==================== mips_multicycle_control
Fig. 1: mips_multicycle_control, I/O nets highlighted
Bar = 20 um.
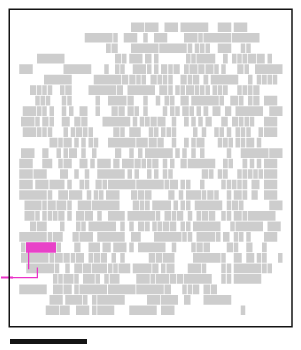

File: src/rtl/mips_multicycle_control.sv
// Main control FSM for the multicycle MIPS datapath with one unified memory and one shared ALU.
// Optional jump support is built when the macro MIPS_MC_JUMP_EN is defined.
module mips_multicycle_control #(
  parameter int COUNT_WIDTH = 32
) (
  input  logic                   clk,
  input  logic                   reset,
  input  logic                   enable_i,
  input  logic [5:0]             opcode_i,
  input  logic                   zero_i,
  input  logic                   mem_ready_i,
  output logic                   iord_o,
  output logic                   mem_read_o,
  output logic                   mem_write_o,
  output logic                   ir_write_o,
  output logic                   pc_write_o,
  output logic [1:0]             pc_src_o,
  output logic                   alu_src_a_o,
  output logic [1:0]             alu_src_b_o,
  output logic [2:0]             alu_op_o,
  output logic                   ext_zero_o,
  output logic                   reg_dst_o,
  output logic                   mem_to_reg_o,
  output logic                   reg_write_o,
  output logic                   illegal_op_o,
  output logic [3:0]             state_o,
  output logic [COUNT_WIDTH-1:0] instr_count_o
);

  typedef enum logic [3:0] {
    S_FETCH     = 4'd0,
    S_DECODE    = 4'd1,
    S_MEM_ADDR  = 4'd2,
    S_MEM_READ  = 4'd3,
    S_MEM_WB    = 4'd4,
    S_MEM_WRITE = 4'd5,
    S_R_EXEC    = 4'd6,
    S_R_WB      = 4'd7,
    S_BRANCH    = 4'd8,
    S_IMM_EXEC  = 4'd9,
    S_IMM_WB    = 4'd10
`ifdef MIPS_MC_JUMP_EN
    , S_JUMP    = 4'd11
`endif
  } state_e;

  localparam logic [5:0] OP_RTYPE = 6'h00;
  localparam logic [5:0] OP_J     = 6'h02;
  localparam logic [5:0] OP_BEQ   = 6'h04;
  localparam logic [5:0] OP_BNE   = 6'h05;
  localparam logic [5:0] OP_ADDI  = 6'h08;
  localparam logic [5:0] OP_ORI   = 6'h0D;
  localparam logic [5:0] OP_LW    = 6'h23;
  localparam logic [5:0] OP_SW    = 6'h2B;

  localparam logic [2:0] ALU_ADD   = 3'b000;
  localparam logic [2:0] ALU_SUB   = 3'b001;
  localparam logic [2:0] ALU_FUNCT = 3'b010;
  localparam logic [2:0] ALU_OR    = 3'b011;

  state_e                 state_q, state_d;
  logic                   ext_zero_q, ext_zero_d;
  logic [COUNT_WIDTH-1:0] count_q;
  logic                   retire;
  logic                   illegal;
  logic                   mem_read, mem_write, ir_write, pc_write, reg_write;

  // NOTE: sequential state uses non-blocking assignments so every register samples pre-edge values.
  always_ff @(posedge clk) begin
    if (reset) begin
      state_q    <= S_FETCH;
      ext_zero_q <= 1'b0;
      count_q    <= '0;
    end else begin
      state_q    <= state_d;
      ext_zero_q <= ext_zero_d;
      if (retire) count_q <= count_q + COUNT_WIDTH'(1);
    end
  end

  always_comb begin
    // NOTE: every output gets a default first, so no path through the case can infer a latch.
    state_d      = state_q;
    ext_zero_d   = ext_zero_q;
    retire       = 1'b0;
    illegal      = 1'b0;
    mem_read     = 1'b0;
    mem_write    = 1'b0;
    ir_write     = 1'b0;
    pc_write     = 1'b0;
    reg_write    = 1'b0;
    iord_o       = 1'b0;
    pc_src_o     = 2'b00;
    alu_src_a_o  = 1'b0;
    alu_src_b_o  = 2'b00;
    alu_op_o     = ALU_ADD;
    ext_zero_o   = 1'b0;
    reg_dst_o    = 1'b0;
    mem_to_reg_o = 1'b0;

    case (state_q)
      S_FETCH: begin
        if (enable_i) begin
          mem_read    = 1'b1;
          alu_src_b_o = 2'b01;
          ir_write    = mem_ready_i;
          pc_write    = mem_ready_i;
          if (mem_ready_i) state_d = S_DECODE;
        end
      end
      S_DECODE: begin
        alu_src_b_o = 2'b11;
        case (opcode_i)
          OP_RTYPE:       state_d = S_R_EXEC;
          OP_LW, OP_SW:   state_d = S_MEM_ADDR;
          OP_BEQ, OP_BNE: state_d = S_BRANCH;
          OP_ADDI, OP_ORI: state_d = S_IMM_EXEC;
`ifdef MIPS_MC_JUMP_EN
          OP_J:           state_d = S_JUMP;
`endif
          default: begin
            state_d = S_FETCH;
            illegal = 1'b1;
          end
        endcase
      end
      S_MEM_ADDR: begin
        alu_src_a_o = 1'b1;
        alu_src_b_o = 2'b10;
        state_d     = (opcode_i == OP_SW) ? S_MEM_WRITE : S_MEM_READ;
      end
      S_MEM_READ: begin
        mem_read = 1'b1;
        iord_o   = 1'b1;
        if (mem_ready_i) state_d = S_MEM_WB;
      end
      S_MEM_WB: begin
        reg_write    = 1'b1;
        mem_to_reg_o = 1'b1;
        state_d      = S_FETCH;
        retire       = 1'b1;
      end
      S_MEM_WRITE: begin
        mem_write = 1'b1;
        iord_o    = 1'b1;
        if (mem_ready_i) begin
          state_d = S_FETCH;
          retire  = 1'b1;
        end
      end
      S_R_EXEC: begin
        alu_src_a_o = 1'b1;
        alu_op_o    = ALU_FUNCT;
        state_d     = S_R_WB;
      end
      S_R_WB: begin
        reg_write = 1'b1;
        reg_dst_o = 1'b1;
        state_d   = S_FETCH;
        retire    = 1'b1;
      end
      S_BRANCH: begin
        alu_src_a_o = 1'b1;
        alu_op_o    = ALU_SUB;
        pc_src_o    = 2'b01;
        pc_write    = (opcode_i == OP_BNE) ? ~zero_i : zero_i;
        state_d     = S_FETCH;
        retire      = 1'b1;
      end
      S_IMM_EXEC: begin
        alu_src_a_o = 1'b1;
        alu_src_b_o = 2'b10;
        alu_op_o    = (opcode_i == OP_ORI) ? ALU_OR : ALU_ADD;
        ext_zero_o  = (opcode_i == OP_ORI);
        ext_zero_d  = (opcode_i == OP_ORI);
        state_d     = S_IMM_WB;
      end
      S_IMM_WB: begin
        reg_write  = 1'b1;
        ext_zero_o = ext_zero_q;   // IR no longer consulted here
        state_d    = S_FETCH;
        retire     = 1'b1;
      end
`ifdef MIPS_MC_JUMP_EN
      S_JUMP: begin
        pc_src_o = 2'b10;
        pc_write = 1'b1;
        state_d  = S_FETCH;
        retire   = 1'b1;
      end
`endif
      default: state_d = S_FETCH;
    endcase
  end

  // Reset silences every write strobe so an aborted instruction leaves no side effects.
  assign mem_read_o    = mem_read  & ~reset;
  assign mem_write_o   = mem_write & ~reset;
  assign ir_write_o    = ir_write  & ~reset;
  assign pc_write_o    = pc_write  & ~reset;
  assign reg_write_o   = reg_write & ~reset;
  assign illegal_op_o  = illegal   & ~reset;
  assign state_o       = state_q;
  assign instr_count_o = count_q;

endmodule

File: config.mk
export PLATFORM = sky130hd
export DESIGN_NAME = mips_multicycle_control
export DESIGN_NICKNAME = d
export VERILOG_FILES = /design/src/rtl/mips_multicycle_control.sv
export SDC_FILE = /design/constraint.sdc
export NUM_CORES = 1
export LEC_CHECK = 0
export ABC_AREA = 1
export ABC_CLOCK_PERIOD_IN_PS = 2400
export CAP_MARGIN = 5
export CORE_AREA = 2 2 71 80
export DETAILED_ROUTE_END_ITERATION = 10
export DIE_AREA = 0 0 73 82
export PLACE_DENSITY = 0.81
export SETUP_SLACK_MARGIN = 0.02
export SLEW_MARGIN = 20
export SYNTH_ARGS = -nofsm -noshare
export SYNTH_HDL_FRONTEND = slang
export SYNTH_SLANG_ARGS = --single-unit
File: constraint.sdc
create_clock -name clk -period 2.4 [get_ports clk]
set_input_delay 0.48 -clock clk [delete_from_list [all_inputs] [get_ports clk]]
set_output_delay 0.48 -clock clk [all_outputs]
set_load 0.05 [all_outputs]
==================== mc_ctrl_fsm
$ cat src/rtl/mc_ctrl_fsm.sv
// Multi-cycle control unit for the RV32I core.
// FETCH and MEM use a request/ready handshake with a bounded wait counter.
// The instruction register is decoded into datapath selects.
// The unit traps on illegal opcodes and on bus timeouts.
// Optional feature macro: CTRL_MULDIV_EN. It adds the M-extension OP encoding
// (funct7 = 0000001) and a MULDIV wait state.
module mc_ctrl_fsm #(
  parameter int unsigned MEM_TIMEOUT = 16,
  parameter int unsigned ALU_CTRL_W  = 5,
  parameter logic [31:0] RESET_IR    = 32'h0000_0013
) (
  input  logic                  clk,
  input  logic                  rst,
  input  logic [31:0]           instruction,
  input  logic                  imem_ready,
  input  logic                  dmem_ready,
  input  logic                  BrEq,
  input  logic                  BrLT,
  input  logic                  muldiv_done,
  output logic                  en_fetch,
  output logic                  en_fetch_data,
  output logic                  en_store_data,
  output logic                  pc_we,
  output logic                  PCSel,
  output logic                  BrUn,
  output logic                  ASel,
  output logic                  BSel,
  output logic [1:0]            WBSel,
  output logic                  isWreg,
  output logic [ALU_CTRL_W-1:0] alu_ctrl,
  output logic [4:0]            rs1,
  output logic [4:0]            rs2,
  output logic [4:0]            rd,
  output logic                  branch,
  output logic                  muldiv_start,
  output logic                  trap,
  output logic [1:0]            trap_cause,
  output logic [2:0]            state
);

  typedef enum logic [2:0] {
    StFetch  = 3'd0,
    StDecode = 3'd1,
    StExec   = 3'd2,
    StMem    = 3'd3,
    StWb     = 3'd4,
    StMuldiv = 3'd5,
    StTrap   = 3'd6
  } state_e;

  localparam logic [6:0] OpLui    = 7'b0110111;
  localparam logic [6:0] OpAuipc  = 7'b0010111;
  localparam logic [6:0] OpJal    = 7'b1101111;
  localparam logic [6:0] OpJalr   = 7'b1100111;
  localparam logic [6:0] OpBranch = 7'b1100011;
  localparam logic [6:0] OpLoad   = 7'b0000011;
  localparam logic [6:0] OpStore  = 7'b0100011;
  localparam logic [6:0] OpImm    = 7'b0010011;
  localparam logic [6:0] OpReg    = 7'b0110011;

  // Last count value before the wait budget is exhausted.
  localparam logic [7:0] TimeoutLast = 8'(MEM_TIMEOUT - 1);

  state_e      state_q, state_d;
  logic [31:0] ir_q, ir_d;
  logic [7:0]  cnt_q, cnt_d;
  logic        trap_q, trap_d;
  logic [1:0]  cause_q, cause_d;

  // IR field decode
  logic [6:0] opcode;
  logic [2:0] funct3;
  logic [6:0] funct7;
  logic       is_lui, is_auipc, is_jal, is_jalr, is_branch;
  logic       is_load, is_store, is_opimm, is_op, is_mdiv_enc;
  logic       is_legal;
  logic       br_taken;
  logic       dec_asel, dec_bsel;
  logic [4:0] dec_alu;

  assign opcode = ir_q[6:0];
  assign funct3 = ir_q[14:12];
  assign funct7 = ir_q[31:25];

  assign is_lui      = (opcode == OpLui);
  assign is_auipc    = (opcode == OpAuipc);
  assign is_jal      = (opcode == OpJal);
  assign is_jalr     = (opcode == OpJalr);
  assign is_branch   = (opcode == OpBranch);
  assign is_load     = (opcode == OpLoad);
  assign is_store    = (opcode == OpStore);
  assign is_opimm    = (opcode == OpImm);
  assign is_op       = (opcode == OpReg);
  assign is_mdiv_enc = is_op && (funct7 == 7'b0000001);

  // Legality check: funct3 010/011 is unassigned for BRANCH.
  always_comb begin
    is_legal = is_lui | is_auipc | is_jal | is_jalr | is_load | is_store | is_opimm | is_op;
    if (is_branch && (funct3[2:1] != 2'b01)) begin
      is_legal = 1'b1;
    end
`ifndef CTRL_MULDIV_EN
    if (is_mdiv_enc) begin
      is_legal = 1'b0;
    end
`endif
  end

  // funct3[2] selects a less-than compare, funct3[0] inverts the sense.
  assign br_taken = funct3[0] ^ (funct3[2] ? BrLT : BrEq);

  // PC-relative forms take the PC as operand A.
  assign dec_asel = is_auipc | is_jal | is_branch;
  assign dec_bsel = ~is_op;

  // ALU operation derived from the IR
  always_comb begin
    dec_alu = 5'b00000;
    if (is_op || (is_opimm && (funct3[1:0] == 2'b01))) begin
      dec_alu = {1'b0, ir_q[30], funct3};
    end else if (is_opimm) begin
      dec_alu = {2'b00, funct3};
    end else if (is_lui) begin
      dec_alu = 5'b10000;
    end
  end

`ifndef CTRL_MULDIV_EN
  logic unused_muldiv_done;
  assign unused_muldiv_done = muldiv_done;
`endif

  // State, IR, wait counter and sticky trap registers
  always_ff @(posedge clk) begin
    if (rst) begin
      state_q <= StFetch;
      ir_q    <= RESET_IR;
      cnt_q   <= 8'd0;
      trap_q  <= 1'b0;
      cause_q <= 2'd0;
    end else begin
      state_q <= state_d;
      ir_q    <= ir_d;
      cnt_q   <= cnt_d;
      trap_q  <= trap_d;
      cause_q <= cause_d;
    end
  end

  // Next-state and per-state datapath controls
  always_comb begin
    state_d       = state_q;
    ir_d          = ir_q;
    cnt_d         = 8'd0;
    trap_d        = trap_q;
    cause_d       = cause_q;
    en_fetch      = 1'b0;
    en_fetch_data = 1'b0;
    en_store_data = 1'b0;
    pc_we         = 1'b0;
    PCSel         = 1'b0;
    BrUn          = 1'b0;
    ASel          = 1'b0;
    BSel          = 1'b0;
    WBSel         = 2'b00;
    isWreg        = 1'b0;
    alu_ctrl      = '0;
    branch        = 1'b0;
    muldiv_start  = 1'b0;

    // The ALU stays combinationally configured from EXEC through WB so the
    // address (MEM) and result/jump target (WB) remain valid.
    if ((state_q == StExec) || (state_q == StMem) || (state_q == StWb)
        || (state_q == StMuldiv)) begin
      ASel     = dec_asel;
      BSel     = dec_bsel;
      alu_ctrl = ALU_CTRL_W'(dec_alu);
    end

    unique case (state_q)
      StFetch: begin
        en_fetch = 1'b1;
        if (imem_ready) begin
          ir_d    = instruction;
          state_d = StDecode;
        end else if (cnt_q == TimeoutLast) begin
          state_d = StTrap;
          trap_d  = 1'b1;
          cause_d = 2'd1;
        end else begin
          cnt_d = cnt_q + 8'd1;
        end
      end
      StDecode: begin
        if (is_legal) begin
          state_d = StExec;
        end else begin
          state_d = StTrap;
          trap_d  = 1'b1;
          cause_d = 2'd0;
        end
      end
      StExec: begin
        if (is_branch) begin
          BrUn    = funct3[1];
          PCSel   = br_taken;
          branch  = br_taken;
          pc_we   = 1'b1;
          state_d = StFetch;
        end else if (is_load || is_store) begin
          state_d = StMem;
`ifdef CTRL_MULDIV_EN
        end else if (is_mdiv_enc) begin
          muldiv_start = 1'b1;
          state_d      = StMuldiv;
`endif
        end else begin
          state_d = StWb;
        end
      end
      StMem: begin
        en_fetch_data = is_load;
        en_store_data = ~is_load;
        if (dmem_ready) begin
          if (is_load) begin
            state_d = StWb;
          end else begin
            pc_we   = 1'b1;
            state_d = StFetch;
          end
        end else if (cnt_q == TimeoutLast) begin
          state_d = StTrap;
          trap_d  = 1'b1;
          cause_d = 2'd2;
        end else begin
          cnt_d = cnt_q + 8'd1;
        end
      end
      StWb: begin
        isWreg = (ir_q[11:7] != 5'd0);
        pc_we  = 1'b1;
        PCSel  = is_jal | is_jalr;
        if (is_load) begin
          WBSel = 2'b00;
        end else if (is_jal || is_jalr) begin
          WBSel = 2'b10;
`ifdef CTRL_MULDIV_EN
        end else if (is_mdiv_enc) begin
          WBSel = 2'b11;
`endif
        end else begin
          WBSel = 2'b01;
        end
        state_d = StFetch;
      end
`ifdef CTRL_MULDIV_EN
      StMuldiv: begin
        if (muldiv_done) begin
          state_d = StWb;
        end
      end
`endif
      StTrap: begin
        state_d = StTrap;
      end
      default: begin
        state_d = StFetch;
      end
    endcase

    // Reset masks every request and strobe in the cycle it is sampled.
    if (rst) begin
      en_fetch      = 1'b0;
      en_fetch_data = 1'b0;
      en_store_data = 1'b0;
      pc_we         = 1'b0;
      PCSel         = 1'b0;
      BrUn          = 1'b0;
      ASel          = 1'b0;
      BSel          = 1'b0;
      WBSel         = 2'b00;
      isWreg        = 1'b0;
      alu_ctrl      = '0;
      branch        = 1'b0;
      muldiv_start  = 1'b0;
    end
  end

  assign rs1        = rst ? 5'd0 : ir_q[19:15];
  assign rs2        = rst ? 5'd0 : ir_q[24:20];
  assign rd         = rst ? 5'd0 : ir_q[11:7];
  assign trap       = trap_q & ~rst;
  assign trap_cause = rst ? 2'd0 : cause_q;
  assign state      = rst ? 3'd0 : state_q;

endmodule

$ cat config.mk
export PLATFORM = sky130hd
export DESIGN_NAME = mc_ctrl_fsm
export DESIGN_NICKNAME = d
export VERILOG_FILES = /design/src/rtl/mc_ctrl_fsm.sv
export SDC_FILE = /design/constraint.sdc
export NUM_CORES = 1
export LEC_CHECK = 0
export CAP_MARGIN = 20
export CORE_ASPECT_RATIO = 1.75
export CORE_MARGIN = 1.5
export CORE_UTILIZATION = 29
export DETAILED_ROUTE_END_ITERATION = 10
export SYNTH_ARGS = -nofsm -noshare
export SYNTH_HDL_FRONTEND = slang
export SYNTH_SLANG_ARGS = --single-unit
$ cat constraint.sdc
create_clock -name clk -period 1.9 [get_ports clk]
set_clock_uncertainty 0.1 [all_clocks]
set_input_delay 0.475 -clock clk [delete_from_list [all_inputs] [get_ports clk]]
set_output_delay 0.475 -clock clk [all_outputs]
set_load 0.01 [all_outputs]
==================== tx_frame_scheduler
--- src/rtl/tx_frame_scheduler.sv ---
// Two-requester frame scheduler: arbitrates round-robin, then feeds the two bytes
// of the granted 16-bit frame to a UART transmitter with gap and timeout handling.
module tx_frame_scheduler #(
    parameter logic [15:0] TIMEOUT_CLOCKS = 16'd20000,
    parameter logic [7:0]  INTER_BYTE_GAP = 8'd2
) (
    input  logic        clock,
    input  logic        reset_n,
    input  logic        req_0,
    input  logic        req_1,
    input  logic [15:0] frame_0,
    input  logic [15:0] frame_1,
    output logic        grant_0,
    output logic        grant_1,
    output logic        tx_start,
    output logic [7:0]  tx_byte,
    input  logic        tx_active,
    input  logic        tx_done,
    output logic        busy,
    output logic        frame_done,
    output logic        timeout_error
);

    typedef enum logic [2:0] {
        IDLE, SEND_HI, WAIT_HI, GAP, SEND_LO, WAIT_LO, FINISH
    } state_t;

    state_t      state_reg, state_next;
    logic [15:0] frame_reg, frame_next;
    logic [15:0] wait_cnt_reg, wait_cnt_next;
    logic [7:0]  gap_cnt_reg, gap_cnt_next;
    logic [7:0]  tx_byte_reg, tx_byte_next;
    logic        owner_reg, owner_next;
    logic        last_winner_reg, last_winner_next;
    logic        done_prev_reg;
    logic        grant_0_reg, grant_0_next;
    logic        grant_1_reg, grant_1_next;
    logic        tx_start_reg, tx_start_next;
    logic        busy_reg, busy_next;
    logic        frame_done_reg, frame_done_next;
    logic        timeout_reg, timeout_next;
    logic        winner;
    logic        done_edge;

    // With both requests pending, the one not served last goes next.
    assign winner    = (req_0 && req_1) ? ~last_winner_reg : req_1;
    assign done_edge = tx_done && !done_prev_reg;

    always_ff @(posedge clock) begin
        if (!reset_n) begin
            state_reg       <= IDLE;
            frame_reg       <= 16'h0000;
            wait_cnt_reg    <= 16'h0000;
            gap_cnt_reg     <= 8'h00;
            tx_byte_reg     <= 8'h00;
            owner_reg       <= 1'b0;
            last_winner_reg <= 1'b1;
            done_prev_reg   <= 1'b0;
            grant_0_reg     <= 1'b0;
            grant_1_reg     <= 1'b0;
            tx_start_reg    <= 1'b0;
            busy_reg        <= 1'b0;
            frame_done_reg  <= 1'b0;
            timeout_reg     <= 1'b0;
        end else begin
            state_reg       <= state_next;
            frame_reg       <= frame_next;
            wait_cnt_reg    <= wait_cnt_next;
            gap_cnt_reg     <= gap_cnt_next;
            tx_byte_reg     <= tx_byte_next;
            owner_reg       <= owner_next;
            last_winner_reg <= last_winner_next;
            done_prev_reg   <= tx_done;
            grant_0_reg     <= grant_0_next;
            grant_1_reg     <= grant_1_next;
            tx_start_reg    <= tx_start_next;
            busy_reg        <= busy_next;
            frame_done_reg  <= frame_done_next;
            timeout_reg     <= timeout_next;
        end
    end

    always_comb begin
        state_next       = state_reg;
        frame_next       = frame_reg;
        wait_cnt_next    = wait_cnt_reg;
        gap_cnt_next     = gap_cnt_reg;
        tx_byte_next     = tx_byte_reg;
        owner_next       = owner_reg;
        last_winner_next = last_winner_reg;
        grant_0_next     = 1'b0;
        grant_1_next     = 1'b0;
        tx_start_next    = 1'b0;
        busy_next        = busy_reg;
        frame_done_next  = 1'b0;
        timeout_next     = 1'b0;
        case (state_reg)
            IDLE: begin
                if (req_0 || req_1) begin
                    owner_next   = winner;
                    frame_next   = winner ? frame_1 : frame_0;
                    grant_0_next = ~winner;
                    grant_1_next = winner;
                    busy_next    = 1'b1;
                    state_next   = SEND_HI;
                end
            end
            SEND_HI, SEND_LO: begin
                // Hold off until the transmitter is fully quiet, including a stretched done.
                if (!tx_active && !tx_done) begin
                    tx_byte_next  = (state_reg == SEND_HI) ? frame_reg[15:8] : frame_reg[7:0];
                    tx_start_next = 1'b1;
                    wait_cnt_next = 16'h0000;
                    state_next    = (state_reg == SEND_HI) ? WAIT_HI : WAIT_LO;
                end
            end
            WAIT_HI, WAIT_LO: begin
                if (done_edge) begin
                    gap_cnt_next = 8'h00;
                    if (state_reg == WAIT_LO)
                        state_next = FINISH;
                    else if (INTER_BYTE_GAP == 8'd0)
                        state_next = SEND_LO;
                    else
                        state_next = GAP;
                end else if (wait_cnt_reg == TIMEOUT_CLOCKS - 16'd1) begin
                    timeout_next     = 1'b1;
                    busy_next        = 1'b0;
                    last_winner_next = owner_reg;
                    state_next       = IDLE;
                end else begin
                    wait_cnt_next = wait_cnt_reg + 16'd1;
                end
            end
            GAP: begin
                if (gap_cnt_reg == INTER_BYTE_GAP - 8'd1)
                    state_next = SEND_LO;
                else
                    gap_cnt_next = gap_cnt_reg + 8'd1;
            end
            FINISH: begin
                frame_done_next  = 1'b1;
                busy_next        = 1'b0;
                last_winner_next = owner_reg;
                state_next       = IDLE;
            end
            default: state_next = IDLE;
        endcase
    end

    assign grant_0       = grant_0_reg;
    assign grant_1       = grant_1_reg;
    assign tx_start      = tx_start_reg;
    assign tx_byte       = tx_byte_reg;
    assign busy          = busy_reg;
    assign frame_done    = frame_done_reg;
    assign timeout_error = timeout_reg;

endmodule

--- config.mk ---
export PLATFORM = sky130hd
export DESIGN_NAME = tx_frame_scheduler
export DESIGN_NICKNAME = d
export VERILOG_FILES = /design/src/rtl/tx_frame_scheduler.sv
export SDC_FILE = /design/constraint.sdc
export NUM_CORES = 1
export LEC_CHECK = 0
export CORE_MARGIN = 1
export CORE_UTILIZATION = 49
export CTS_BUF_LIST = sky130_fd_sc_hd__clkbuf_4 sky130_fd_sc_hd__clkbuf_8
export DETAILED_ROUTE_END_ITERATION = 8
export PLACE_DENSITY_LB_ADDON = 0.1
export SETUP_SLACK_MARGIN = 0.2
export SLEW_MARGIN = 25
export SYNTH_ARGS = -nofsm -noshare
export SYNTH_HDL_FRONTEND = slang
export SYNTH_SLANG_ARGS = --single-unit
--- constraint.sdc ---
create_clock -name clock -period 2.2 [get_ports clock]
set_clock_uncertainty 0.1 [all_clocks]
set_input_delay 0.44 -clock clock [delete_from_list [all_inputs] [get_ports clock]]
set_output_delay 0.44 -clock clock [all_outputs]
set_load 0.05 [all_outputs]
Fig. 2: mc_ctrl_fsm, where the registers sit
Other sequential cells in the stronger gray, the rest of the logic in the fainter gray.
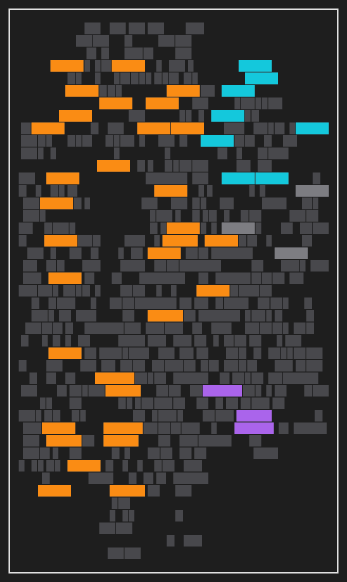
| color | netlist name | sequential cells |
|---|---|---|
| cyan | cnt_q | 8 |
| orange | ir_q | 32 |
| purple | state_q | 3 |
not colored: 3

Fig. 3: mc_ctrl_fsm, routing congestion map
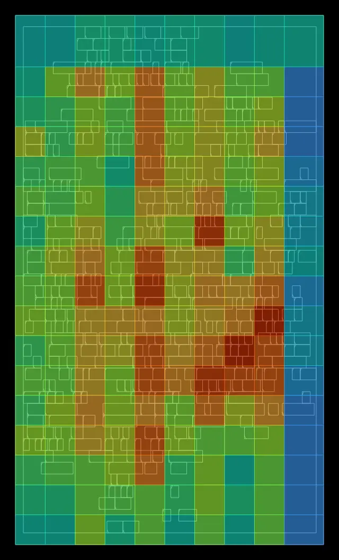
GR Util met1: 18.2%
Avg WL per Cell: 13.6 um
met3 Resource Use GR: 2.63%
busiest grt layer: met2

==> ci_impl_report.md, mc_ctrl_fsm <==
## PnR job results

| Metric | Value |
|---|---|
| Via Count | 2569 |
| Reg2reg setup slack | -0.24 ns |
| Max-area cell class | multi-input combinational cells |
| RR Startpoint | ir_q[6]$_SDFFE_PP0P_ |
| Final setup viols | 19 |
| WP data arrival | 1.76 ns |
| Clock-cell share of area | 3.82% |
| WHS | 0.336 ns |
| Routed wl met2 | 4040 um |
| Final setup margin | -0.434 ns |
| N_taps | 90 |
| Critical path type | reg2out |
| Tool warnings | 30 |
| Most frequent cells after synthesis | nand2_1 (73), dfxtp_1 (46), a21oi_1 (34) |
| Outcome | finished with violations |
| Routed length on met3 | 334 um |
| Count of library flops with an enable pin | 0 |
| Aoi share | 13.7% |
| # fillers | 761 |
| DRT antenna net count | 0 |
| Setup TNS | -5.22 ns |
| Drt first pass iters | 4 |
| Area Growth Syn to Fin | 67.9% |
| Worst path depth | 7 |
| Flop Count | 46 |
| Placed Cells | 513 |
| Num CTS Buffers | 5 |
| Die extent in y | 122 um |
| Layout Nets | 480 |
| Violations in the final reports | setup timing |
| Latency at later pin | 0.28 ns |
==> mc_ctrl_fsm: worst register-to-register path, stage by stage, from the launching register on <==
cell and delay [ns]:
dfxtp_4 0.36, buf_6 0.11, nand3b_1 0.20, buf_4 0.16, buf_4 0.12, a211oi_2 0.24, a211oi_2 0.11, o31ai_4 0.30
mux2_4 0.32
==> mc_ctrl_fsm: what timing repair did <==
action,in CTS,in global routing
pin swaps,15,9
setup endpoints to repair,41,39
setup buffers,6,4
hold buffers,0,0
gates resized,155,38
==> mc_ctrl_fsm: flip-flops by register name, summed over array words and instances (netlist names) <==
signal   flops
state_q      3
ir_q        32
cause_q      2
trap_q       1
cnt_q        8
==> mc_ctrl_fsm: where the power goes <==
part	switching [mW]	internal [mW]
registers	0.0536	1.04
logic	0.395	0.441
clock network	0.358	0.529
total	0.807	2.01
==> mc_ctrl_fsm: cells by family (layout without fill, tap and decap cells) <==
kind of cell,after synthesis,after routing
fa+ha+maj,1,1
other cells,1,1
simple gates,171,171
buf+inv,27,159
xor+xnor,8,8
flops,46,46
compound gates,52,52
mux,3,3
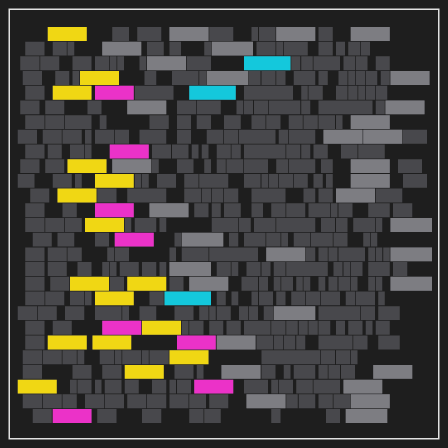
Fig. 4. Where the registers sit (tx_frame_scheduler).
Other sequential cells in the stronger gray, the rest of the logic in the fainter gray.
| color | netlist name | sequential cells |
|---|---|---|
| magenta | tx_byte | 8 |
| cyan | state_reg | 3 |
| yellow | frame_reg | 16 |

==> ci_impl_report.md, tx_frame_scheduler <==
## PnR job results

| Metric | Value |
|---|---|
| Met3 Resource Use GR | 7.13% |
| Post-place setup slack | -0.183 ns |
| CTS tree | built |
| DP Wirelength | 4730 um |
| DRT antenna net count | 0 |
| Top power group | combinational cells |
| Num CTS Buffers | 9 |
| Synth area leaders | dfxtp_1 (41%), mux2i_1 (9.2%), a211oi_1 (6.4%) |
| Cell Count, Final, Fillers Out | 490 |
| Simple share | 23.5% |
| Reg power frac | 35.4% |
| Synth Warn # | 0 |
| # H-tree levels | 3 |
| DRT iter0 DRCs | 128 |
| Outcome | completed |
| Final setup margin | 0.100 ns |
| CP cell instances | inv_2 -> ha_4 -> or4b_4 -> o41ai_4 -> buf_4 -> o211ai_4 -> a211o_1 -> a21oi_2 |
| I/O Buffers | 51 |
| CTS resizes | 28 |
| Area share of xor/xnor cells in the synthesized design | 0.899% |
| Combinational gates | 244 |
| Synth Area in Adders | 1.28% |
| Layout cells sized above 1 | 24.6% |
| DP Area | 3740 sq um |
| Power in sequential cells | 1.41 mW |
| Leakage | 1.68 nW |
| # fillers | 427 |
| Via density | 5.64 |
| Mapped Area | 2920 sq um |
| Via Count | 2764 |
| Final hold violation count | 0 |
| Tot GR Track Use | 24.9% |
| Synth mux share | 9.25% |
| FF+latch area | 1220 sq um |
| Dominant flop cell | dfxtp_1 |
| Yosys top cell by area | dfxtp_1 |
| Period minus WS final | 2.10 ns |
==> tx_frame_scheduler: path summary, 6_finish.rpt <==
check / endpoint / cells past startpoint / slack, ns / start
worst min-delay path: last_winner_reg$_SDFFE_PN1P_ / 2 / 0.38 / owner_reg$_SDFFE_PN0P_
worst max-delay path: state_reg[0]$_SDFFE_PN0P_ / 8 / 0.10 / gap_cnt_reg[1]$_SDFFE_PN0P_
worst min register to register: last_winner_reg$_SDFFE_PN1P_ / 2 / 0.38 / owner_reg$_SDFFE_PN0P_
worst max register to register: state_reg[0]$_SDFFE_PN0P_ / 8 / 0.10 / gap_cnt_reg[1]$_SDFFE_PN0P_
==> tx_frame_scheduler: cell usage in the layout, fill, tap and decap left out, drive strengths merged, types with 5 or more instances in the layout <==
cell type,instances
nor2,44
a211oi,26
clkbuf,10
clkdlybuf4s50,35
or3,8
o21ai,15
nand3,15
dlymetal6s2s,7
dfxtp,60
mux2i,27
nand2,19
buf,44
and2,6
nor2b,5
a21oi,16
inv,6
o211ai,6
dlygate4sd2,9
nor3,6
==> tx_frame_scheduler: tightest hold or removal path, delay by kind of cell, from the launching register on <==
kind	cells	cell delay (ns)
flops	1	0.33
mux	1	0.07
simple gates	1	0.06
Fig. 5: mips_multicycle_control, M2 wires
Cells faint in the background.
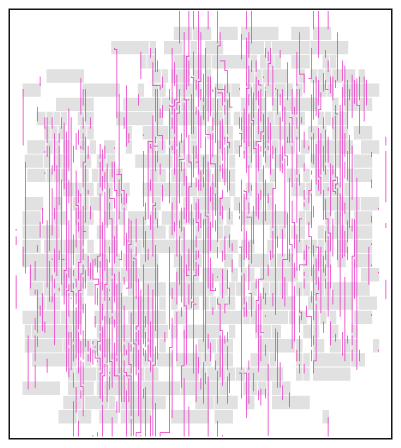
longest straight run: 36.7 um
main direction: vertical
share of all routed wire: 53%
wire length on this layer: 3970 um

Notes on Fig. 1 above:
| color | port | bits | direction | edge | end cells | buffers | wire |
|---|---|---|---|---|---|---|---|
| magenta | illegal_op_o | 1 | output | west | 1 | 1 | 14.0 um |

==> ci_impl_report.md, mips_multicycle_control <==
## PnR job results

| Metric | Value |
|---|---|
| Outcome | completed |
| Layout Nets | 527 |
| Synth Warn # | 0 |
| Total Power | 1.24 mW |
| First-pass GRT wire length | 12800 um |
| Comb group | 190 uW |
| Final Instance Area | 3500 sq um |
| Final setup margin | 0.0626 ns |
| Synth mux share | 0% |
| Hold path start | ext_zero_q$_SDFFE_PP0P_ |
| Mapped Area | 2570 sq um |
| Gr ovfl total | 0 |
| Flops after synth | 37 |
| Flop Count | 37 |
| Placed Cells | 568 |
| WHS | 0.510 ns |
| Clock share of power | 34.6% |
| Comb power frac | 15.4% |
| Comb area | 1540 sq um |
| Area Growth Syn to Fin | 36.3% |
| Synth area leaders | dfxtp_1 (29%), nand2_1 (18%), nor2_1 (12%) |
| Final core utilization | 67.1% |
| DRT antenna net count | 0 |
| Maximum vdd ir drop | 0.000186 V |
| Die area | 5990 sq um |
| Logic share of the area | 43.9% |
| Power per Cell Area | 353 nW/um^2 |
| Simple share | 48.6% |
| Fmax | 0.428 GHz |
| Avg WL per Cell | 13.1 um |
| Critical path launch point | opcode_i[5] |
| Most frequent cells after synthesis | nand2_1 (125), nor2_1 (80), inv_1 (68) |
| Clk slew on worst S/H paths | 0.07 ns |
-- mips_multicycle_control: flip-flops by register name, indices dropped and copies added, names as in the netlist --
register and flops:
instr_count_o 32, state_o 4, ext_zero_q 1
-- mips_multicycle_control: placed cells by master, fill, tap and decap left out, types with 8 or more instances in the layout --
master	n
a21oi_1	24
buf_12	12
buf_4	11
clkdlybuf4s50_1	43
dfxtp_1	37
inv_1	67
nand2_1	124
nand3_1	42
nand4_1	20
nor2_1	76
nor2_2	8
-- mips_multicycle_control: worst register-to-register path: cells and delay by family (launching register included) --
kind / cells / cell delay (ns)
fa+ha+maj: 1 / 0.22
buf+inv: 1 / 0.03
flops: 1 / 0.41
simple gates: 7 / 1.05
-- mips_multicycle_control: per-layer routing --
| metal | vias up | share of wire (%) | GRT usage [%] |
|---|---|---|---|
| met5 | - | 0 | 0 |
| met4 | 0 | 3.6 | 14.3 |
| met3 | 22 | 4.6 | 5.40 |
| met2 | 103 | 53 | 49.4 |
| met1 | 1416 | 39 | 29.9 |
| li1 | 1539 | - | - |

==================== controle_envase_flat
Fig. 6: controle_envase_flat, metal 1
Supply wires on this layer in gray. Cells faint in the background.
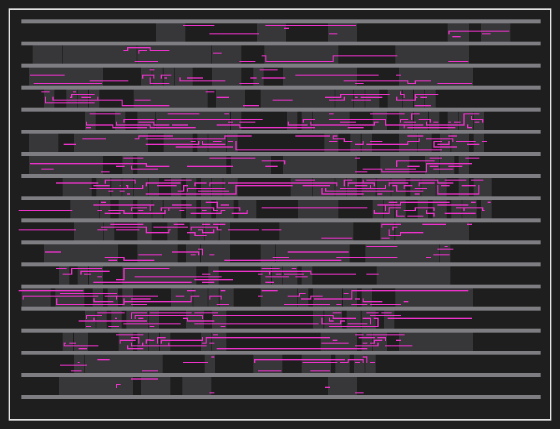

==> src/rtl/controle_envase_pkg.sv <==
// rtl/controle_envase_pkg.sv - shared types, defaults and output decode for the bottle-filling controller
// Contents: state encoding (3-bit), default TARGET / FILL_TIMEOUT, actuator bundle and its Moore decode.
package controle_envase_pkg;

  localparam int DEFAULT_TARGET       = 12;
  localparam int DEFAULT_FILL_TIMEOUT = 200;

  typedef enum logic [2:0] {
    ST_IDLE  = 3'd0,
    ST_MOVE  = 3'd1,
    ST_FILL  = 3'd2,
    ST_CAP   = 3'd3,
    ST_CHECK = 3'd4,
    ST_DONE  = 3'd5,
    ST_FAULT = 3'd6
  } state_t;

  typedef struct packed {
    logic conveyor_on;
    logic valve_open;
    logic capper_go;
    logic batch_done;
    logic fault;
  } act_t;

  // Moore decode; the FSM registers this for the state it is entering so the
  // outputs change on the same edge as the state.
  function automatic act_t decode_outputs(state_t s);
    act_t a;
    a = '0;
    case (s)
      ST_MOVE:  a.conveyor_on = 1'b1;
      ST_FILL:  a.valve_open  = 1'b1;
      ST_CAP:   a.capper_go   = 1'b1;
      ST_DONE:  a.batch_done  = 1'b1;
      ST_FAULT: a.fault       = 1'b1;
      default:  a = '0;
    endcase
    return a;
  endfunction

endpackage

==> src/rtl/controle_envase_if.sv <==
// rtl/controle_envase_if.sv - station sensor/actuator bundle for one filling line
// Signals: start, stop, bottle_present, level_full, box_ack, fault_clr (sensors/operator, into the controller);
//          conveyor_on, valve_open, capper_go, batch_done, fault, bottle_count[7:0] (out of the controller).
// Modports: master = station side (drives sensors), slave = controller side.
interface controle_envase_if;
  logic       start;
  logic       stop;
  logic       bottle_present;
  logic       level_full;
  logic       box_ack;
  logic       fault_clr;
  logic       conveyor_on;
  logic       valve_open;
  logic       capper_go;
  logic       batch_done;
  logic       fault;
  logic [7:0] bottle_count;

  modport master (
    output start, stop, bottle_present, level_full, box_ack, fault_clr,
    input  conveyor_on, valve_open, capper_go, batch_done, fault, bottle_count
  );

  modport slave (
    input  start, stop, bottle_present, level_full, box_ack, fault_clr,
    output conveyor_on, valve_open, capper_go, batch_done, fault, bottle_count
  );
endinterface

==> src/rtl/comparador_8bit.sv <==
// rtl/comparador_8bit.sv - 8-bit equality comparator
// Ports: a[7:0], b[7:0] operands; eq = 1 when a equals b.
module comparador_8bit (
  input  logic [7:0] a,
  input  logic [7:0] b,
  output logic       eq
);
  assign eq = (a == b);
endmodule

==> src/rtl/controle_envase.sv <==
// rtl/controle_envase.sv - bottle-filling station sequencer: conveyor, fill valve, capper, batch count
// Ports: clk, rst_n (async active-low); bus (controle_envase_if.slave) carrying sensors in and actuators out.
// Parameters: TARGET bottles per batch (1..255), FILL_TIMEOUT max FILL cycles (2..255).
module controle_envase
  import controle_envase_pkg::*;
#(
  parameter int TARGET       = DEFAULT_TARGET,
  parameter int FILL_TIMEOUT = DEFAULT_FILL_TIMEOUT
) (
  input  logic               clk,
  input  logic               rst_n,
  controle_envase_if.slave   bus
);

  localparam logic [7:0] TARGET_B     = 8'(TARGET);
  localparam logic [7:0] TIMEOUT_LAST = 8'(FILL_TIMEOUT - 1);

  state_t     state;
  state_t     nxt;
  act_t       act;
  logic [7:0] count;
  logic [7:0] timer;
  logic       batch_eq;
  logic       timeout_eq;

  comparador_8bit u_cmp_batch (
    .a  (count),
    .b  (TARGET_B),
    .eq (batch_eq)
  );

  // timer holds (cycles already spent in FILL); hitting FILL_TIMEOUT-1 means
  // the current cycle is the last one allowed.
  comparador_8bit u_cmp_timeout (
    .a  (timer),
    .b  (TIMEOUT_LAST),
    .eq (timeout_eq)
  );

  always_comb begin
    nxt = state;
    case (state)
      ST_IDLE:  if (bus.start && !bus.stop) nxt = ST_MOVE;
      ST_MOVE: begin
        if (bus.stop)                nxt = ST_IDLE;
        else if (bus.bottle_present) nxt = ST_FILL;
      end
      ST_FILL: begin
        if (bus.level_full)  nxt = ST_CAP;
        else if (timeout_eq) nxt = ST_FAULT;
      end
      ST_CAP:   nxt = ST_CHECK;
      // count already includes the bottle just capped
      ST_CHECK: begin
        if (batch_eq)      nxt = ST_DONE;
        else if (bus.stop) nxt = ST_IDLE;
        else               nxt = ST_MOVE;
      end
      ST_DONE:  if (bus.box_ack)   nxt = ST_IDLE;
      ST_FAULT: if (bus.fault_clr) nxt = ST_IDLE;
      default:  nxt = ST_IDLE;
    endcase
  end

  always_ff @(posedge clk or negedge rst_n) begin
    if (!rst_n) begin
      state <= ST_IDLE;
      act   <= '0;
    end else begin
      state <= nxt;
      act   <= decode_outputs(nxt);
    end
  end

  always_ff @(posedge clk or negedge rst_n) begin
    if (!rst_n) begin
      count <= 8'd0;
    end else if (state == ST_CAP) begin
      count <= count + 8'd1;
    end else if (state == ST_DONE && bus.box_ack) begin
      count <= 8'd0;
    end
  end

  always_ff @(posedge clk or negedge rst_n) begin
    if (!rst_n) begin
      timer <= 8'd0;
    end else if (state == ST_MOVE && !bus.stop && bus.bottle_present) begin
      timer <= 8'd0;
    end else if (state == ST_FILL) begin
      timer <= timer + 8'd1;
    end
  end

  assign bus.conveyor_on  = act.conveyor_on;
  assign bus.valve_open   = act.valve_open;
  assign bus.capper_go    = act.capper_go;
  assign bus.batch_done   = act.batch_done;
  assign bus.fault        = act.fault;
  assign bus.bottle_count = count;

endmodule

==> src/flat_wrapper.sv <==
// flat-port wrapper written by rule: the top's interface ports become plain ports
module controle_envase_flat import controle_envase_pkg::*;
#(
  parameter int TARGET       = DEFAULT_TARGET,
  parameter int FILL_TIMEOUT = DEFAULT_FILL_TIMEOUT
)
  (clk, rst_n, bus_start, bus_stop, bus_bottle_present, bus_level_full, bus_box_ack, bus_fault_clr, bus_conveyor_on, bus_valve_open, bus_capper_go, bus_batch_done, bus_fault, bus_bottle_count);
  controle_envase_if bus_i ();
  input  logic clk;
  input  logic rst_n;
  input wire logic [$bits(bus_i.start)-1:0] bus_start;
  input wire logic [$bits(bus_i.stop)-1:0] bus_stop;
  input wire logic [$bits(bus_i.bottle_present)-1:0] bus_bottle_present;
  input wire logic [$bits(bus_i.level_full)-1:0] bus_level_full;
  input wire logic [$bits(bus_i.box_ack)-1:0] bus_box_ack;
  input wire logic [$bits(bus_i.fault_clr)-1:0] bus_fault_clr;
  output wire logic [$bits(bus_i.conveyor_on)-1:0] bus_conveyor_on;
  output wire logic [$bits(bus_i.valve_open)-1:0] bus_valve_open;
  output wire logic [$bits(bus_i.capper_go)-1:0] bus_capper_go;
  output wire logic [$bits(bus_i.batch_done)-1:0] bus_batch_done;
  output wire logic [$bits(bus_i.fault)-1:0] bus_fault;
  output wire logic [$bits(bus_i.bottle_count)-1:0] bus_bottle_count;
  assign bus_i.start = bus_start;
  assign bus_i.stop = bus_stop;
  assign bus_i.bottle_present = bus_bottle_present;
  assign bus_i.level_full = bus_level_full;
  assign bus_i.box_ack = bus_box_ack;
  assign bus_i.fault_clr = bus_fault_clr;
  assign bus_conveyor_on = bus_i.conveyor_on;
  assign bus_valve_open = bus_i.valve_open;
  assign bus_capper_go = bus_i.capper_go;
  assign bus_batch_done = bus_i.batch_done;
  assign bus_fault = bus_i.fault;
  assign bus_bottle_count = bus_i.bottle_count;
  controle_envase #(.TARGET(TARGET), .FILL_TIMEOUT(FILL_TIMEOUT)) u_core (.clk(clk), .rst_n(rst_n), .bus(bus_i));
endmodule
==> config.mk <==
export PLATFORM = sky130hd
export DESIGN_NAME = controle_envase_flat
export DESIGN_NICKNAME = d
export VERILOG_FILES = /design/src/rtl/controle_envase_pkg.sv /design/src/rtl/controle_envase_if.sv /design/src/rtl/comparador_8bit.sv /design/src/rtl/controle_envase.sv /design/src/flat_wrapper.sv
export SDC_FILE = /design/constraint.sdc
export NUM_CORES = 1
export LEC_CHECK = 0
export ABC_AREA = 1
export ABC_CLOCK_PERIOD_IN_PS = 1600
export CAP_MARGIN = 20
export CORE_ASPECT_RATIO = 0.75
export CORE_UTILIZATION = 41
export DETAILED_ROUTE_END_ITERATION = 8
export SLEW_MARGIN = 20
export SYNTH_ARGS = -nofsm -noshare
export SYNTH_HDL_FRONTEND = slang
export SYNTH_SLANG_ARGS = --single-unit
==> constraint.sdc <==
create_clock -name clk -period 1.6 [get_ports clk]
set_input_delay 0.32 -clock clk [delete_from_list [all_inputs] [get_ports clk]]
set_output_delay 0.32 -clock clk [all_outputs]
set_load 0.005 [all_outputs]
==================== ln4017_rx
**config.mk**
```make
export PLATFORM = sky130hd
export DESIGN_NAME = ln4017_rx
export DESIGN_NICKNAME = d
export VERILOG_FILES = /design/src/rtl/ln4017_rx.sv
export SDC_FILE = /design/constraint.sdc
export NUM_CORES = 1
export LEC_CHECK = 0
export ABC_AREA = 1
export CAP_MARGIN = 20
export CORE_MARGIN = 4
export CORE_UTILIZATION = 37
export CTS_CLUSTER_SIZE = 12
export DETAILED_ROUTE_END_ITERATION = 6
export PLACE_DENSITY = 0.64
export REMOVE_ABC_BUFFERS = 1
export SKIP_CTS_REPAIR_TIMING = 1
export SLEW_MARGIN = 5
export SYNTH_ARGS = -nofsm -noshare
export SYNTH_HDL_FRONTEND = slang
export SYNTH_SLANG_ARGS = --single-unit
export TNS_END_PERCENT = 50
```
**constraint.sdc**
```tcl
create_clock -name cp0 -period 1.8 [get_ports cp0]
set_input_delay 0.36 -clock cp0 [delete_from_list [all_inputs] [get_ports cp0]]
set_output_delay 0.36 -clock cp0 [all_outputs]
set_load 0.05 [all_outputs]
```
**src/rtl/ln4017_rx.sv**
```systemverilog
// rtl/ln4017_rx.sv - ln4017 decade counter receiver: one-hot to BCD, sequence check, lock and decade count
// Optional build macro: LN4017_CARRY_CHECK_EN (cross-checks q59_b against the decoded state)
module ln4017_rx #(
    parameter int DECADE_W = 8,
    parameter int LOCK_CNT = 3
) (
    input  logic                cp0,
    input  logic                mr_b,
    input  logic                sample_en,
    input  logic [9:0]          out_q,
    input  logic                q59_b,
    output logic [3:0]          bcd,
    output logic                locked,
    output logic                seq_err,
    output logic                onehot_err,
    output logic                wrap,
    output logic [DECADE_W-1:0] decades,
    output logic                ovf
);

    typedef enum logic {
        ACQUIRE = 1'b0,
        LOCKED  = 1'b1
    } state_t;

    localparam logic [3:0] LOCK_N = 4'(LOCK_CNT);

    state_t              state, state_nx;
    logic [9:0]          s_q;
    logic                s_carry;
    logic                s_valid;
    logic [3:0]          good, good_nx;
    logic [3:0]          bcd_nx;
    logic                seq_nx, onehot_nx, wrap_nx, ovf_nx;
    logic [DECADE_W-1:0] decades_nx;

    logic                is_onehot;
    logic [3:0]          digit;
    logic [3:0]          bcd_inc;
    logic                legal;
    logic                carry_ok;

    assign locked = (state == LOCKED);

    // Stage 1: capture the counter lines; the valid flag drops on any unqualified cycle
    always_ff @(posedge cp0 or negedge mr_b) begin
        if (!mr_b) begin
            s_valid <= 1'b0;
            s_q     <= '0;
            s_carry <= 1'b0;
        end else begin
            s_valid <= sample_en;
            if (sample_en) begin
                s_q     <= out_q;
                s_carry <= q59_b;
            end
        end
    end

    // Decode the captured sample and judge it against the last accepted digit
    always_comb begin
        digit = 4'd0;
        for (int i = 0; i < 10; i++) begin
            if (s_q[i]) digit = 4'(i);
        end
        is_onehot = (s_q != 10'd0) && ((s_q & (s_q - 10'd1)) == 10'd0);
        bcd_inc   = (bcd == 4'd9) ? 4'd0 : bcd + 4'd1;
        legal     = (digit == bcd) || (digit == bcd_inc);
`ifdef LN4017_CARRY_CHECK_EN
        // q59_b is high exactly in states 0-4
        carry_ok  = (s_carry == (digit < 4'd5));
`else
        carry_ok  = 1'b1;
`endif
    end

`ifndef LN4017_CARRY_CHECK_EN
    logic unused_carry;
    assign unused_carry = s_carry;
`endif

    // Stage 2 next-state: acquisition/lock FSM, digit tracking, pulses and decade accumulator.
    // good == 0 in ACQUIRE means there is no reference digit yet, so the next one-hot sample just loads.
    always_comb begin
        state_nx   = state;
        good_nx    = good;
        bcd_nx     = bcd;
        seq_nx     = 1'b0;
        onehot_nx  = 1'b0;
        wrap_nx    = 1'b0;
        decades_nx = decades;
        ovf_nx     = ovf;
        if (s_valid) begin
            if (!is_onehot) begin
                onehot_nx = 1'b1;
                good_nx   = 4'd0;
                if (state == LOCKED) begin
                    seq_nx   = 1'b1;
                    state_nx = ACQUIRE;
                end
            end else if (!carry_ok) begin
                // A carry mismatch breaks the chain but does not supply a trustworthy digit
                good_nx = 4'd0;
                if (state == LOCKED) begin
                    seq_nx   = 1'b1;
                    state_nx = ACQUIRE;
                end
            end else if (state == ACQUIRE) begin
                bcd_nx = digit;
                if ((good == 4'd0) || !legal) begin
                    good_nx = 4'd1;
                end else begin
                    good_nx = (good == 4'd15) ? good : good + 4'd1;
                end
                if (good_nx >= LOCK_N) begin
                    state_nx = LOCKED;
                end
            end else if (legal) begin
                bcd_nx = digit;
                if ((bcd == 4'd9) && (digit == 4'd0)) begin
                    wrap_nx    = 1'b1;
                    decades_nx = decades + DECADE_W'(1);
                    if (decades == {DECADE_W{1'b1}}) begin
                        ovf_nx = 1'b1;
                    end
                end
            end else begin
                seq_nx   = 1'b1;
                bcd_nx   = digit;
                good_nx  = 4'd1;
                state_nx = ACQUIRE;
            end
        end
    end

    // Stage 2 registers: pulses are rewritten every cycle so they never stretch
    always_ff @(posedge cp0 or negedge mr_b) begin
        if (!mr_b) begin
            state      <= ACQUIRE;
            good       <= 4'd0;
            bcd        <= 4'd0;
            seq_err    <= 1'b0;
            onehot_err <= 1'b0;
            wrap       <= 1'b0;
            decades    <= '0;
            ovf        <= 1'b0;
        end else begin
            state      <= state_nx;
            good       <= good_nx;
            bcd        <= bcd_nx;
            seq_err    <= seq_nx;
            onehot_err <= onehot_nx;
            wrap       <= wrap_nx;
            decades    <= decades_nx;
            ovf        <= ovf_nx;
        end
    end

endmodule

```
==================== mem_io_ctrl
==> src/rtl/mem_io_ctrl.sv <==
// ---------------------------------------------------------------------------
// mem_io_ctrl
//
// Memory and memory-mapped I/O controller for the downstream side of the
// Simple RISC Machine CPU. Single-word read/write requests arrive over a
// req/ack handshake and are decoded onto:
//   - addr[8] == 0 : 256 x 16 RAM, word addr[7:0] (read/write)
//   - 9'h100       : 8-bit LED register (read/write)
//   - 9'h140       : 8-bit switch input port (read; writes ignored)
//   - otherwise    : unmapped
//
// Transaction flow: IDLE -> ACCESS -> [WAIT x RAM_WAIT, RAM only] -> RESP.
// ack and err are registered from the RESP state, so they are high in the
// cycle after RESP. That cycle is IDLE again, so a request presented in the
// ack cycle is taken at the end of it.
//
// Parameters:
//   RAM_WAIT  extra wait cycles on RAM accesses (0..3)
//   RAM_INIT  name of the RAM image file that the FPGA memory-init flow
//             attaches to the RAM array (the RTL itself never clears RAM)
//
// Build option:
//   MMIO_ERR_EN  defined   : unmapped reads return 16'hDEAD and any unmapped
//                            access raises err for the ack cycle.
//                undefined : err is tied low, unmapped reads return 16'h0000
//                            and unmapped writes are dropped.
//
// Ports:
//   clk    in   1   clock, rising edge
//   reset  in   1   asynchronous, active-high
//   req    in   1   request strobe (examined only in IDLE)
//   we     in   1   1 = write, 0 = read (sampled with req)
//   addr   in   9   word address (sampled with req)
//   wdata  in  16   write data (sampled with req)
//   rdata  out 16   read data, held until the next completed read
//   ack    out  1   one-cycle transaction-complete pulse
//   busy   out  1   high whenever the controller is not in IDLE
//   sw     in   8   switch inputs
//   led    out  8   LED register
//   err    out  1   unmapped-access flag
// ---------------------------------------------------------------------------
module mem_io_ctrl #(
    parameter int    RAM_WAIT = 1,
    parameter string RAM_INIT = "data.txt"
) (
    input  logic        clk,
    input  logic        reset,
    input  logic        req,
    input  logic        we,
    input  logic [8:0]  addr,
    input  logic [15:0] wdata,
    output logic [15:0] rdata,
    output logic        ack,
    output logic        busy,
    input  logic [7:0]  sw,
    output logic [7:0]  led,
    output logic        err
);

    typedef enum logic [1:0] {
        ST_IDLE   = 2'd0,
        ST_ACCESS = 2'd1,
        ST_WAIT   = 2'd2,
        ST_RESP   = 2'd3
    } state_t;

    localparam logic [8:0] ADDR_LED  = 9'h100;
    localparam logic [8:0] ADDR_SW   = 9'h140;
    localparam bit         HAS_WAIT  = (RAM_WAIT > 0);
    // Counter preload; with one wait cycle the counter starts at zero.
    localparam logic [1:0] WAIT_LOAD = HAS_WAIT ? 2'(RAM_WAIT - 1) : 2'd0;

`ifdef MMIO_ERR_EN
    localparam logic [15:0] UNMAPPED_RDATA = 16'hDEAD;
`else
    localparam logic [15:0] UNMAPPED_RDATA = 16'h0000;
`endif

    // Reject an out-of-range wait setting or an empty RAM image name.
    if (RAM_WAIT < 0 || RAM_WAIT > 3 || RAM_INIT == "") begin : g_param_check
        $error("mem_io_ctrl: RAM_WAIT must be 0..3 and RAM_INIT must name a RAM image");
    end

    // ------------------------------------------------------------------
    // State and registered outputs
    // ------------------------------------------------------------------
    state_t      state_q, state_d;
    logic        we_q,    we_d;
    logic [8:0]  addr_q,  addr_d;
    logic [15:0] wdata_q, wdata_d;
    logic [1:0]  cnt_q,   cnt_d;
    logic [15:0] rdata_q, rdata_d;
    logic [7:0]  led_q,   led_d;
    logic        ack_q,   ack_d;
    logic        busy_q,  busy_d;

    logic [15:0] mem_q [0:255];

    // Decode of the latched address; the live bus is never decoded.
    logic        is_ram_s;
    logic        is_led_s;
    logic        is_sw_s;
    logic        ram_we_s;
    logic [15:0] rd_val_s;

    assign is_ram_s = ~addr_q[8];
    assign is_led_s = (addr_q == ADDR_LED);
    assign is_sw_s  = (addr_q == ADDR_SW);

    // RAM writes commit on the edge leaving ACCESS. An asynchronous reset
    // during ACCESS forces IDLE first, so an aborted write never lands.
    assign ram_we_s = (state_q == ST_ACCESS) && we_q && is_ram_s;

    // Read mux for the latched address; the switch port is sampled here on
    // the ACCESS edge because IO reads go straight from ACCESS to RESP.
    always_comb begin
        rd_val_s = UNMAPPED_RDATA;
        if (is_ram_s) begin
            rd_val_s = mem_q[addr_q[7:0]];
        end else if (is_led_s) begin
            rd_val_s = {8'h00, led_q};
        end else if (is_sw_s) begin
            rd_val_s = {8'h00, sw};
        end else begin
            rd_val_s = UNMAPPED_RDATA;
        end
    end

    // Next-state and next-output logic for the transaction FSM.
    always_comb begin
        state_d = state_q;
        we_d    = we_q;
        addr_d  = addr_q;
        wdata_d = wdata_q;
        cnt_d   = cnt_q;
        rdata_d = rdata_q;
        led_d   = led_q;

        case (state_q)
            ST_IDLE: begin
                if (req) begin
                    we_d    = we;
                    addr_d  = addr;
                    wdata_d = wdata;
                    state_d = ST_ACCESS;
                end else begin
                    state_d = ST_IDLE;
                end
            end

            ST_ACCESS: begin
                cnt_d = WAIT_LOAD;
                if (is_led_s && we_q) begin
                    led_d = wdata_q[7:0];
                end else begin
                    led_d = led_q;
                end
                if (is_ram_s && HAS_WAIT) begin
                    state_d = ST_WAIT;
                end else begin
                    state_d = ST_RESP;
                    // rdata changes only on reads, on the edge entering RESP.
                    if (!we_q) begin
                        rdata_d = rd_val_s;
                    end else begin
                        rdata_d = rdata_q;
                    end
                end
            end

            ST_WAIT: begin
                if (cnt_q == 2'd0) begin
                    state_d = ST_RESP;
                    if (!we_q) begin
                        rdata_d = rd_val_s;
                    end else begin
                        rdata_d = rdata_q;
                    end
                end else begin
                    state_d = ST_WAIT;
                    cnt_d   = cnt_q - 2'd1;
                end
            end

            ST_RESP: begin
                state_d = ST_IDLE;
            end

            default: begin
                state_d = ST_IDLE;
            end
        endcase
    end

    // ack follows RESP by one edge; busy mirrors the state being entered.
    always_comb begin
        ack_d  = (state_q == ST_RESP);
        busy_d = (state_d != ST_IDLE);
    end

    // FSM state, latched request and registered outputs.
    always_ff @(posedge clk or posedge reset) begin
        if (reset) begin
            state_q <= ST_IDLE;
            we_q    <= 1'b0;
            addr_q  <= 9'h000;
            wdata_q <= 16'h0000;
            cnt_q   <= 2'd0;
            rdata_q <= 16'h0000;
            led_q   <= 8'h00;
            ack_q   <= 1'b0;
            busy_q  <= 1'b0;
        end else begin
            state_q <= state_d;
            we_q    <= we_d;
            addr_q  <= addr_d;
            wdata_q <= wdata_d;
            cnt_q   <= cnt_d;
            rdata_q <= rdata_d;
            led_q   <= led_d;
            ack_q   <= ack_d;
            busy_q  <= busy_d;
        end
    end

    // RAM array; contents survive reset.
    always_ff @(posedge clk) begin
        if (ram_we_s) begin
            mem_q[addr_q[7:0]] <= wdata_q;
        end
    end

`ifdef MMIO_ERR_EN
    logic is_unmapped_s;
    logic err_q, err_d;

    assign is_unmapped_s = ~is_ram_s & ~is_led_s & ~is_sw_s;

    // err is raised in the ack cycle of any unmapped access.
    always_comb begin
        err_d = (state_q == ST_RESP) && is_unmapped_s;
    end

    // Registered unmapped-access flag.
    always_ff @(posedge clk or posedge reset) begin
        if (reset) begin
            err_q <= 1'b0;
        end else begin
            err_q <= err_d;
        end
    end

    assign err = err_q;
`else
    assign err = 1'b0;
`endif

    assign rdata = rdata_q;
    assign ack   = ack_q;
    assign busy  = busy_q;
    assign led   = led_q;

endmodule

==> config.mk <==
export PLATFORM = sky130hd
export DESIGN_NAME = mem_io_ctrl
export DESIGN_NICKNAME = d
export VERILOG_FILES = /design/src/rtl/mem_io_ctrl.sv
export SDC_FILE = /design/constraint.sdc
export NUM_CORES = 2
export LEC_CHECK = 0
export CAP_MARGIN = 20
export CORE_AREA = 2 2 636 638
export CTS_BUF_LIST = sky130_fd_sc_hd__clkbuf_8
export DETAILED_ROUTE_END_ITERATION = 16
export DIE_AREA = 0 0 638 640
export RECOVER_POWER = 25
export SETUP_SLACK_MARGIN = 0.5
export SYNTH_ARGS = -nofsm -noshare
export SYNTH_HDL_FRONTEND = slang
export SYNTH_SLANG_ARGS = --single-unit
==> constraint.sdc <==
create_clock -name clk -period 9.3 [get_ports clk]
set_input_delay 1.395 -clock clk [delete_from_list [all_inputs] [get_ports clk]]
set_output_delay 1.395 -clock clk [all_outputs]
set_load 0.005 [all_outputs]
==================== lfsr_rand_gen_flat
**config.mk**
```make
export PLATFORM = sky130hd
export DESIGN_NAME = lfsr_rand_gen_flat
export DESIGN_NICKNAME = d
export VERILOG_FILES = /design/src/rtl/lfsr_rand_gen_pkg.sv /design/src/rtl/lfsr_rand_gen_if.sv /design/src/rtl/lfsr_rand_gen_core.sv /design/src/rtl/lfsr_rand_gen.sv /design/src/flat_wrapper.sv
export SDC_FILE = /design/constraint.sdc
export NUM_CORES = 1
export LEC_CHECK = 0
export CAP_MARGIN = 20
export CORE_MARGIN = 2
export CORE_UTILIZATION = 52
export DETAILED_ROUTE_END_ITERATION = 8
export HOLD_SLACK_MARGIN = 0.02
export PLACE_DENSITY = 0.82
export SYNTH_ARGS = -nofsm -noshare
export SYNTH_HDL_FRONTEND = slang
export SYNTH_SLANG_ARGS = --single-unit
```
**constraint.sdc**
```tcl
create_clock -name clk -period 4.45 [get_ports clk]
set_input_delay 1.335 -clock clk [delete_from_list [all_inputs] [get_ports clk]]
set_output_delay 1.335 -clock clk [all_outputs]
set_load 0.1 [all_outputs]
```
**src/rtl/lfsr_rand_gen_pkg.sv**
```systemverilog
// Shared types and constants for the LFSR random source: step actions,
// recommended maximal-length tap masks (bit i set = state bit i feeds back) and seed sanitising.
package rng_pkg;

    typedef enum logic [1:0] {
        ACT_HOLD,
        ACT_LOAD,
        ACT_STEP,
        ACT_RECOVER
    } lfsr_act_e;

    localparam logic [2:0]  TAPS_W3  = 3'h6;
    localparam logic [3:0]  TAPS_W4  = 4'hC;
    localparam logic [4:0]  TAPS_W5  = 5'h14;
    localparam logic [5:0]  TAPS_W6  = 6'h30;
    localparam logic [6:0]  TAPS_W7  = 7'h60;
    localparam logic [7:0]  TAPS_W8  = 8'hB8;
    localparam logic [8:0]  TAPS_W9  = 9'h110;
    localparam logic [9:0]  TAPS_W10 = 10'h240;
    localparam logic [10:0] TAPS_W11 = 11'h500;
    localparam logic [11:0] TAPS_W12 = 12'h829;
    localparam logic [12:0] TAPS_W13 = 13'h100D;
    localparam logic [13:0] TAPS_W14 = 14'h2015;
    localparam logic [14:0] TAPS_W15 = 15'h6000;
    localparam logic [15:0] TAPS_W16 = 16'hB400;
    localparam logic [16:0] TAPS_W17 = 17'h12000;
    localparam logic [17:0] TAPS_W18 = 18'h20400;
    localparam logic [18:0] TAPS_W19 = 19'h40023;
    localparam logic [19:0] TAPS_W20 = 20'h90000;
    localparam logic [20:0] TAPS_W21 = 21'h140000;
    localparam logic [21:0] TAPS_W22 = 22'h300000;
    localparam logic [22:0] TAPS_W23 = 23'h420000;
    localparam logic [23:0] TAPS_W24 = 24'hE10000;
    localparam logic [24:0] TAPS_W25 = 25'h1200000;
    localparam logic [25:0] TAPS_W26 = 26'h2000023;
    localparam logic [26:0] TAPS_W27 = 27'h4000013;
    localparam logic [27:0] TAPS_W28 = 28'h9000000;
    localparam logic [28:0] TAPS_W29 = 29'h14000000;
    localparam logic [29:0] TAPS_W30 = 30'h20000029;
    localparam logic [30:0] TAPS_W31 = 31'h48000000;
    localparam logic [31:0] TAPS_W32 = 32'h80200003;

    // An all-zero LFSR never leaves zero, so zero seeds are replaced by 1.
    function automatic logic [31:0] nonzero_seed(input logic [31:0] s);
        return (s == '0) ? 32'd1 : s;
    endfunction

endpackage

```
**src/rtl/lfsr_rand_gen_if.sv**
```systemverilog
// Valid/ready sample stream between the random source (master) and its consumer (slave).
interface lfsr_rand_gen_if #(
    parameter int unsigned OUT_W = 4
);
    logic [OUT_W-1:0] out_data;
    logic             out_valid;
    logic             out_ready;

    modport master (output out_data, output out_valid, input out_ready);
    modport slave  (input out_data, input out_valid, output out_ready);
endinterface

```
**src/rtl/lfsr_rand_gen_core.sv**
```systemverilog
// Fibonacci LFSR state register: reset to sanitised seed, runtime load, step on enable,
// and recovery from an all-zero state. Reports the action taken so the wrapper can gate draws.
module lfsr_core
    import rng_pkg::*;
#(
    parameter int unsigned      WIDTH = 16,
    parameter logic [WIDTH-1:0] TAPS  = 16'hB400,
    parameter logic [WIDTH-1:0] SEED  = WIDTH'(1)
) (
    input  logic             clk,
    input  logic             rst,
    input  logic             en,
    input  logic             load,
    input  logic [WIDTH-1:0] load_val,
    output logic [WIDTH-1:0] state,
    output lfsr_act_e        act
);

    localparam logic [WIDTH-1:0] RESET_VAL = WIDTH'(nonzero_seed(32'(SEED)));

    logic             fb;
    logic [WIDTH-1:0] next_state;

    assign fb         = ^(state & TAPS);
    assign next_state = {state[WIDTH-2:0], fb};

    always_comb begin
        act = ACT_HOLD;
        if (load) begin
            act = ACT_LOAD;
        end else if (en) begin
            act = (state == '0) ? ACT_RECOVER : ACT_STEP;
        end
    end

    always_ff @(posedge clk) begin
        if (rst) begin
            state <= RESET_VAL;
        end else begin
            case (act)
                ACT_LOAD:    state <= WIDTH'(nonzero_seed(32'(load_val)));
                ACT_STEP:    state <= next_state;
                ACT_RECOVER: state <= WIDTH'(1);
                default:     state <= state;
            endcase
        end
    end

endmodule

```
**src/rtl/lfsr_rand_gen.sv**
```systemverilog
// Range-limited pseudo-random sample stream built on lfsr_core, using rejection sampling
// and valid/ready back-pressure. Define RNG_REJECT_CNT_EN to add the reject_cnt port.
module lfsr_rand_gen
    import rng_pkg::*;
#(
    parameter int unsigned      WIDTH = 16,
    parameter logic [WIDTH-1:0] TAPS  = 16'hB400,
    parameter logic [WIDTH-1:0] SEED  = WIDTH'(1),
    parameter int unsigned      OUT_W = 4,
    parameter int unsigned      RANGE = 16
) (
    input  logic                 clk,
    input  logic                 rst,
    input  logic                 en,
    input  logic                 seed_load,
    input  logic [WIDTH-1:0]     seed_in,
    lfsr_rand_gen_if.master      stream,
    output logic                 lockup
`ifdef RNG_REJECT_CNT_EN
    ,
    output logic [15:0]          reject_cnt
`endif
);

    logic [WIDTH-1:0] state;
    lfsr_act_e        act;
    logic [OUT_W-1:0] cand;
    logic             in_range;
    logic             handshake;
    logic             slot_free;
    logic             draw;

    lfsr_core #(
        .WIDTH (WIDTH),
        .TAPS  (TAPS),
        .SEED  (SEED)
    ) u_core (
        .clk      (clk),
        .rst      (rst),
        .en       (en),
        .load     (seed_load),
        .load_val (seed_in),
        .state    (state),
        .act      (act)
    );

    // Candidate comes from the pre-advance state; the core steps in the same edge.
    assign cand = OUT_W'(state);

    generate
        if (64'(RANGE) >= (64'd1 << OUT_W)) begin : g_full_range
            assign in_range = 1'b1;
        end else begin : g_limited_range
            localparam logic [OUT_W-1:0] LIMIT = OUT_W'(RANGE);
            assign in_range = (cand < LIMIT);
        end
    endgenerate

    assign handshake = stream.out_valid && stream.out_ready;
    assign slot_free = !stream.out_valid || stream.out_ready;
    assign draw      = (act == ACT_STEP) && slot_free;

    always_ff @(posedge clk) begin
        if (rst) begin
            stream.out_valid <= 1'b0;
            stream.out_data  <= '0;
            lockup           <= 1'b0;
        end else begin
            lockup <= (act == ACT_RECOVER);
            if (draw && in_range) begin
                stream.out_data  <= cand;
                stream.out_valid <= 1'b1;
            end else if ((act == ACT_LOAD) || draw || handshake) begin
                stream.out_valid <= 1'b0;
            end
        end
    end

`ifdef RNG_REJECT_CNT_EN
    always_ff @(posedge clk) begin
        if (rst || (act == ACT_LOAD)) begin
            reject_cnt <= '0;
        end else if (draw && !in_range && (reject_cnt != '1)) begin
            reject_cnt <= reject_cnt + 16'd1;
        end
    end
`endif

endmodule
```
**src/flat_wrapper.sv**
```systemverilog
// flat-port wrapper written by rule: the top's interface ports become plain ports
module lfsr_rand_gen_flat import rng_pkg::*;
#(
    parameter int unsigned      WIDTH = 16,
    parameter logic [WIDTH-1:0] TAPS  = 16'hB400,
    parameter logic [WIDTH-1:0] SEED  = WIDTH'(1),
    parameter int unsigned      OUT_W = 4,
    parameter int unsigned      RANGE = 16
)
  (clk, rst, en, seed_load, seed_in, lockup, stream_out_data, stream_out_valid, stream_out_ready);
  lfsr_rand_gen_if #(.OUT_W(OUT_W)) stream_i ();
  input  logic clk;
  input  logic rst;
  input  logic en;
  input  logic seed_load;
  input  logic [WIDTH-1:0] seed_in;
  output logic lockup;
  output wire logic [$bits(stream_i.out_data)-1:0] stream_out_data;
  output wire logic [$bits(stream_i.out_valid)-1:0] stream_out_valid;
  input wire logic [$bits(stream_i.out_ready)-1:0] stream_out_ready;
  assign stream_out_data = stream_i.out_data;
  assign stream_out_valid = stream_i.out_valid;
  assign stream_i.out_ready = stream_out_ready;
  lfsr_rand_gen #(.WIDTH(WIDTH), .TAPS(TAPS), .SEED(SEED), .OUT_W(OUT_W), .RANGE(RANGE)) u_core (.clk(clk), .rst(rst), .en(en), .seed_load(seed_load), .seed_in(seed_in), .stream(stream_i), .lockup(lockup));
endmodule
```
Fig. 7: ln4017_rx, M2 wires
Cells faint in the background.
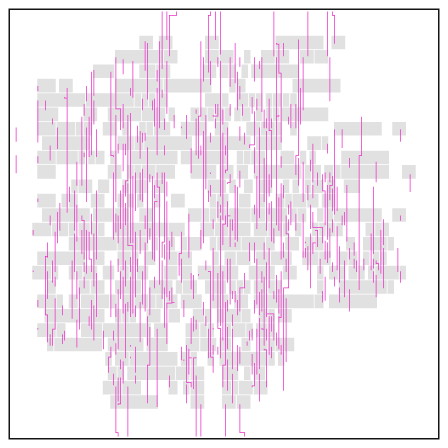
wire length on this layer: 2390 um
share of all routed wire: 52%

==> ci_impl_report.md, ln4017_rx <==
## PnR job results

| Metric | Value |
|---|---|
| Outcome | finished with violations |
| Violations in the final reports | setup timing |
| Latency at later pin | 0.28 ns |
| Layout cells sized above 1 | 36.4% |
| Gr ovfl total | 0 |
| Aoi share | 9.41% |
| Die extent in y | 80.9 um |
| Simple share | 36.9% |
| Most frequent cells after synthesis | nand2_1 (89), dfrtp_1 (32), inv_1 (31) |
| TritonCTS Sinks | 32 |
| Final setup viols | 20 |
| Die width | 80.9 um |
| Critical path launch point | s_q[1]$_DFFE_PN0P_ |
| Fmax | 0.507 GHz |
| Placed Cells | 414 |
| Core area | 5140 sq um |
| Final setup margin | -0.174 ns |
| Mapped Area | 1970 sq um |
| Clk slew on worst S/H paths | 0.07 ns |
| Total Power | 2.16 mW |
| Top non-seq family | simple AND/OR/NAND/NOR gates |
| Num CTS Buffers | 5 |
| Count of library flops with an enable pin | 0 |
| Crit path largest cell delay | 0.43 ns |
| Ports | 31 |
| Tool warnings | 28 |
| Via Count | 1983 |
| I/O Buffers | 29 |
| WP data arrival | 2.18 ns |
| Vias in the first global route | 1890 |
| Synth top area share | 40.7% |
## ln4017_rx: state kept, by name, indices dropped and copies added, names as in the netlist
| signal | cells |
|---|---|
| bcd | 4 |
| decades | 8 |
| good | 4 |
| locked | 1 |
| onehot_err | 1 |
| ovf | 1 |
| s_q | 10 |
| s_valid | 1 |
| seq_err | 1 |
| wrap | 1 |
## ln4017_rx: report_power, final
part | internal (mW) | switching [mW] | leakage, nW | total, mW
sequential | 0.762 | 0.0543 | 0.422 | 0.817
clock | 0.310 | 0.265 | 0.0445 | 0.576
combinational | 0.342 | 0.426 | 0.958 | 0.768
## ln4017_rx: metal layers
| layer | wire [um] | vias to the layer above | track usage (%) |
|---|---|---|---|
| met5 | 0 | - | 0 |
| met1 | 1980 | 895 | 17.5 |
| met3 | 165 | 6 | 3.44 |
| li1 | - | 1053 | - |
| met2 | 2390 | 29 | 26.4 |
| met4 | 53 | 0 | 4.73 |
## ln4017_rx: layout make-up
class,instances,area [sq um],share of cell area (%)
multi-input cells,203,1130,39.0
clock buffers,7,86.3,2.97
well taps,70,87.6,3.01
inverters,34,130,4.47
repair buffers,83,664,22.8
clock inverters,1,7.51,0.258
flip-flops and latches,32,801,27.5
Fig. 8: mem_io_ctrl, M2 wires
Cells faint in the background.
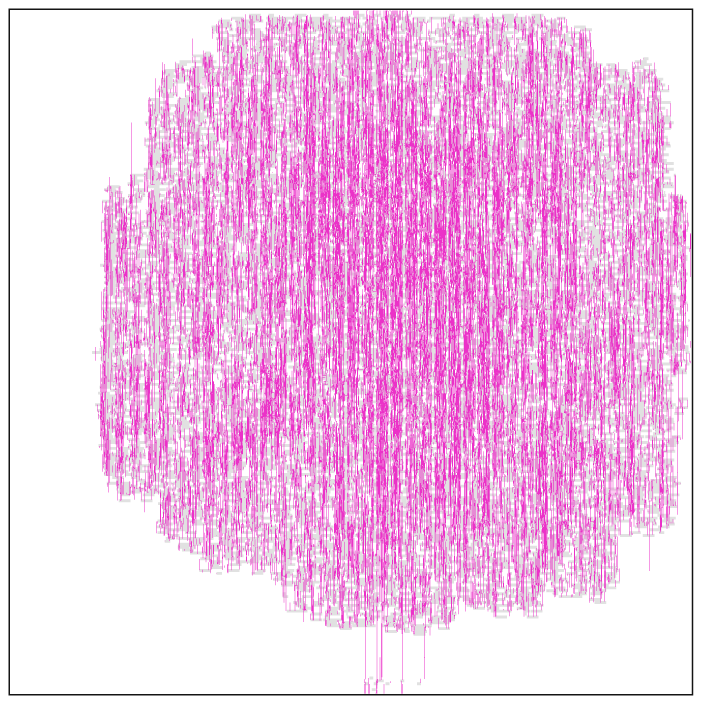
share of all routed wire: 46%
wire length on this layer: 224 mm
nets with wire on the layer: 7314

Fig. 9: mem_io_ctrl, where the registers sit
Other sequential cells in the stronger gray, the rest of the logic in the fainter gray.
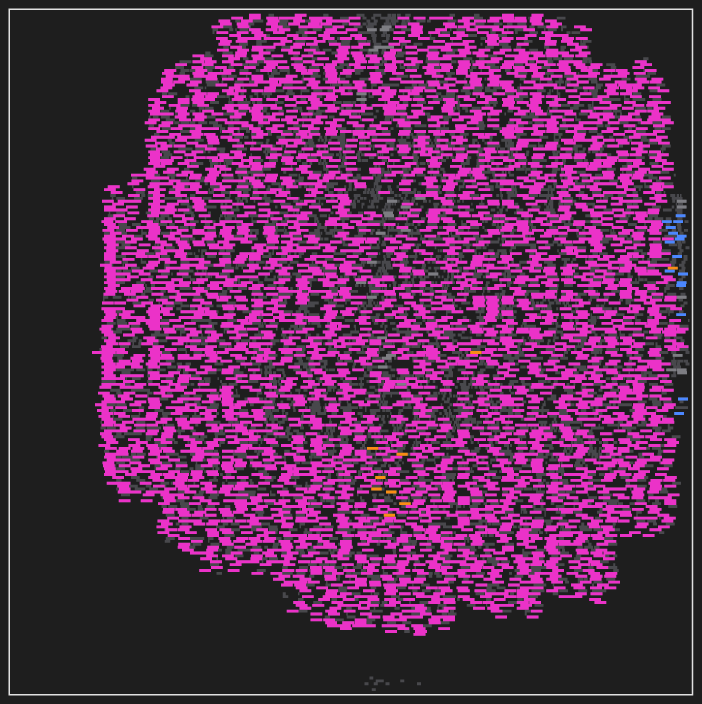
| color | netlist name | sequential cells |
|---|---|---|
| orange | addr_q | 9 |
| blue | wdata_q | 16 |
| magenta | mem_q | 4096 |
not colored: 31

==> ci_impl_report.md, mem_io_ctrl <==
## PnR job results

| Metric | Value |
|---|---|
| CTS tree | built |
| FF+latch area | 124000 sq um |
| Final core utilization | 45.2% |
| Violations in the final reports | capacitance limit, slew limit |
| Met3 Resource Use GR | 6.07% |
| Total of max-cap violations | 36 |
| Max-area cell class | flip-flops and latches |
| Final Max Slew Viols | 2966 |
| Top power group | sequential cells |
| Top Metal Used | met5 |
| Avg Inst Size Synth | 22.2 sq um |
| Post-CTS Setup Inserts | 0 |
| Outcome | finished with violations |
| Comb area | 33900 sq um |
| Initial antenna violation count | 35 |
| Reg power frac | 43.4% |
| Fmax | 0.147 GHz |
| Signal buffers | 502 |
| N_taps | 5287 |
| Layout Nets | 8004 |
| Critical path type | reg2reg |
[mem_io_ctrl: cells by family after synthesis]
family	count (synthesis)	synth area share [%]
DFF	4152	77.8
buffers and inverters	423	1.43
and+or+nand+nor	736	2.02
other	1	0.00234
AOI/OAI and AO/OA	522	2.33
muxes	1370	16.4
adders and majority gates	6	0.0469
[mem_io_ctrl: flip-flops by register name, indices dropped and copies added (netlist names)]
register / cells
busy: 1
cnt_q: 2
led: 8
rdata: 16
addr_q: 9
wdata_q: 16
mem_q: 4096
ack: 1
we_q: 1
state_q: 2
[mem_io_ctrl: through the flow]
stage | cells | total power, mW | hold slack, ns | setup WS (ns)
final | 13800 | 57.6 | 0.476 | 2.52
after global routing | 13800 | 59.0 | 0.499 | 2.34
after global placement | 12500 | 42.6 | 0.460 | 3.15
after floorplan | 7210 | 35.4 | 0.448 | 5.30
after detailed placement | 12600 | 42.9 | 0.470 | 3.21
after CTS | 13800 | 57.1 | 0.429 | 3.15
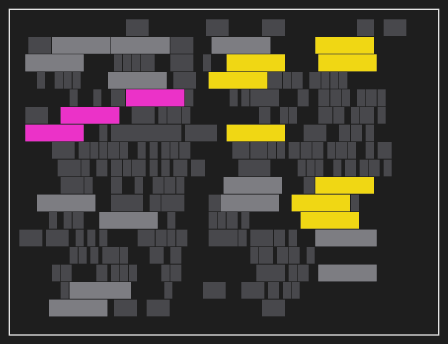
Fig. 10. Where the registers sit (controle_envase_flat).
Other sequential cells in the stronger gray, the rest of the logic in the fainter gray.
| color | netlist name | sequential cells |
|---|---|---|
| yellow | u_core.timer | 8 |
| magenta | u_core.state | 3 |

Notes on Fig. 6 above:
wire length on this layer: 1290 um
main direction: horizontal
share of all routed wire: 51%
longest straight run: 25.3 um

==> ci_impl_report.md, controle_envase_flat <==
## PnR job results

| Metric | Value |
|---|---|
| M1 WL | 1290 um |
| Fmax | 0.648 GHz |
| Combinational gates | 115 |
| RR Startpoint | u_core.bus.bottle_count[0]$_DFFE_PN0P_ |
| # H-tree levels | 1 |
| RR Endpoint | u_core.bus.fault$_DFF_PN0_ |
| Signal buffers | 22 |
| Met3 Resource Use GR | 4.55% |
| DRT antenna net count | 0 |
| Gr ovfl total | 0 |
| Worst Path Buf+Inv | 1 |
| Yosys top cell by area | dfrtp_1 |
| Power per Cell Area | 1410 nW/um^2 |
| Flop Count | 24 |
| Initial antenna violation count | 0 |
| Comb group | 763 uW |
| Critical path launch point | u_core.bus.bottle_count[1]$_DFFE_PN0P_ |
| Final hold violation count | 0 |
| Placed Cells | 227 |
| Switching Fraction | 34.6% |
| Drt first pass iters | 4 |
| FP Util | 43.3% |
| Ports | 21 |
| FF+latch area | 603 sq um |
| Outcome | completed |
| Top Layout Cells | nand2_1 (38), inv_1 (24), dfrtp_1 (22) |
| Routed wire length | 2520 um |
| Routed wl met2 | 1110 um |
| RSZ-0062 raised after global routing | true |
| Comb power frac | 33.6% |
| Final period utilization | 96.4% |
| NonClk Buf Share | 13.4% |
| CTS tree | built |
| DRT iter0 DRCs | 48 |
| Layout cells sized above 1 | 9.84% |
| Comb area | 568 sq um |
| WP data arrival | 1.22 ns |
| Worst r2r path cells | 7 |
| N_taps | 38 |
| Logic share of the area | 35.3% |
| # hold bufs at CTS | 0 |
| Number of buffers on the longest clock path | 2 |
| Area Growth Syn to Fin | 25.9% |
==> controle_envase_flat: cell usage after synthesis <==
| cell type | count |
|---|---|
| a21oi_1 | 6 |
| buf_2 | 1 |
| nor3b_1 | 2 |
| ha_1 | 3 |
| dfrtp_1 | 24 |
| nand3_2 | 2 |
| inv_2 | 4 |
| nor2_1 | 16 |
| nand2_2 | 2 |
| nand3b_1 | 1 |
| nor3_1 | 5 |
| nand3_1 | 18 |
| nand4_1 | 8 |
| nand2_1 | 38 |
| o21ai_0 | 1 |
| nor2_2 | 2 |
| inv_1 | 24 |
| o21ai_1 | 10 |
| nor3_2 | 1 |
==> controle_envase_flat: metrics by stage <==
stage / utilization, % / instance area [sq um] / total power [mW] / setup TNS, ns
CTS: 54.4 / 1610 / 2.28 / 0
global route: 54.5 / 1610 / 2.45 / -0.0435
global placement: 52.0 / 1540 / 1.73 / 0
detailed placement: 52.0 / 1540 / 1.75 / 0
finish: 54.5 / 1610 / 2.27 / 0
floorplan: - / 1280 / 1.39 / 0
Fig. 11: lfsr_rand_gen_flat, where the registers sit
Other sequential cells in the stronger gray, the rest of the logic in the fainter gray.
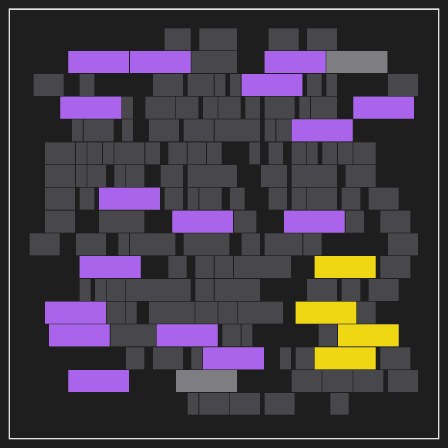
| color | netlist name | sequential cells |
|---|---|---|
| purple | u_core.u_core.state | 16 |
| yellow | u_core.stream.out_data | 4 |
not colored: 2

==> ci_impl_report.md, lfsr_rand_gen_flat <==
## PnR job results

| Metric | Value |
|---|---|
| Outcome | completed |
| DRT antenna net count | 0 |
| RR Endpoint | u_core.stream.out_data[3]$_SDFFE_PP0P_ |
| Fmax | 0.312 GHz |
| # H-tree levels | 1 |
| WHS | 0.483 ns |
| Non-clk invs | 7 |
| Diode count | 0 |
| Top Metal Used | met4 |
| Leakage | 0.549 nW |
| Switching pwr | 123 uW |
| Via Count | 1037 |
| Synth Area in Adders | 1.08% |
| Cell Type Count | 31 |
| Final setup viols | 0 |
| Final core utilization | 67.3% |
| DP Area | 1420 sq um |
| DP Wirelength | 1970 um |
| Worst setup SP type | flip-flop |
| Die area | 2610 sq um |
| Comb power frac | 24.1% |
| Crit-path max FO | 3 |
| Tool warnings | 26 |
| Area Growth Syn to Fin | 25.4% |
| M1 WL | 1180 um |
| Die extent in y | 51.1 um |
| Final hold violation count | 0 |
| Layout cells sized above 1 | 13.9% |
| Avg Inst Size Synth | 9.61 sq um |
| Ports | 27 |
| Hold Path End | u_core.stream.out_data[2]$_SDFFE_PP0P_ |
| Number of buffers on the longest clock path | 2 |
| Avg WL per Cell | 15.6 um |
| Biggest regs | u_core.u_core.state: 16 flops, u_core.stream.out_data: 4 flops |
| Combinational gates | 84 |
| Power per Cell Area | 283 nW/um^2 |
| Core Rows | 17 |
| Area share of xor/xnor cells in the synthesized design | 1.52% |
| Syn Nets | 142 |
| Post-synth seq share | 38.2% |
| Largest reg by FF count | u_core.u_core.state |
| Routed length on met3 | 155 um |
| Mapped Cells | 120 |
lfsr_rand_gen_flat: power groups by stage:
stage	combinational (mW)	sequential, mW	clock [mW]
after detailed placement	0.0977	0.225	0
after CTS	0.0988	0.221	0.0908
after floorplan	0.0513	0.237	0
after global placement	0.0968	0.225	0
after global routing	0.106	0.222	0.101
final	0.0988	0.221	0.0893
lfsr_rand_gen_flat: how the worst max path moves through the flow:
stage                                                   to  slack (ns)
floorplan           u_core.stream.out_data[0]$_SDFFE_PP0P_        2.07
global placement    u_core.stream.out_data[3]$_SDFFE_PP0P_        1.14
detailed placement  u_core.stream.out_data[3]$_SDFFE_PP0P_        1.06
CTS                                       stream_out_valid        1.23
global route                              stream_out_valid        1.19
finish                                    stream_out_valid        1.25
lfsr_rand_gen_flat: cell usage in the layout (no fill, tap or decap), types with 2 or more instances in the layout:
master,instances
clkdlybuf4s50_1,26
dfxtp_1,22
nor2_1,16
nand2b_1,9
a221oi_2,9
mux2i_1,8
nor3_1,7
a21oi_1,7
and3_1,7
inv_1,6
nor4_1,4
clkbuf_4,3
nand4_1,2
a221oi_1,2
buf_4,2

==> layout pictures side by side <==
I/O nets highlighted.
shot_01.png
Bar = 20 um.
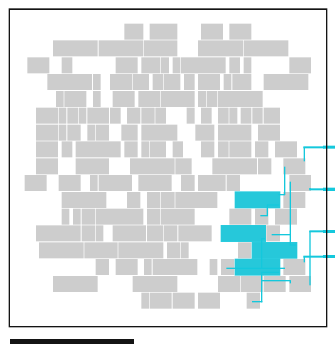
shot_02.png
Bar = 20 um.
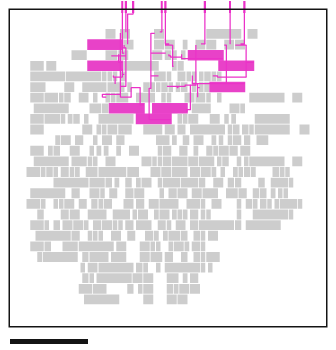
shot_03.png
Bar = 20 um.
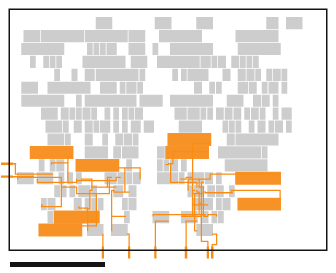
shot_04.png
Bar = 200 um.
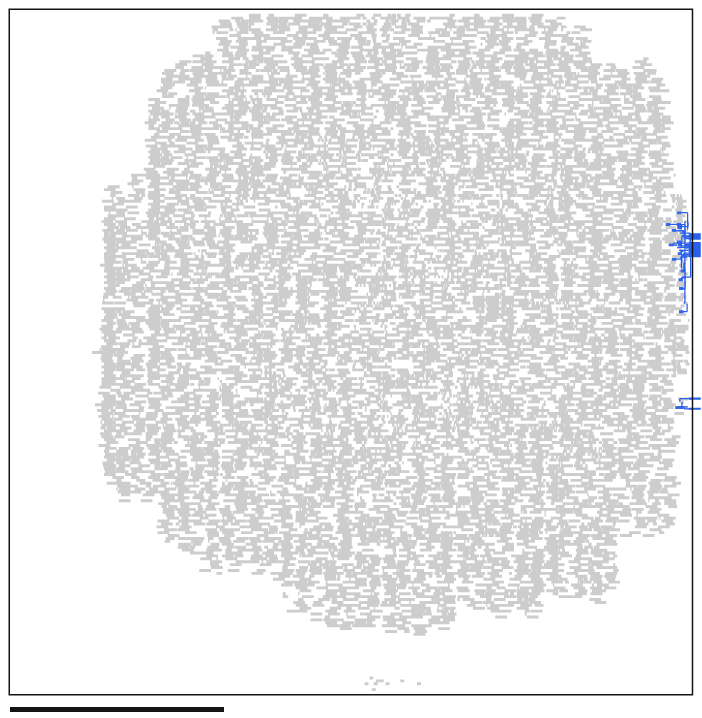
For lfsr_rand_gen_flat, see shot_01.png.
For ln4017_rx, see shot_02.png.
For mem_io_ctrl, see shot_04.png.
For controle_envase_flat, see shot_03.png.


==================== wb_regfile
Fig. 12: wb_regfile, where the registers sit
Other sequential cells in the stronger gray, the rest of the logic in the fainter gray.
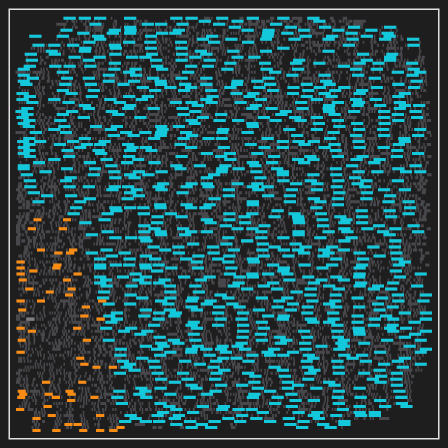

`src/rtl/pipe_pkg.sv`:
```
// Shared pipeline types and default widths for the write-back register file.
package pipe_pkg;
  localparam int DEF_DATA_W = 32;
  localparam int DEF_ADDR_W = 5;
  localparam int DEF_PEND_W = 2;

  typedef logic [DEF_ADDR_W-1:0] reg_sel_t;
  typedef logic [DEF_DATA_W-1:0] word_t;
endpackage

```
`src/rtl/wb_scoreboard.sv`:
```
// Per-register pending-write counters, hazard lookup for both read ports, sticky overflow.
// WB_REGFILE_BYPASS_EN: hazard is suppressed while the last outstanding write lands.
module wb_scoreboard
  import pipe_pkg::*;
#(
  parameter int ADDR_W = DEF_ADDR_W,
  parameter int PEND_W = DEF_PEND_W
) (
  input  logic              clk,
  input  logic              reset,
  input  logic              wb_en,
  input  logic [ADDR_W-1:0] wb_sel,
  input  logic              iss_en,
  input  logic [ADDR_W-1:0] iss_sel,
  input  logic [ADDR_W-1:0] rd_sel_a,
  input  logic [ADDR_W-1:0] rd_sel_b,
  output logic              hazard_a,
  output logic              hazard_b,
  output logic              pend_ovf
);
  localparam int NREG = 2**ADDR_W;
  localparam logic [PEND_W-1:0] PEND_MAX = '1;

  logic [NREG-1:0][PEND_W-1:0] w_pend;
  logic [NREG-1:0]             w_ovf_hit;
  logic                        r_ovf;
  logic [PEND_W-1:0]           w_pend_a, w_pend_b;

  for (genvar g = 0; g < NREG; g++) begin : g_reg
    logic              w_iss, w_wb;
    logic [PEND_W-1:0] r_cnt;

    // Register 0 is hardwired: never pending, never overflows.
    assign w_iss = iss_en && (iss_sel == ADDR_W'(g)) && (g != 0);
    assign w_wb  = wb_en  && (wb_sel  == ADDR_W'(g)) && (g != 0);

    always_ff @(posedge clk) begin
      if (reset)
        r_cnt <= '0;
      else if (w_iss && !w_wb) begin
        if (r_cnt != PEND_MAX) r_cnt <= r_cnt + 1'b1;
      end else if (w_wb && !w_iss) begin
        if (r_cnt != '0) r_cnt <= r_cnt - 1'b1;
      end
    end

    assign w_pend[g]    = r_cnt;
    assign w_ovf_hit[g] = w_iss && !w_wb && (r_cnt == PEND_MAX);
  end

  always_ff @(posedge clk) begin
    if (reset)           r_ovf <= 1'b0;
    else if (|w_ovf_hit) r_ovf <= 1'b1;
  end

  assign pend_ovf = r_ovf;
  assign w_pend_a = w_pend[rd_sel_a];
  assign w_pend_b = w_pend[rd_sel_b];

  always_comb begin
    hazard_a = (rd_sel_a != '0) && (w_pend_a != '0);
    hazard_b = (rd_sel_b != '0) && (w_pend_b != '0);
`ifdef WB_REGFILE_BYPASS_EN
    if (wb_en && wb_sel == rd_sel_a && w_pend_a == PEND_W'(1)) hazard_a = 1'b0;
    if (wb_en && wb_sel == rd_sel_b && w_pend_b == PEND_W'(1)) hazard_b = 1'b0;
`endif
  end
endmodule

```
`src/rtl/wb_regfile.sv`:
```
// Write-back register file with two combinational read ports and a pending-write scoreboard.
// WB_REGFILE_BYPASS_EN: same-cycle write-through from the write-back bus to the read ports.
module wb_regfile
  import pipe_pkg::*;
#(
  parameter int DATA_W = DEF_DATA_W,
  parameter int ADDR_W = DEF_ADDR_W,
  parameter int PEND_W = DEF_PEND_W
) (
  input  logic              clk,
  input  logic              reset,
  input  logic              wb_en,
  input  logic [ADDR_W-1:0] wb_sel,
  input  logic [DATA_W-1:0] wb_data,
  input  logic              iss_en,
  input  logic [ADDR_W-1:0] iss_sel,
  input  logic [ADDR_W-1:0] rd_sel_a,
  input  logic [ADDR_W-1:0] rd_sel_b,
  output logic [DATA_W-1:0] rd_data_a,
  output logic [DATA_W-1:0] rd_data_b,
  output logic              hazard_a,
  output logic              hazard_b,
  output logic              pend_ovf
);
  localparam int NREG = 2**ADDR_W;

  logic [DATA_W-1:0] r_regs [NREG];
  logic              w_wr;

  assign w_wr = wb_en && (wb_sel != '0);

  always_ff @(posedge clk) begin
    if (reset) begin
      for (int i = 0; i < NREG; i++) r_regs[i] <= '0;
    end else if (w_wr) begin
      r_regs[wb_sel] <= wb_data;
    end
  end

  always_comb begin
    rd_data_a = (rd_sel_a == '0) ? '0 : r_regs[rd_sel_a];
    rd_data_b = (rd_sel_b == '0) ? '0 : r_regs[rd_sel_b];
`ifdef WB_REGFILE_BYPASS_EN
    if (w_wr && wb_sel == rd_sel_a) rd_data_a = wb_data;
    if (w_wr && wb_sel == rd_sel_b) rd_data_b = wb_data;
`endif
  end

  wb_scoreboard #(.ADDR_W(ADDR_W), .PEND_W(PEND_W)) u_sb (
    .clk      (clk),
    .reset    (reset),
    .wb_en    (wb_en),
    .wb_sel   (wb_sel),
    .iss_en   (iss_en),
    .iss_sel  (iss_sel),
    .rd_sel_a (rd_sel_a),
    .rd_sel_b (rd_sel_b),
    .hazard_a (hazard_a),
    .hazard_b (hazard_b),
    .pend_ovf (pend_ovf)
  );
endmodule

```
`config.mk`:
```
export PLATFORM = sky130hd
export DESIGN_NAME = wb_regfile
export DESIGN_NICKNAME = d
export VERILOG_FILES = /design/src/rtl/pipe_pkg.sv /design/src/rtl/wb_scoreboard.sv /design/src/rtl/wb_regfile.sv
export SDC_FILE = /design/constraint.sdc
export NUM_CORES = 2
export LEC_CHECK = 0
export ABC_AREA = 1
export CAP_MARGIN = 20
export CELL_PAD_IN_SITES_DETAIL_PLACEMENT = 1
export CELL_PAD_IN_SITES_GLOBAL_PLACEMENT = 2
export CORE_MARGIN = 5
export CORE_UTILIZATION = 42
export CTS_CLUSTER_SIZE = 24
export DETAILED_ROUTE_END_ITERATION = 12
export PLACE_DENSITY_LB_ADDON = 0.1
export SYNTH_ARGS = -nofsm -noshare
export SYNTH_HDL_FRONTEND = slang
export SYNTH_SLANG_ARGS = --single-unit
```
`constraint.sdc`:
```
create_clock -name clk -period 5.8 [get_ports clk]
set_input_delay 1.16 -clock clk [delete_from_list [all_inputs] [get_ports clk]]
set_output_delay 1.16 -clock clk [all_outputs]
set_load 0.005 [all_outputs]
```
==================== pcie_tx_framer
--- config.mk ---
export PLATFORM = sky130hd
export DESIGN_NAME = pcie_tx_framer
export DESIGN_NICKNAME = d
export VERILOG_FILES = /design/src/rtl/pcie_phy_pkg.sv /design/src/rtl/pcie_skp_timer.sv /design/src/rtl/pcie_tx_framer.sv
export SDC_FILE = /design/constraint.sdc
export NUM_CORES = 1
export LEC_CHECK = 0
export CAP_MARGIN = 20
export CORE_MARGIN = 1
export CORE_UTILIZATION = 50
export CTS_CLUSTER_DIAMETER = 80
export DETAILED_ROUTE_END_ITERATION = 16
export GPL_TIMING_DRIVEN = 0
export MAX_ROUTING_LAYER = met4
export PLACE_DENSITY_LB_ADDON = 0.12
export SLEW_MARGIN = 20
export SYNTH_ARGS = -nofsm -noshare
export SYNTH_HDL_FRONTEND = slang
export SYNTH_SLANG_ARGS = --single-unit
--- constraint.sdc ---
create_clock -name CLK -period 1.85 [get_ports CLK]
set_clock_uncertainty 0.2 [all_clocks]
set_input_delay 0.555 -clock CLK [delete_from_list [all_inputs] [get_ports CLK]]
set_output_delay 0.555 -clock CLK [all_outputs]
set_load 0.01 [all_outputs]
--- src/rtl/pcie_phy_pkg.sv ---
// Shared PHY symbol codes, framer state encoding and lane-replication helper.
package pcie_phy_pkg;

  // 8b/10b K-code symbols used by the transmit framer
  localparam logic [7:0] SYM_STP = 8'hFB;
  localparam logic [7:0] SYM_SDP = 8'h5C;
  localparam logic [7:0] SYM_END = 8'hFD;
  localparam logic [7:0] SYM_EDB = 8'hFE;
  localparam logic [7:0] SYM_COM = 8'hBC;
  localparam logic [7:0] SYM_SKP = 8'h1C;
  localparam logic [7:0] SYM_IDL = 8'h7C;

  // Widest link the replicate helper supports; callers truncate to their width
  localparam int unsigned MAX_LANES = 16;

  typedef enum logic [2:0] {
    ST_IDLE = 3'd0,
    ST_SOF  = 3'd1,
    ST_DATA = 3'd2,
    ST_EOF  = 3'd3,
    ST_NULL = 3'd4,
    ST_COM  = 3'd5,
    ST_SKP  = 3'd6
  } framer_state_t;

  // Copy one symbol onto every lane of a MAX_LANES-wide vector
  function automatic logic [8*MAX_LANES-1:0] replicate(input logic [7:0] sym);
    replicate = {MAX_LANES{sym}};
  endfunction

endpackage

--- src/rtl/pcie_skp_timer.sv ---
// Free-running SKP interval timer; raises PEND once the interval elapses and
// holds it until the framer starts an ordered set (CLR).
module pcie_skp_timer #(
  parameter int unsigned SKP_INTERVAL = 1180,
  parameter int unsigned CNT_W        = 11
) (
  input  logic CLK,
  input  logic RESET_L,
  input  logic CLR,
  output logic PEND
);

  localparam logic [CNT_W-1:0] LP_LAST = CNT_W'(SKP_INTERVAL - 1);

  logic [CNT_W-1:0] r_cnt;
  logic             r_pend;

  // Count up to the interval end and saturate there; a clear always wins
  always_ff @(posedge CLK) begin
    if (!RESET_L) begin
      r_cnt  <= '0;
      r_pend <= 1'b0;
    end else if (CLR) begin
      r_cnt  <= '0;
      r_pend <= 1'b0;
    end else if (r_cnt == LP_LAST) begin
      r_pend <= 1'b1;
    end else begin
      r_cnt <= r_cnt + CNT_W'(1);
    end
  end

  assign PEND = r_pend;

endmodule

--- src/rtl/pcie_tx_framer.sv ---
// PCIe transmit framer: wraps link-layer bytes in STP/SDP..END, fills gaps
// with IDL, nullifies underrun packets with EDB and inserts COM+SKP ordered
// sets at packet boundaries.
module pcie_tx_framer
  import pcie_phy_pkg::*;
#(
  parameter int unsigned LANES        = 1,
  parameter int unsigned SKP_INTERVAL = 1180,
  parameter int unsigned SKP_COUNT    = 3,
  parameter int unsigned CNT_W        = 11
) (
  input  logic                 CLK,
  input  logic                 RESET_L,
  input  logic [8*LANES-1:0]   IN_DATA,
  input  logic                 IN_VALID,
  input  logic                 IN_LAST,
  input  logic                 IN_DLLP,
  output logic                 IN_READY,
  output logic [8*LANES-1:0]   OUT_SYM,
  output logic [LANES-1:0]     OUT_K,
  output logic                 SKP_ACTIVE
);

  localparam int unsigned    LP_W        = 8 * LANES;
  localparam logic [2:0]     LP_SKP_LAST = 3'(SKP_COUNT - 1);

  framer_state_t     r_state;
  logic              r_dllp;
  logic [2:0]        r_skp_cnt;
  logic [LP_W-1:0]   r_sym;
  logic [LANES-1:0]  r_k;
  logic              r_skp_active;

  logic              w_skp_pend;
  logic              w_skp_clr;

  // Same control symbol on every lane
  function automatic logic [LP_W-1:0] rep(input logic [7:0] sym);
    rep = LP_W'(replicate(sym));
  endfunction

  assign w_skp_clr = (r_state == ST_COM);

  pcie_skp_timer #(
    .SKP_INTERVAL (SKP_INTERVAL),
    .CNT_W        (CNT_W)
  ) u_skp_timer (
    .CLK     (CLK),
    .RESET_L (RESET_L),
    .CLR     (w_skp_clr),
    .PEND    (w_skp_pend)
  );

  // Framer FSM; each state's symbol appears on OUT_SYM the following cycle
  always_ff @(posedge CLK) begin
    if (!RESET_L) begin
      r_state      <= ST_IDLE;
      r_dllp       <= 1'b0;
      r_skp_cnt    <= 3'd0;
      r_sym        <= rep(SYM_IDL);
      r_k          <= {LANES{1'b1}};
      r_skp_active <= 1'b0;
    end else begin
      r_sym        <= rep(SYM_IDL);
      r_k          <= {LANES{1'b1}};
      r_skp_active <= 1'b0;
      case (r_state)
        ST_IDLE: begin
          if (w_skp_pend) begin
            r_state <= ST_COM;
          end else if (IN_VALID) begin
            r_state <= ST_SOF;
            r_dllp  <= IN_DLLP;
          end
        end
        ST_SOF: begin
          r_sym   <= r_dllp ? rep(SYM_SDP) : rep(SYM_STP);
          r_state <= ST_DATA;
        end
        ST_DATA: begin
          r_sym <= IN_DATA;
          r_k   <= {LANES{1'b0}};
          if (IN_VALID) begin
            if (IN_LAST) r_state <= ST_EOF;
          end else begin
            r_state <= ST_NULL;
          end
        end
        ST_EOF: begin
          r_sym <= rep(SYM_END);
          if (w_skp_pend) begin
            r_state <= ST_COM;
          end else if (IN_VALID) begin
            r_state <= ST_SOF;
            r_dllp  <= IN_DLLP;
          end else begin
            r_state <= ST_IDLE;
          end
        end
        ST_NULL: begin
          r_sym   <= rep(SYM_EDB);
          r_state <= w_skp_pend ? ST_COM : ST_IDLE;
        end
        ST_COM: begin
          r_sym        <= rep(SYM_COM);
          r_skp_active <= 1'b1;
          r_skp_cnt    <= 3'd0;
          r_state      <= ST_SKP;
        end
        ST_SKP: begin
          r_sym        <= rep(SYM_SKP);
          r_skp_active <= 1'b1;
          if (r_skp_cnt == LP_SKP_LAST) begin
            r_state <= ST_IDLE;
          end else begin
            r_skp_cnt <= r_skp_cnt + 3'd1;
          end
        end
        default: begin
          r_state <= ST_IDLE;
        end
      endcase
    end
  end

  assign IN_READY   = (r_state == ST_DATA);
  assign OUT_SYM    = r_sym;
  assign OUT_K      = r_k;
  assign SKP_ACTIVE = r_skp_active;

endmodule

==================== pim_cmd_dispatch
`src/rtl/pim_cmd_dispatch.sv`:
```
// pim_cmd_dispatch
// ----------------
// Multi-channel command dispatcher for the PIM matrix-multiply memory.
// Matmul commands (src1, src2, dst) are accepted over valid/ready into an
// in-order FIFO. The FIFO head is issued to the first free channel at or
// after a round-robin pointer, as a one-cycle start pulse with addresses
// that hold until the next dispatch to that channel.
//
// Optional feature macro: PIM_HAZARD_CHECK_EN
//   defined   - the head is held while any busy channel's dst address equals
//               the head's src1, src2 or dst (RAW/WAW protection)
//   undefined - dispatch depends only on FIFO and channel availability
//
// Ports:
//   clk, rst                 clock, asynchronous active-low reset
//   cmd_valid/cmd_ready      command handshake
//   cmd_src1/src2/dst        command addresses (LEN bits each)
//   ch_start                 per-channel one-cycle start pulse
//   ch_src1/src2/dst_addr    per-channel addresses, channel c at [c*LEN +: LEN]
//   ch_done                  per-channel completion pulse from memory
//   busy, idle               channel in-flight flags, global idle
//   done_count               completed operations (wraps)
//   err                      sticky: completion seen on an idle channel
module pim_cmd_dispatch #(
    parameter int LEN    = 32,
    parameter int NUM_CH = 4,
    parameter int DEPTH  = 8,
    parameter int CNT_W  = 16
) (
    input  logic                  clk,
    input  logic                  rst,
    input  logic                  cmd_valid,
    output logic                  cmd_ready,
    input  logic [LEN-1:0]        cmd_src1,
    input  logic [LEN-1:0]        cmd_src2,
    input  logic [LEN-1:0]        cmd_dst,
    output logic [NUM_CH-1:0]     ch_start,
    output logic [NUM_CH*LEN-1:0] ch_src1_addr,
    output logic [NUM_CH*LEN-1:0] ch_src2_addr,
    output logic [NUM_CH*LEN-1:0] ch_dst_addr,
    input  logic [NUM_CH-1:0]     ch_done,
    output logic [NUM_CH-1:0]     busy,
    output logic                  idle,
    output logic [CNT_W-1:0]      done_count,
    output logic                  err
);

    localparam int PTR_W = $clog2(DEPTH);
    localparam int CNT_B = PTR_W + 1;
    localparam int CH_W  = (NUM_CH > 1) ? $clog2(NUM_CH) : 1;
    localparam int PC_W  = $clog2(NUM_CH + 1);

    function automatic logic [PC_W-1:0] popcount(input logic [NUM_CH-1:0] v);
        logic [PC_W-1:0] sum;
        sum = '0;
        for (int i = 0; i < NUM_CH; i++) begin
            sum = sum + PC_W'(v[i]);
        end
        return sum;
    endfunction

    logic [LEN-1:0]        src1_mem_q [DEPTH];
    logic [LEN-1:0]        src2_mem_q [DEPTH];
    logic [LEN-1:0]        dst_mem_q  [DEPTH];
    logic [LEN-1:0]        src1_mem_d [DEPTH];
    logic [LEN-1:0]        src2_mem_d [DEPTH];
    logic [LEN-1:0]        dst_mem_d  [DEPTH];
    logic [PTR_W-1:0]      wr_ptr_q, wr_ptr_d, rd_ptr_q, rd_ptr_d;
    logic [CNT_B-1:0]      count_q, count_d;
    logic [CH_W-1:0]       rr_ptr_q, rr_ptr_d;
    logic [NUM_CH-1:0]     busy_q, busy_d, start_q, start_d;
    logic [NUM_CH*LEN-1:0] ch_src1_q, ch_src1_d, ch_src2_q, ch_src2_d, ch_dst_q, ch_dst_d;
    logic [CNT_W-1:0]      done_cnt_q, done_cnt_d;
    logic                  err_q, err_d;

    logic                  fifo_empty_s, fifo_full_s, push_s, dispatch_s, hazard_s;
    logic                  sel_found_s;
    logic [CH_W-1:0]       sel_ch_s;
    logic [CH_W:0]         idx_s;
    logic [NUM_CH-1:0]     done_hit_s, done_stray_s;
    logic [LEN-1:0]        head_src1_s, head_src2_s, head_dst_s;

    assign fifo_empty_s = (count_q == '0);
    assign fifo_full_s  = (count_q == CNT_B'(DEPTH));
    // No pass-through: a full FIFO refuses input even if it pops this edge.
    assign push_s       = cmd_valid & ~fifo_full_s;
    assign head_src1_s  = src1_mem_q[rd_ptr_q];
    assign head_src2_s  = src2_mem_q[rd_ptr_q];
    assign head_dst_s   = dst_mem_q[rd_ptr_q];
    assign done_hit_s   = ch_done & busy_q;
    assign done_stray_s = ch_done & ~busy_q;

    // Round-robin search: first non-busy channel at or after rr_ptr, with wrap.
    always_comb begin
        sel_found_s = 1'b0;
        sel_ch_s    = '0;
        idx_s       = '0;
        for (int i = 0; i < NUM_CH; i++) begin
            idx_s = {1'b0, rr_ptr_q} + (CH_W+1)'(i);
            idx_s = (idx_s >= (CH_W+1)'(NUM_CH)) ? (idx_s - (CH_W+1)'(NUM_CH)) : idx_s;
            sel_ch_s    = (!sel_found_s && !busy_q[idx_s[CH_W-1:0]]) ? idx_s[CH_W-1:0] : sel_ch_s;
            sel_found_s = sel_found_s | ~busy_q[idx_s[CH_W-1:0]];
        end
    end

`ifdef PIM_HAZARD_CHECK_EN
    // Conservative hazard check: a channel completing this edge still blocks.
    always_comb begin
        hazard_s = 1'b0;
        for (int c = 0; c < NUM_CH; c++) begin
            hazard_s = hazard_s | (busy_q[c] &
                       ((ch_dst_q[c*LEN +: LEN] == head_src1_s) |
                        (ch_dst_q[c*LEN +: LEN] == head_src2_s) |
                        (ch_dst_q[c*LEN +: LEN] == head_dst_s)));
        end
    end
`else
    assign hazard_s = 1'b0;
`endif

    assign dispatch_s = ~fifo_empty_s & sel_found_s & ~hazard_s;

    // Next-state: FIFO, per-channel IDLE/BUSY FSM, counters and error flag.
    always_comb begin
        src1_mem_d = src1_mem_q;
        src2_mem_d = src2_mem_q;
        dst_mem_d  = dst_mem_q;
        ch_src1_d  = ch_src1_q;
        ch_src2_d  = ch_src2_q;
        ch_dst_d   = ch_dst_q;
        busy_d     = busy_q & ~done_hit_s;
        start_d    = '0;
        if (push_s) begin
            src1_mem_d[wr_ptr_q] = cmd_src1;
            src2_mem_d[wr_ptr_q] = cmd_src2;
            dst_mem_d[wr_ptr_q]  = cmd_dst;
            wr_ptr_d             = wr_ptr_q + PTR_W'(1);
        end else begin
            wr_ptr_d = wr_ptr_q;
        end
        if (dispatch_s) begin
            rd_ptr_d                     = rd_ptr_q + PTR_W'(1);
            rr_ptr_d                     = (sel_ch_s == CH_W'(NUM_CH - 1)) ? '0 : (sel_ch_s + CH_W'(1));
            busy_d[sel_ch_s]             = 1'b1;
            start_d[sel_ch_s]            = 1'b1;
            ch_src1_d[sel_ch_s*LEN +: LEN] = head_src1_s;
            ch_src2_d[sel_ch_s*LEN +: LEN] = head_src2_s;
            ch_dst_d[sel_ch_s*LEN +: LEN]  = head_dst_s;
        end else begin
            rd_ptr_d = rd_ptr_q;
            rr_ptr_d = rr_ptr_q;
        end
        case ({push_s, dispatch_s})
            2'b10:   count_d = count_q + CNT_B'(1);
            2'b01:   count_d = count_q - CNT_B'(1);
            default: count_d = count_q;
        endcase
        done_cnt_d = done_cnt_q + CNT_W'(popcount(done_hit_s));
        err_d      = err_q | (|done_stray_s);
    end

    // State register with asynchronous active-low reset.
    always_ff @(posedge clk or negedge rst) begin
        if (!rst) begin
            for (int i = 0; i < DEPTH; i++) begin
                src1_mem_q[i] <= '0;
                src2_mem_q[i] <= '0;
                dst_mem_q[i]  <= '0;
            end
            wr_ptr_q   <= '0;
            rd_ptr_q   <= '0;
            count_q    <= '0;
            rr_ptr_q   <= '0;
            busy_q     <= '0;
            start_q    <= '0;
            ch_src1_q  <= '0;
            ch_src2_q  <= '0;
            ch_dst_q   <= '0;
            done_cnt_q <= '0;
            err_q      <= 1'b0;
        end else begin
            src1_mem_q <= src1_mem_d;
            src2_mem_q <= src2_mem_d;
            dst_mem_q  <= dst_mem_d;
            wr_ptr_q   <= wr_ptr_d;
            rd_ptr_q   <= rd_ptr_d;
            count_q    <= count_d;
            rr_ptr_q   <= rr_ptr_d;
            busy_q     <= busy_d;
            start_q    <= start_d;
            ch_src1_q  <= ch_src1_d;
            ch_src2_q  <= ch_src2_d;
            ch_dst_q   <= ch_dst_d;
            done_cnt_q <= done_cnt_d;
            err_q      <= err_d;
        end
    end

    // Outputs: all derived from registered state only.
    always_comb begin
        cmd_ready    = ~fifo_full_s;
        ch_start     = start_q;
        ch_src1_addr = ch_src1_q;
        ch_src2_addr = ch_src2_q;
        ch_dst_addr  = ch_dst_q;
        busy         = busy_q;
        idle         = fifo_empty_s & ~(|busy_q);
        done_count   = done_cnt_q;
        err          = err_q;
    end

endmodule

```
`config.mk`:
```
export PLATFORM = sky130hd
export DESIGN_NAME = pim_cmd_dispatch
export DESIGN_NICKNAME = d
export VERILOG_FILES = /design/src/rtl/pim_cmd_dispatch.sv
export SDC_FILE = /design/constraint.sdc
export NUM_CORES = 2
export LEC_CHECK = 0
export ABC_AREA = 1
export CAP_MARGIN = 25
export CORE_MARGIN = 2
export CORE_UTILIZATION = 46
export DETAILED_ROUTE_END_ITERATION = 12
export PLACE_DENSITY_LB_ADDON = 0.25
export SLEW_MARGIN = 20
export SYNTH_ARGS = -nofsm -noshare
export SYNTH_HDL_FRONTEND = slang
export SYNTH_SLANG_ARGS = --single-unit
```
`constraint.sdc`:
```
create_clock -name clk -period 5.5 [get_ports clk]
set_input_delay 0.825 -clock clk [delete_from_list [all_inputs] [get_ports clk]]
set_output_delay 0.825 -clock clk [all_outputs]
set_load 0.005 [all_outputs]
```
Fig. 13: pim_cmd_dispatch, metal 1
Supply wires on this layer in gray. Cells faint in the background.
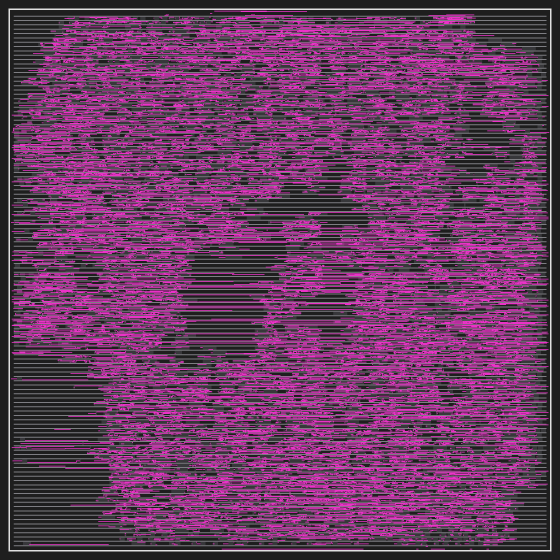
longest straight run: 115 um
wire length on this layer: 71.8 mm
share of all routed wire: 45%

==> ci_impl_report.md, pim_cmd_dispatch <==
## PnR job results

| Metric | Value |
|---|---|
| Outcome | completed |
| Diode count | 3 |
| CTS resizes | 0 |
| Period minus WS final | 4.08 ns |
| Synth Warn # | 0 |
| Die width | 338 um |
| Yosys-reported design area after synthesis | 51500 sq um |
| # hold bufs at CTS | 0 |
| Mapped Area | 51500 sq um |
| Crit path max-delay cell type | nand3_4 |
| Logic share of the area | 31.0% |
| Worst Path Buf+Inv | 4 |
| Flop Count | 1189 |
| Top Layout Cells | nand2_1 (2266), dfrtp_1 (1187), o21ai_0 (776) |
| FP Util | 46.4% |
| Via density | 5.53 |
| Reg2reg setup slack | 1.42 ns |
| Final Skew | 0.0347 ns |
| Routed length on met3 | 12300 um |
| Worst hold path type | in2async |
| RR Startpoint | rr_ptr_q[0]$_DFFE_PN0P_ |
| Crit path largest cell delay | 0.64 ns |
| Routed wl met2 | 72400 um |
| # DRC | 0 |
| Worst setup SP type | flip-flop |
| Vias in the first global route | 42100 |
| WP data arrival | 4.74 ns |
| Power per Cell Area | 706 nW/um^2 |
| Routed wire length | 161000 um |
| Number of buffers on the longest clock path | 3 |
| Via Count | 43900 |
| Die area | 115000 sq um |
| Tool warnings | 64 |
| Total of max-cap violations | 0 |
| Post-synth seq share | 57.8% |
| GR Util met1 | 40.7% |
| # H-tree levels | 4 |
| Clock-cell share of area | 7.18% |
| Met3 Resource Use GR | 5.09% |
| Layout Nets | 6467 |
[pim_cmd_dispatch: registers in the layout, indices dropped and copies added, names as in the netlist]
name / count
wr_ptr_q: 3
err: 1
rr_ptr_q: 2
busy: 4
src1_mem_q: 256
dst_mem_q: 256
src2_mem_q: 256
count_q: 4
ch_start: 4
ch_src2_addr: 128
ch_dst_addr: 128
ch_src1_addr: 128
done_count: 16
rd_ptr_q: 3
[pim_cmd_dispatch: logic make-up (layout without fill, tap and decap cells)]
logic type | Yosys count | after routing | share of synthesized area, %
flops | 1189 | 1189 | 57.8
other cells | 0 | 3 | 0
compound gates | 1072 | 1072 | 11.2
fa+ha+maj | 16 | 16 | 0.433
buf+inv | 596 | 957 | 5.02
xor+xnor | 21 | 21 | 0.357
simple gates | 3189 | 3189 | 25.2
[pim_cmd_dispatch: metrics by stage]
step	power, mW	cells	cell area (sq um)
finish	43.6	7935	61800
global route	46.5	7935	61800
CTS	43.7	7932	61800
detailed placement	34.5	7702	57300
global placement	34.0	7700	57300
floorplan	26.3	6083	51500
[pim_cmd_dispatch: report_power, final]
group	switching [mW]	leakage [nW]	internal [mW]
Combinational	14.2	12.2	6.00
Sequential	2.12	15.5	12.3
Clock	3.55	2.19	5.48
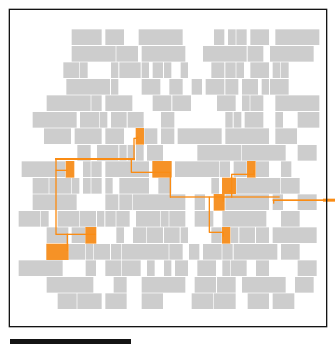
Fig. 14. I/O nets highlighted (pcie_tx_framer).
Bar = 20 um.
| color | port | bits | direction | edge | end cells | buffers | wire |
|---|---|---|---|---|---|---|---|
| orange | RESET_L | 1 | input | east | 9 | 1 | 98.4 um |

==> ci_impl_report.md, pcie_tx_framer <==
## PnR job results

| Metric | Value |
|---|---|
| Reg2reg setup slack | 0.15 ns |
| Die extent in y | 52.1 um |
| Latency at later pin | 0.34 ns |
| CP Data Required Time | 1.09 ns |
| NonClk Buf Share | 17.6% |
| Simple share | 24.4% |
| Worst setup SP type | flip-flop |
| Outcome | completed |
| Diode count | 0 |
| # DRC | 0 |
| Count of library flops with an enable pin | 0 |
| Area share of xor/xnor cells in the synthesized design | 6.28% |
| Via Count | 1111 |
| Synth Area in Adders | 2.99% |
| I/O Buffers | 22 |
| Fmax | 0.554 GHz |
| Most numerous logic cell after layout | dfxtp_1 |
| Post-CTS Setup Inserts | 2 |
| Period minus WS final | 1.81 ns |
| Via density | 5.47 |
| RR Endpoint | u_skp_timer.r_cnt[0]$_SDFFE_PP0P_ |
| Setup TNS | 0 ns |
| Power per Cell Area | 776 nW/um^2 |
==> pcie_tx_framer: power by group <==
group          total [mW]  switching [mW]  internal, mW
logic               0.196          0.0979        0.0982
registers           0.666          0.0150         0.651
clock network       0.386           0.207         0.179
total                1.25           0.320         0.928
==> pcie_tx_framer: sequential cells by signal, indices dropped and copies added, names as in the netlist <==
| signal | cells |
|---|---|
| OUT_K | 1 |
| r_skp_cnt | 3 |
| u_skp_timer.r_cnt | 11 |
| SKP_ACTIVE | 1 |
| r_state | 3 |
| OUT_SYM | 8 |
| r_dllp | 1 |
| u_skp_timer.PEND | 1 |
==> pcie_tx_framer: worst max-delay path, cell delays in order (launching register included) <==
cell      delay (ns)
dfxtp_2         0.33
buf_6           0.10
nand2b_4        0.08
nor2_2          0.08
buf_2           0.13
==> pcie_tx_framer: cells in the mapped netlist, drive strengths merged (2+ instances only) <==
master  instances
o22ai           2
xor2            5
nor2           16
buf             5
xnor2           4
mux2i           3
nand2          16
nand2b          6
nand4           2
dfxtp          29
a21oi           7
inv             6
nor2b           2
nor3            3
o211ai          2
and3            4
nand3           3
or3             4
o21ai           7
ha              3
Fig. 15: wb_regfile, metal 1
Supply wires on this layer in gray. Cells faint in the background.
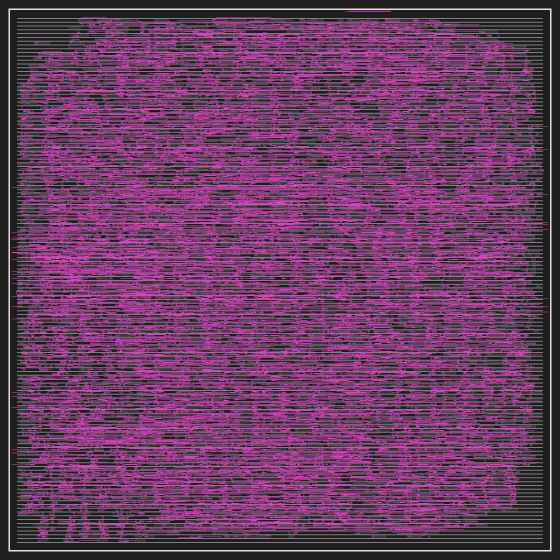
share of all routed wire: 40%
nets with wire on the layer: 6661
longest straight run: 80.5 um

## Picture notes: Fig. 12
| color | netlist name | sequential cells |
|---|---|---|
| orange | u_sb.g_reg.r_cnt | 62 |
| cyan | r_regs | 1024 |

==> ci_impl_report.md, wb_regfile <==
## PnR job results

| Metric | Value |
|---|---|
| Combinational gates | 5071 |
| Post-CTS Setup Inserts | 0 |
| Diode count | 0 |
| Outcome | completed |
| Yosys-reported design area after synthesis | 59600 sq um |
| Met2 usage | 56.6% |
| Post-synth ARST share | 0% |
| Largest net degree at the start of global routing | 182 |
| Flops after synth | 1087 |
| Yosys top cell by area | edfxtp_1 |
| Routed wire length | 271000 um |
| Most frequent cells after synthesis | nor2_1 (2169), edfxtp_1 (1024), nand2_1 (820) |
| Worst hold path type | reg2reg |
| Dominant flop cell | edfxtp_1 |
| Gr ovfl total | 0 |
| Number of buffers on the longest clock path | 3 |
| Clock buffers | 168 |
| Worst hold path depth | 1 |
| Power per Cell Area | 300 nW/um^2 |
| CTS tree | built |
| CP Data Required Time | 4.64 ns |
| Layout Nets | 7049 |
| Clock-cell share of area | 6.17% |
| Root Driver | clkbuf_16 |
| Crit path max-delay cell type | nor2_1 |
| Clk slew on worst S/H paths | 0.06 ns |
| Avg Inst Size Synth | 8.36 sq um |
| Final Max Slew Viols | 0 |
==> wb_regfile: power breakdown <==
part / internal, mW / leakage (nW) / switching, mW
Combinational: 0.748 / 12.9 / 1.97
Sequential: 9.00 / 10.3 / 0.210
Clock: 4.76 / 2.01 / 3.43
==> wb_regfile: logic make-up after synthesis <==
| logic type | count (synthesis) |
|---|---|
| and+or+nand+nor | 3487 |
| AOI/OAI and AO/OA | 1552 |
| DFF | 1087 |
| buffers and inverters | 1004 |
| other | 1 |
==> wb_regfile: metrics by stage <==
stage	power [mW]	setup slack (ns)
CTS	20.1	0.562
global route	20.7	0.309
finish	20.1	0.460
floorplan	10.7	2.33
global placement	11.9	0.582
detailed placement	12.0	0.570
==> wb_regfile: per-layer routing <==
metal	share of wire (%)	wire length [um]
met2	46	125000
met5	0.015	41
met4	5.2	14000
met1	40	109000
met3	8.6	23400
==> wb_regfile: cells in the final DEF (no fill, tap or decap), types with 79 or more instances in the layout <==
cell / count
inv_1: 352
clkbuf_16: 140
o21ai_0: 745
nand3_1: 449
o211ai_1: 387
buf_4: 167
o22ai_1: 79
nor2_1: 2169
a21oi_1: 170
edfxtp_1: 1024
nand2_1: 763
o221ai_1: 140
clkdlybuf4s50_1: 111


## Gallery

Where the registers sit.
Other sequential cells in the stronger gray, the rest of the logic in the fainter gray.
image #1
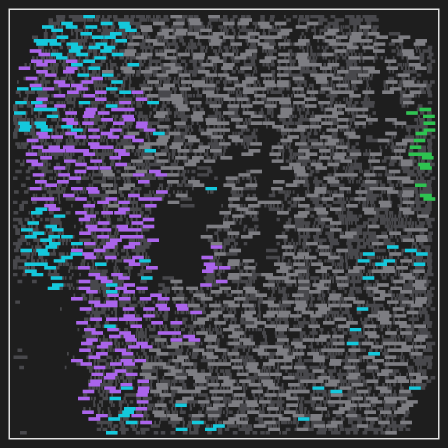
image #2
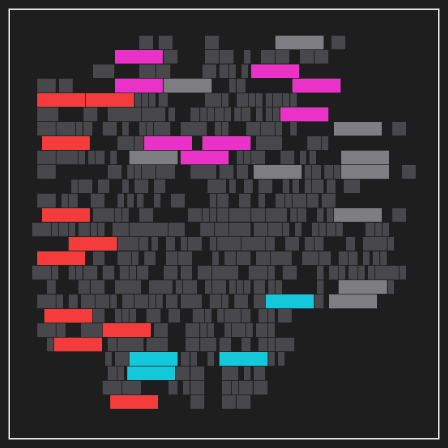
image #3
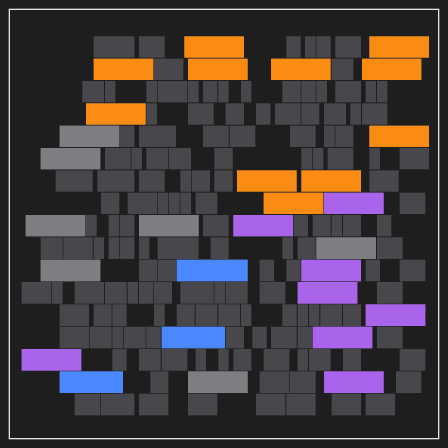
image #4
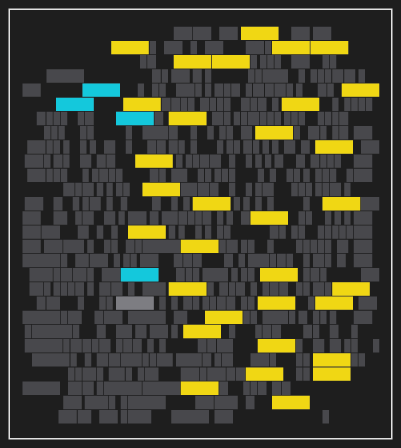
- most sequential cells: image #1
- most cells: image #1
image #4 -> mips_multicycle_control
image #2 -> ln4017_rx
image #1 -> pim_cmd_dispatch
image #3 -> pcie_tx_framer

Key to image #2:
| color | netlist name | sequential cells |
|---|---|---|
| magenta | decades | 8 |
| red | s_q | 10 |
| cyan | bcd | 4 |
not colored: 10


## Gallery

M2 wires.
Cells faint in the background.
Plate I
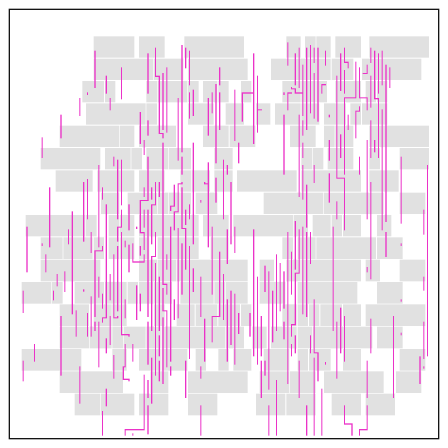
Plate II
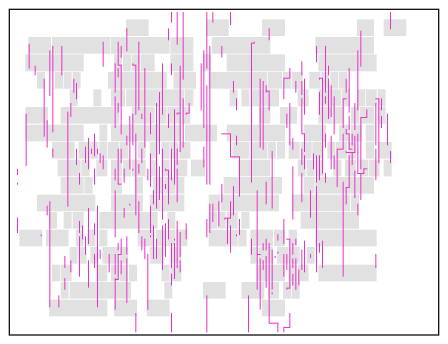
Plate III
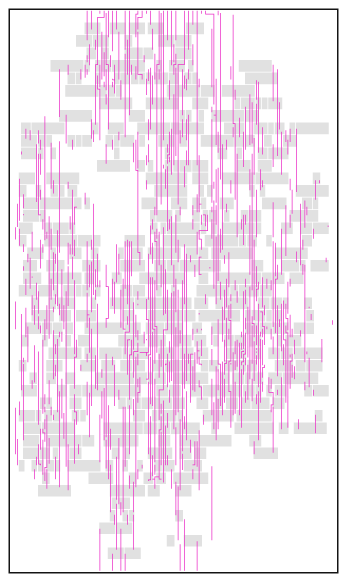
Plate IV
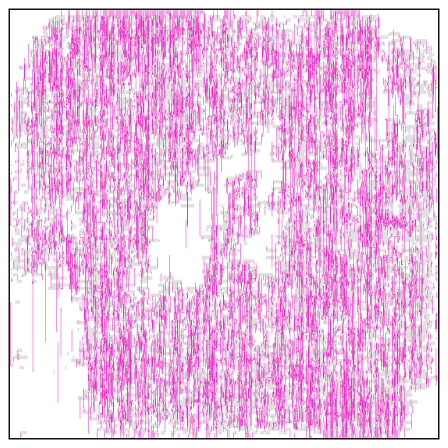
Plate V
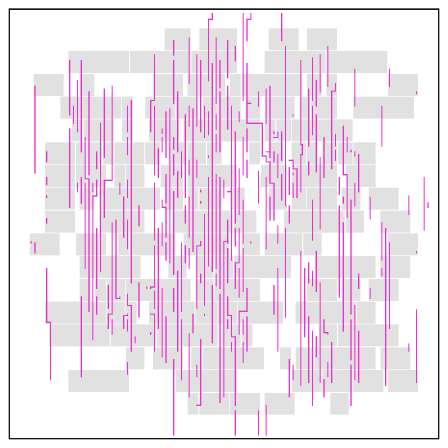
Plate VI
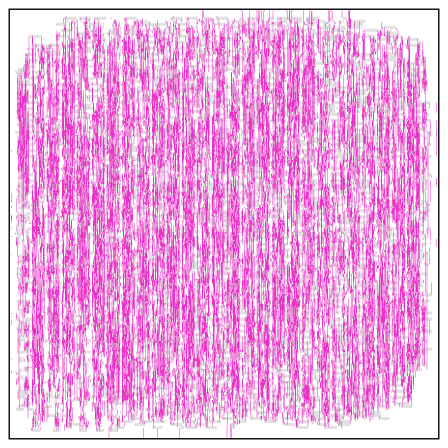
pim_cmd_dispatch -> Plate IV
pcie_tx_framer -> Plate I
controle_envase_flat -> Plate II
lfsr_rand_gen_flat -> Plate V
wb_regfile -> Plate VI
mc_ctrl_fsm -> Plate III

Key to Plate V:
nets with wire on the layer: 152
share of all routed wire: 48%
wire length on this layer: 1280 um

No activity file was given, so power comes from the tool's default toggle rates.
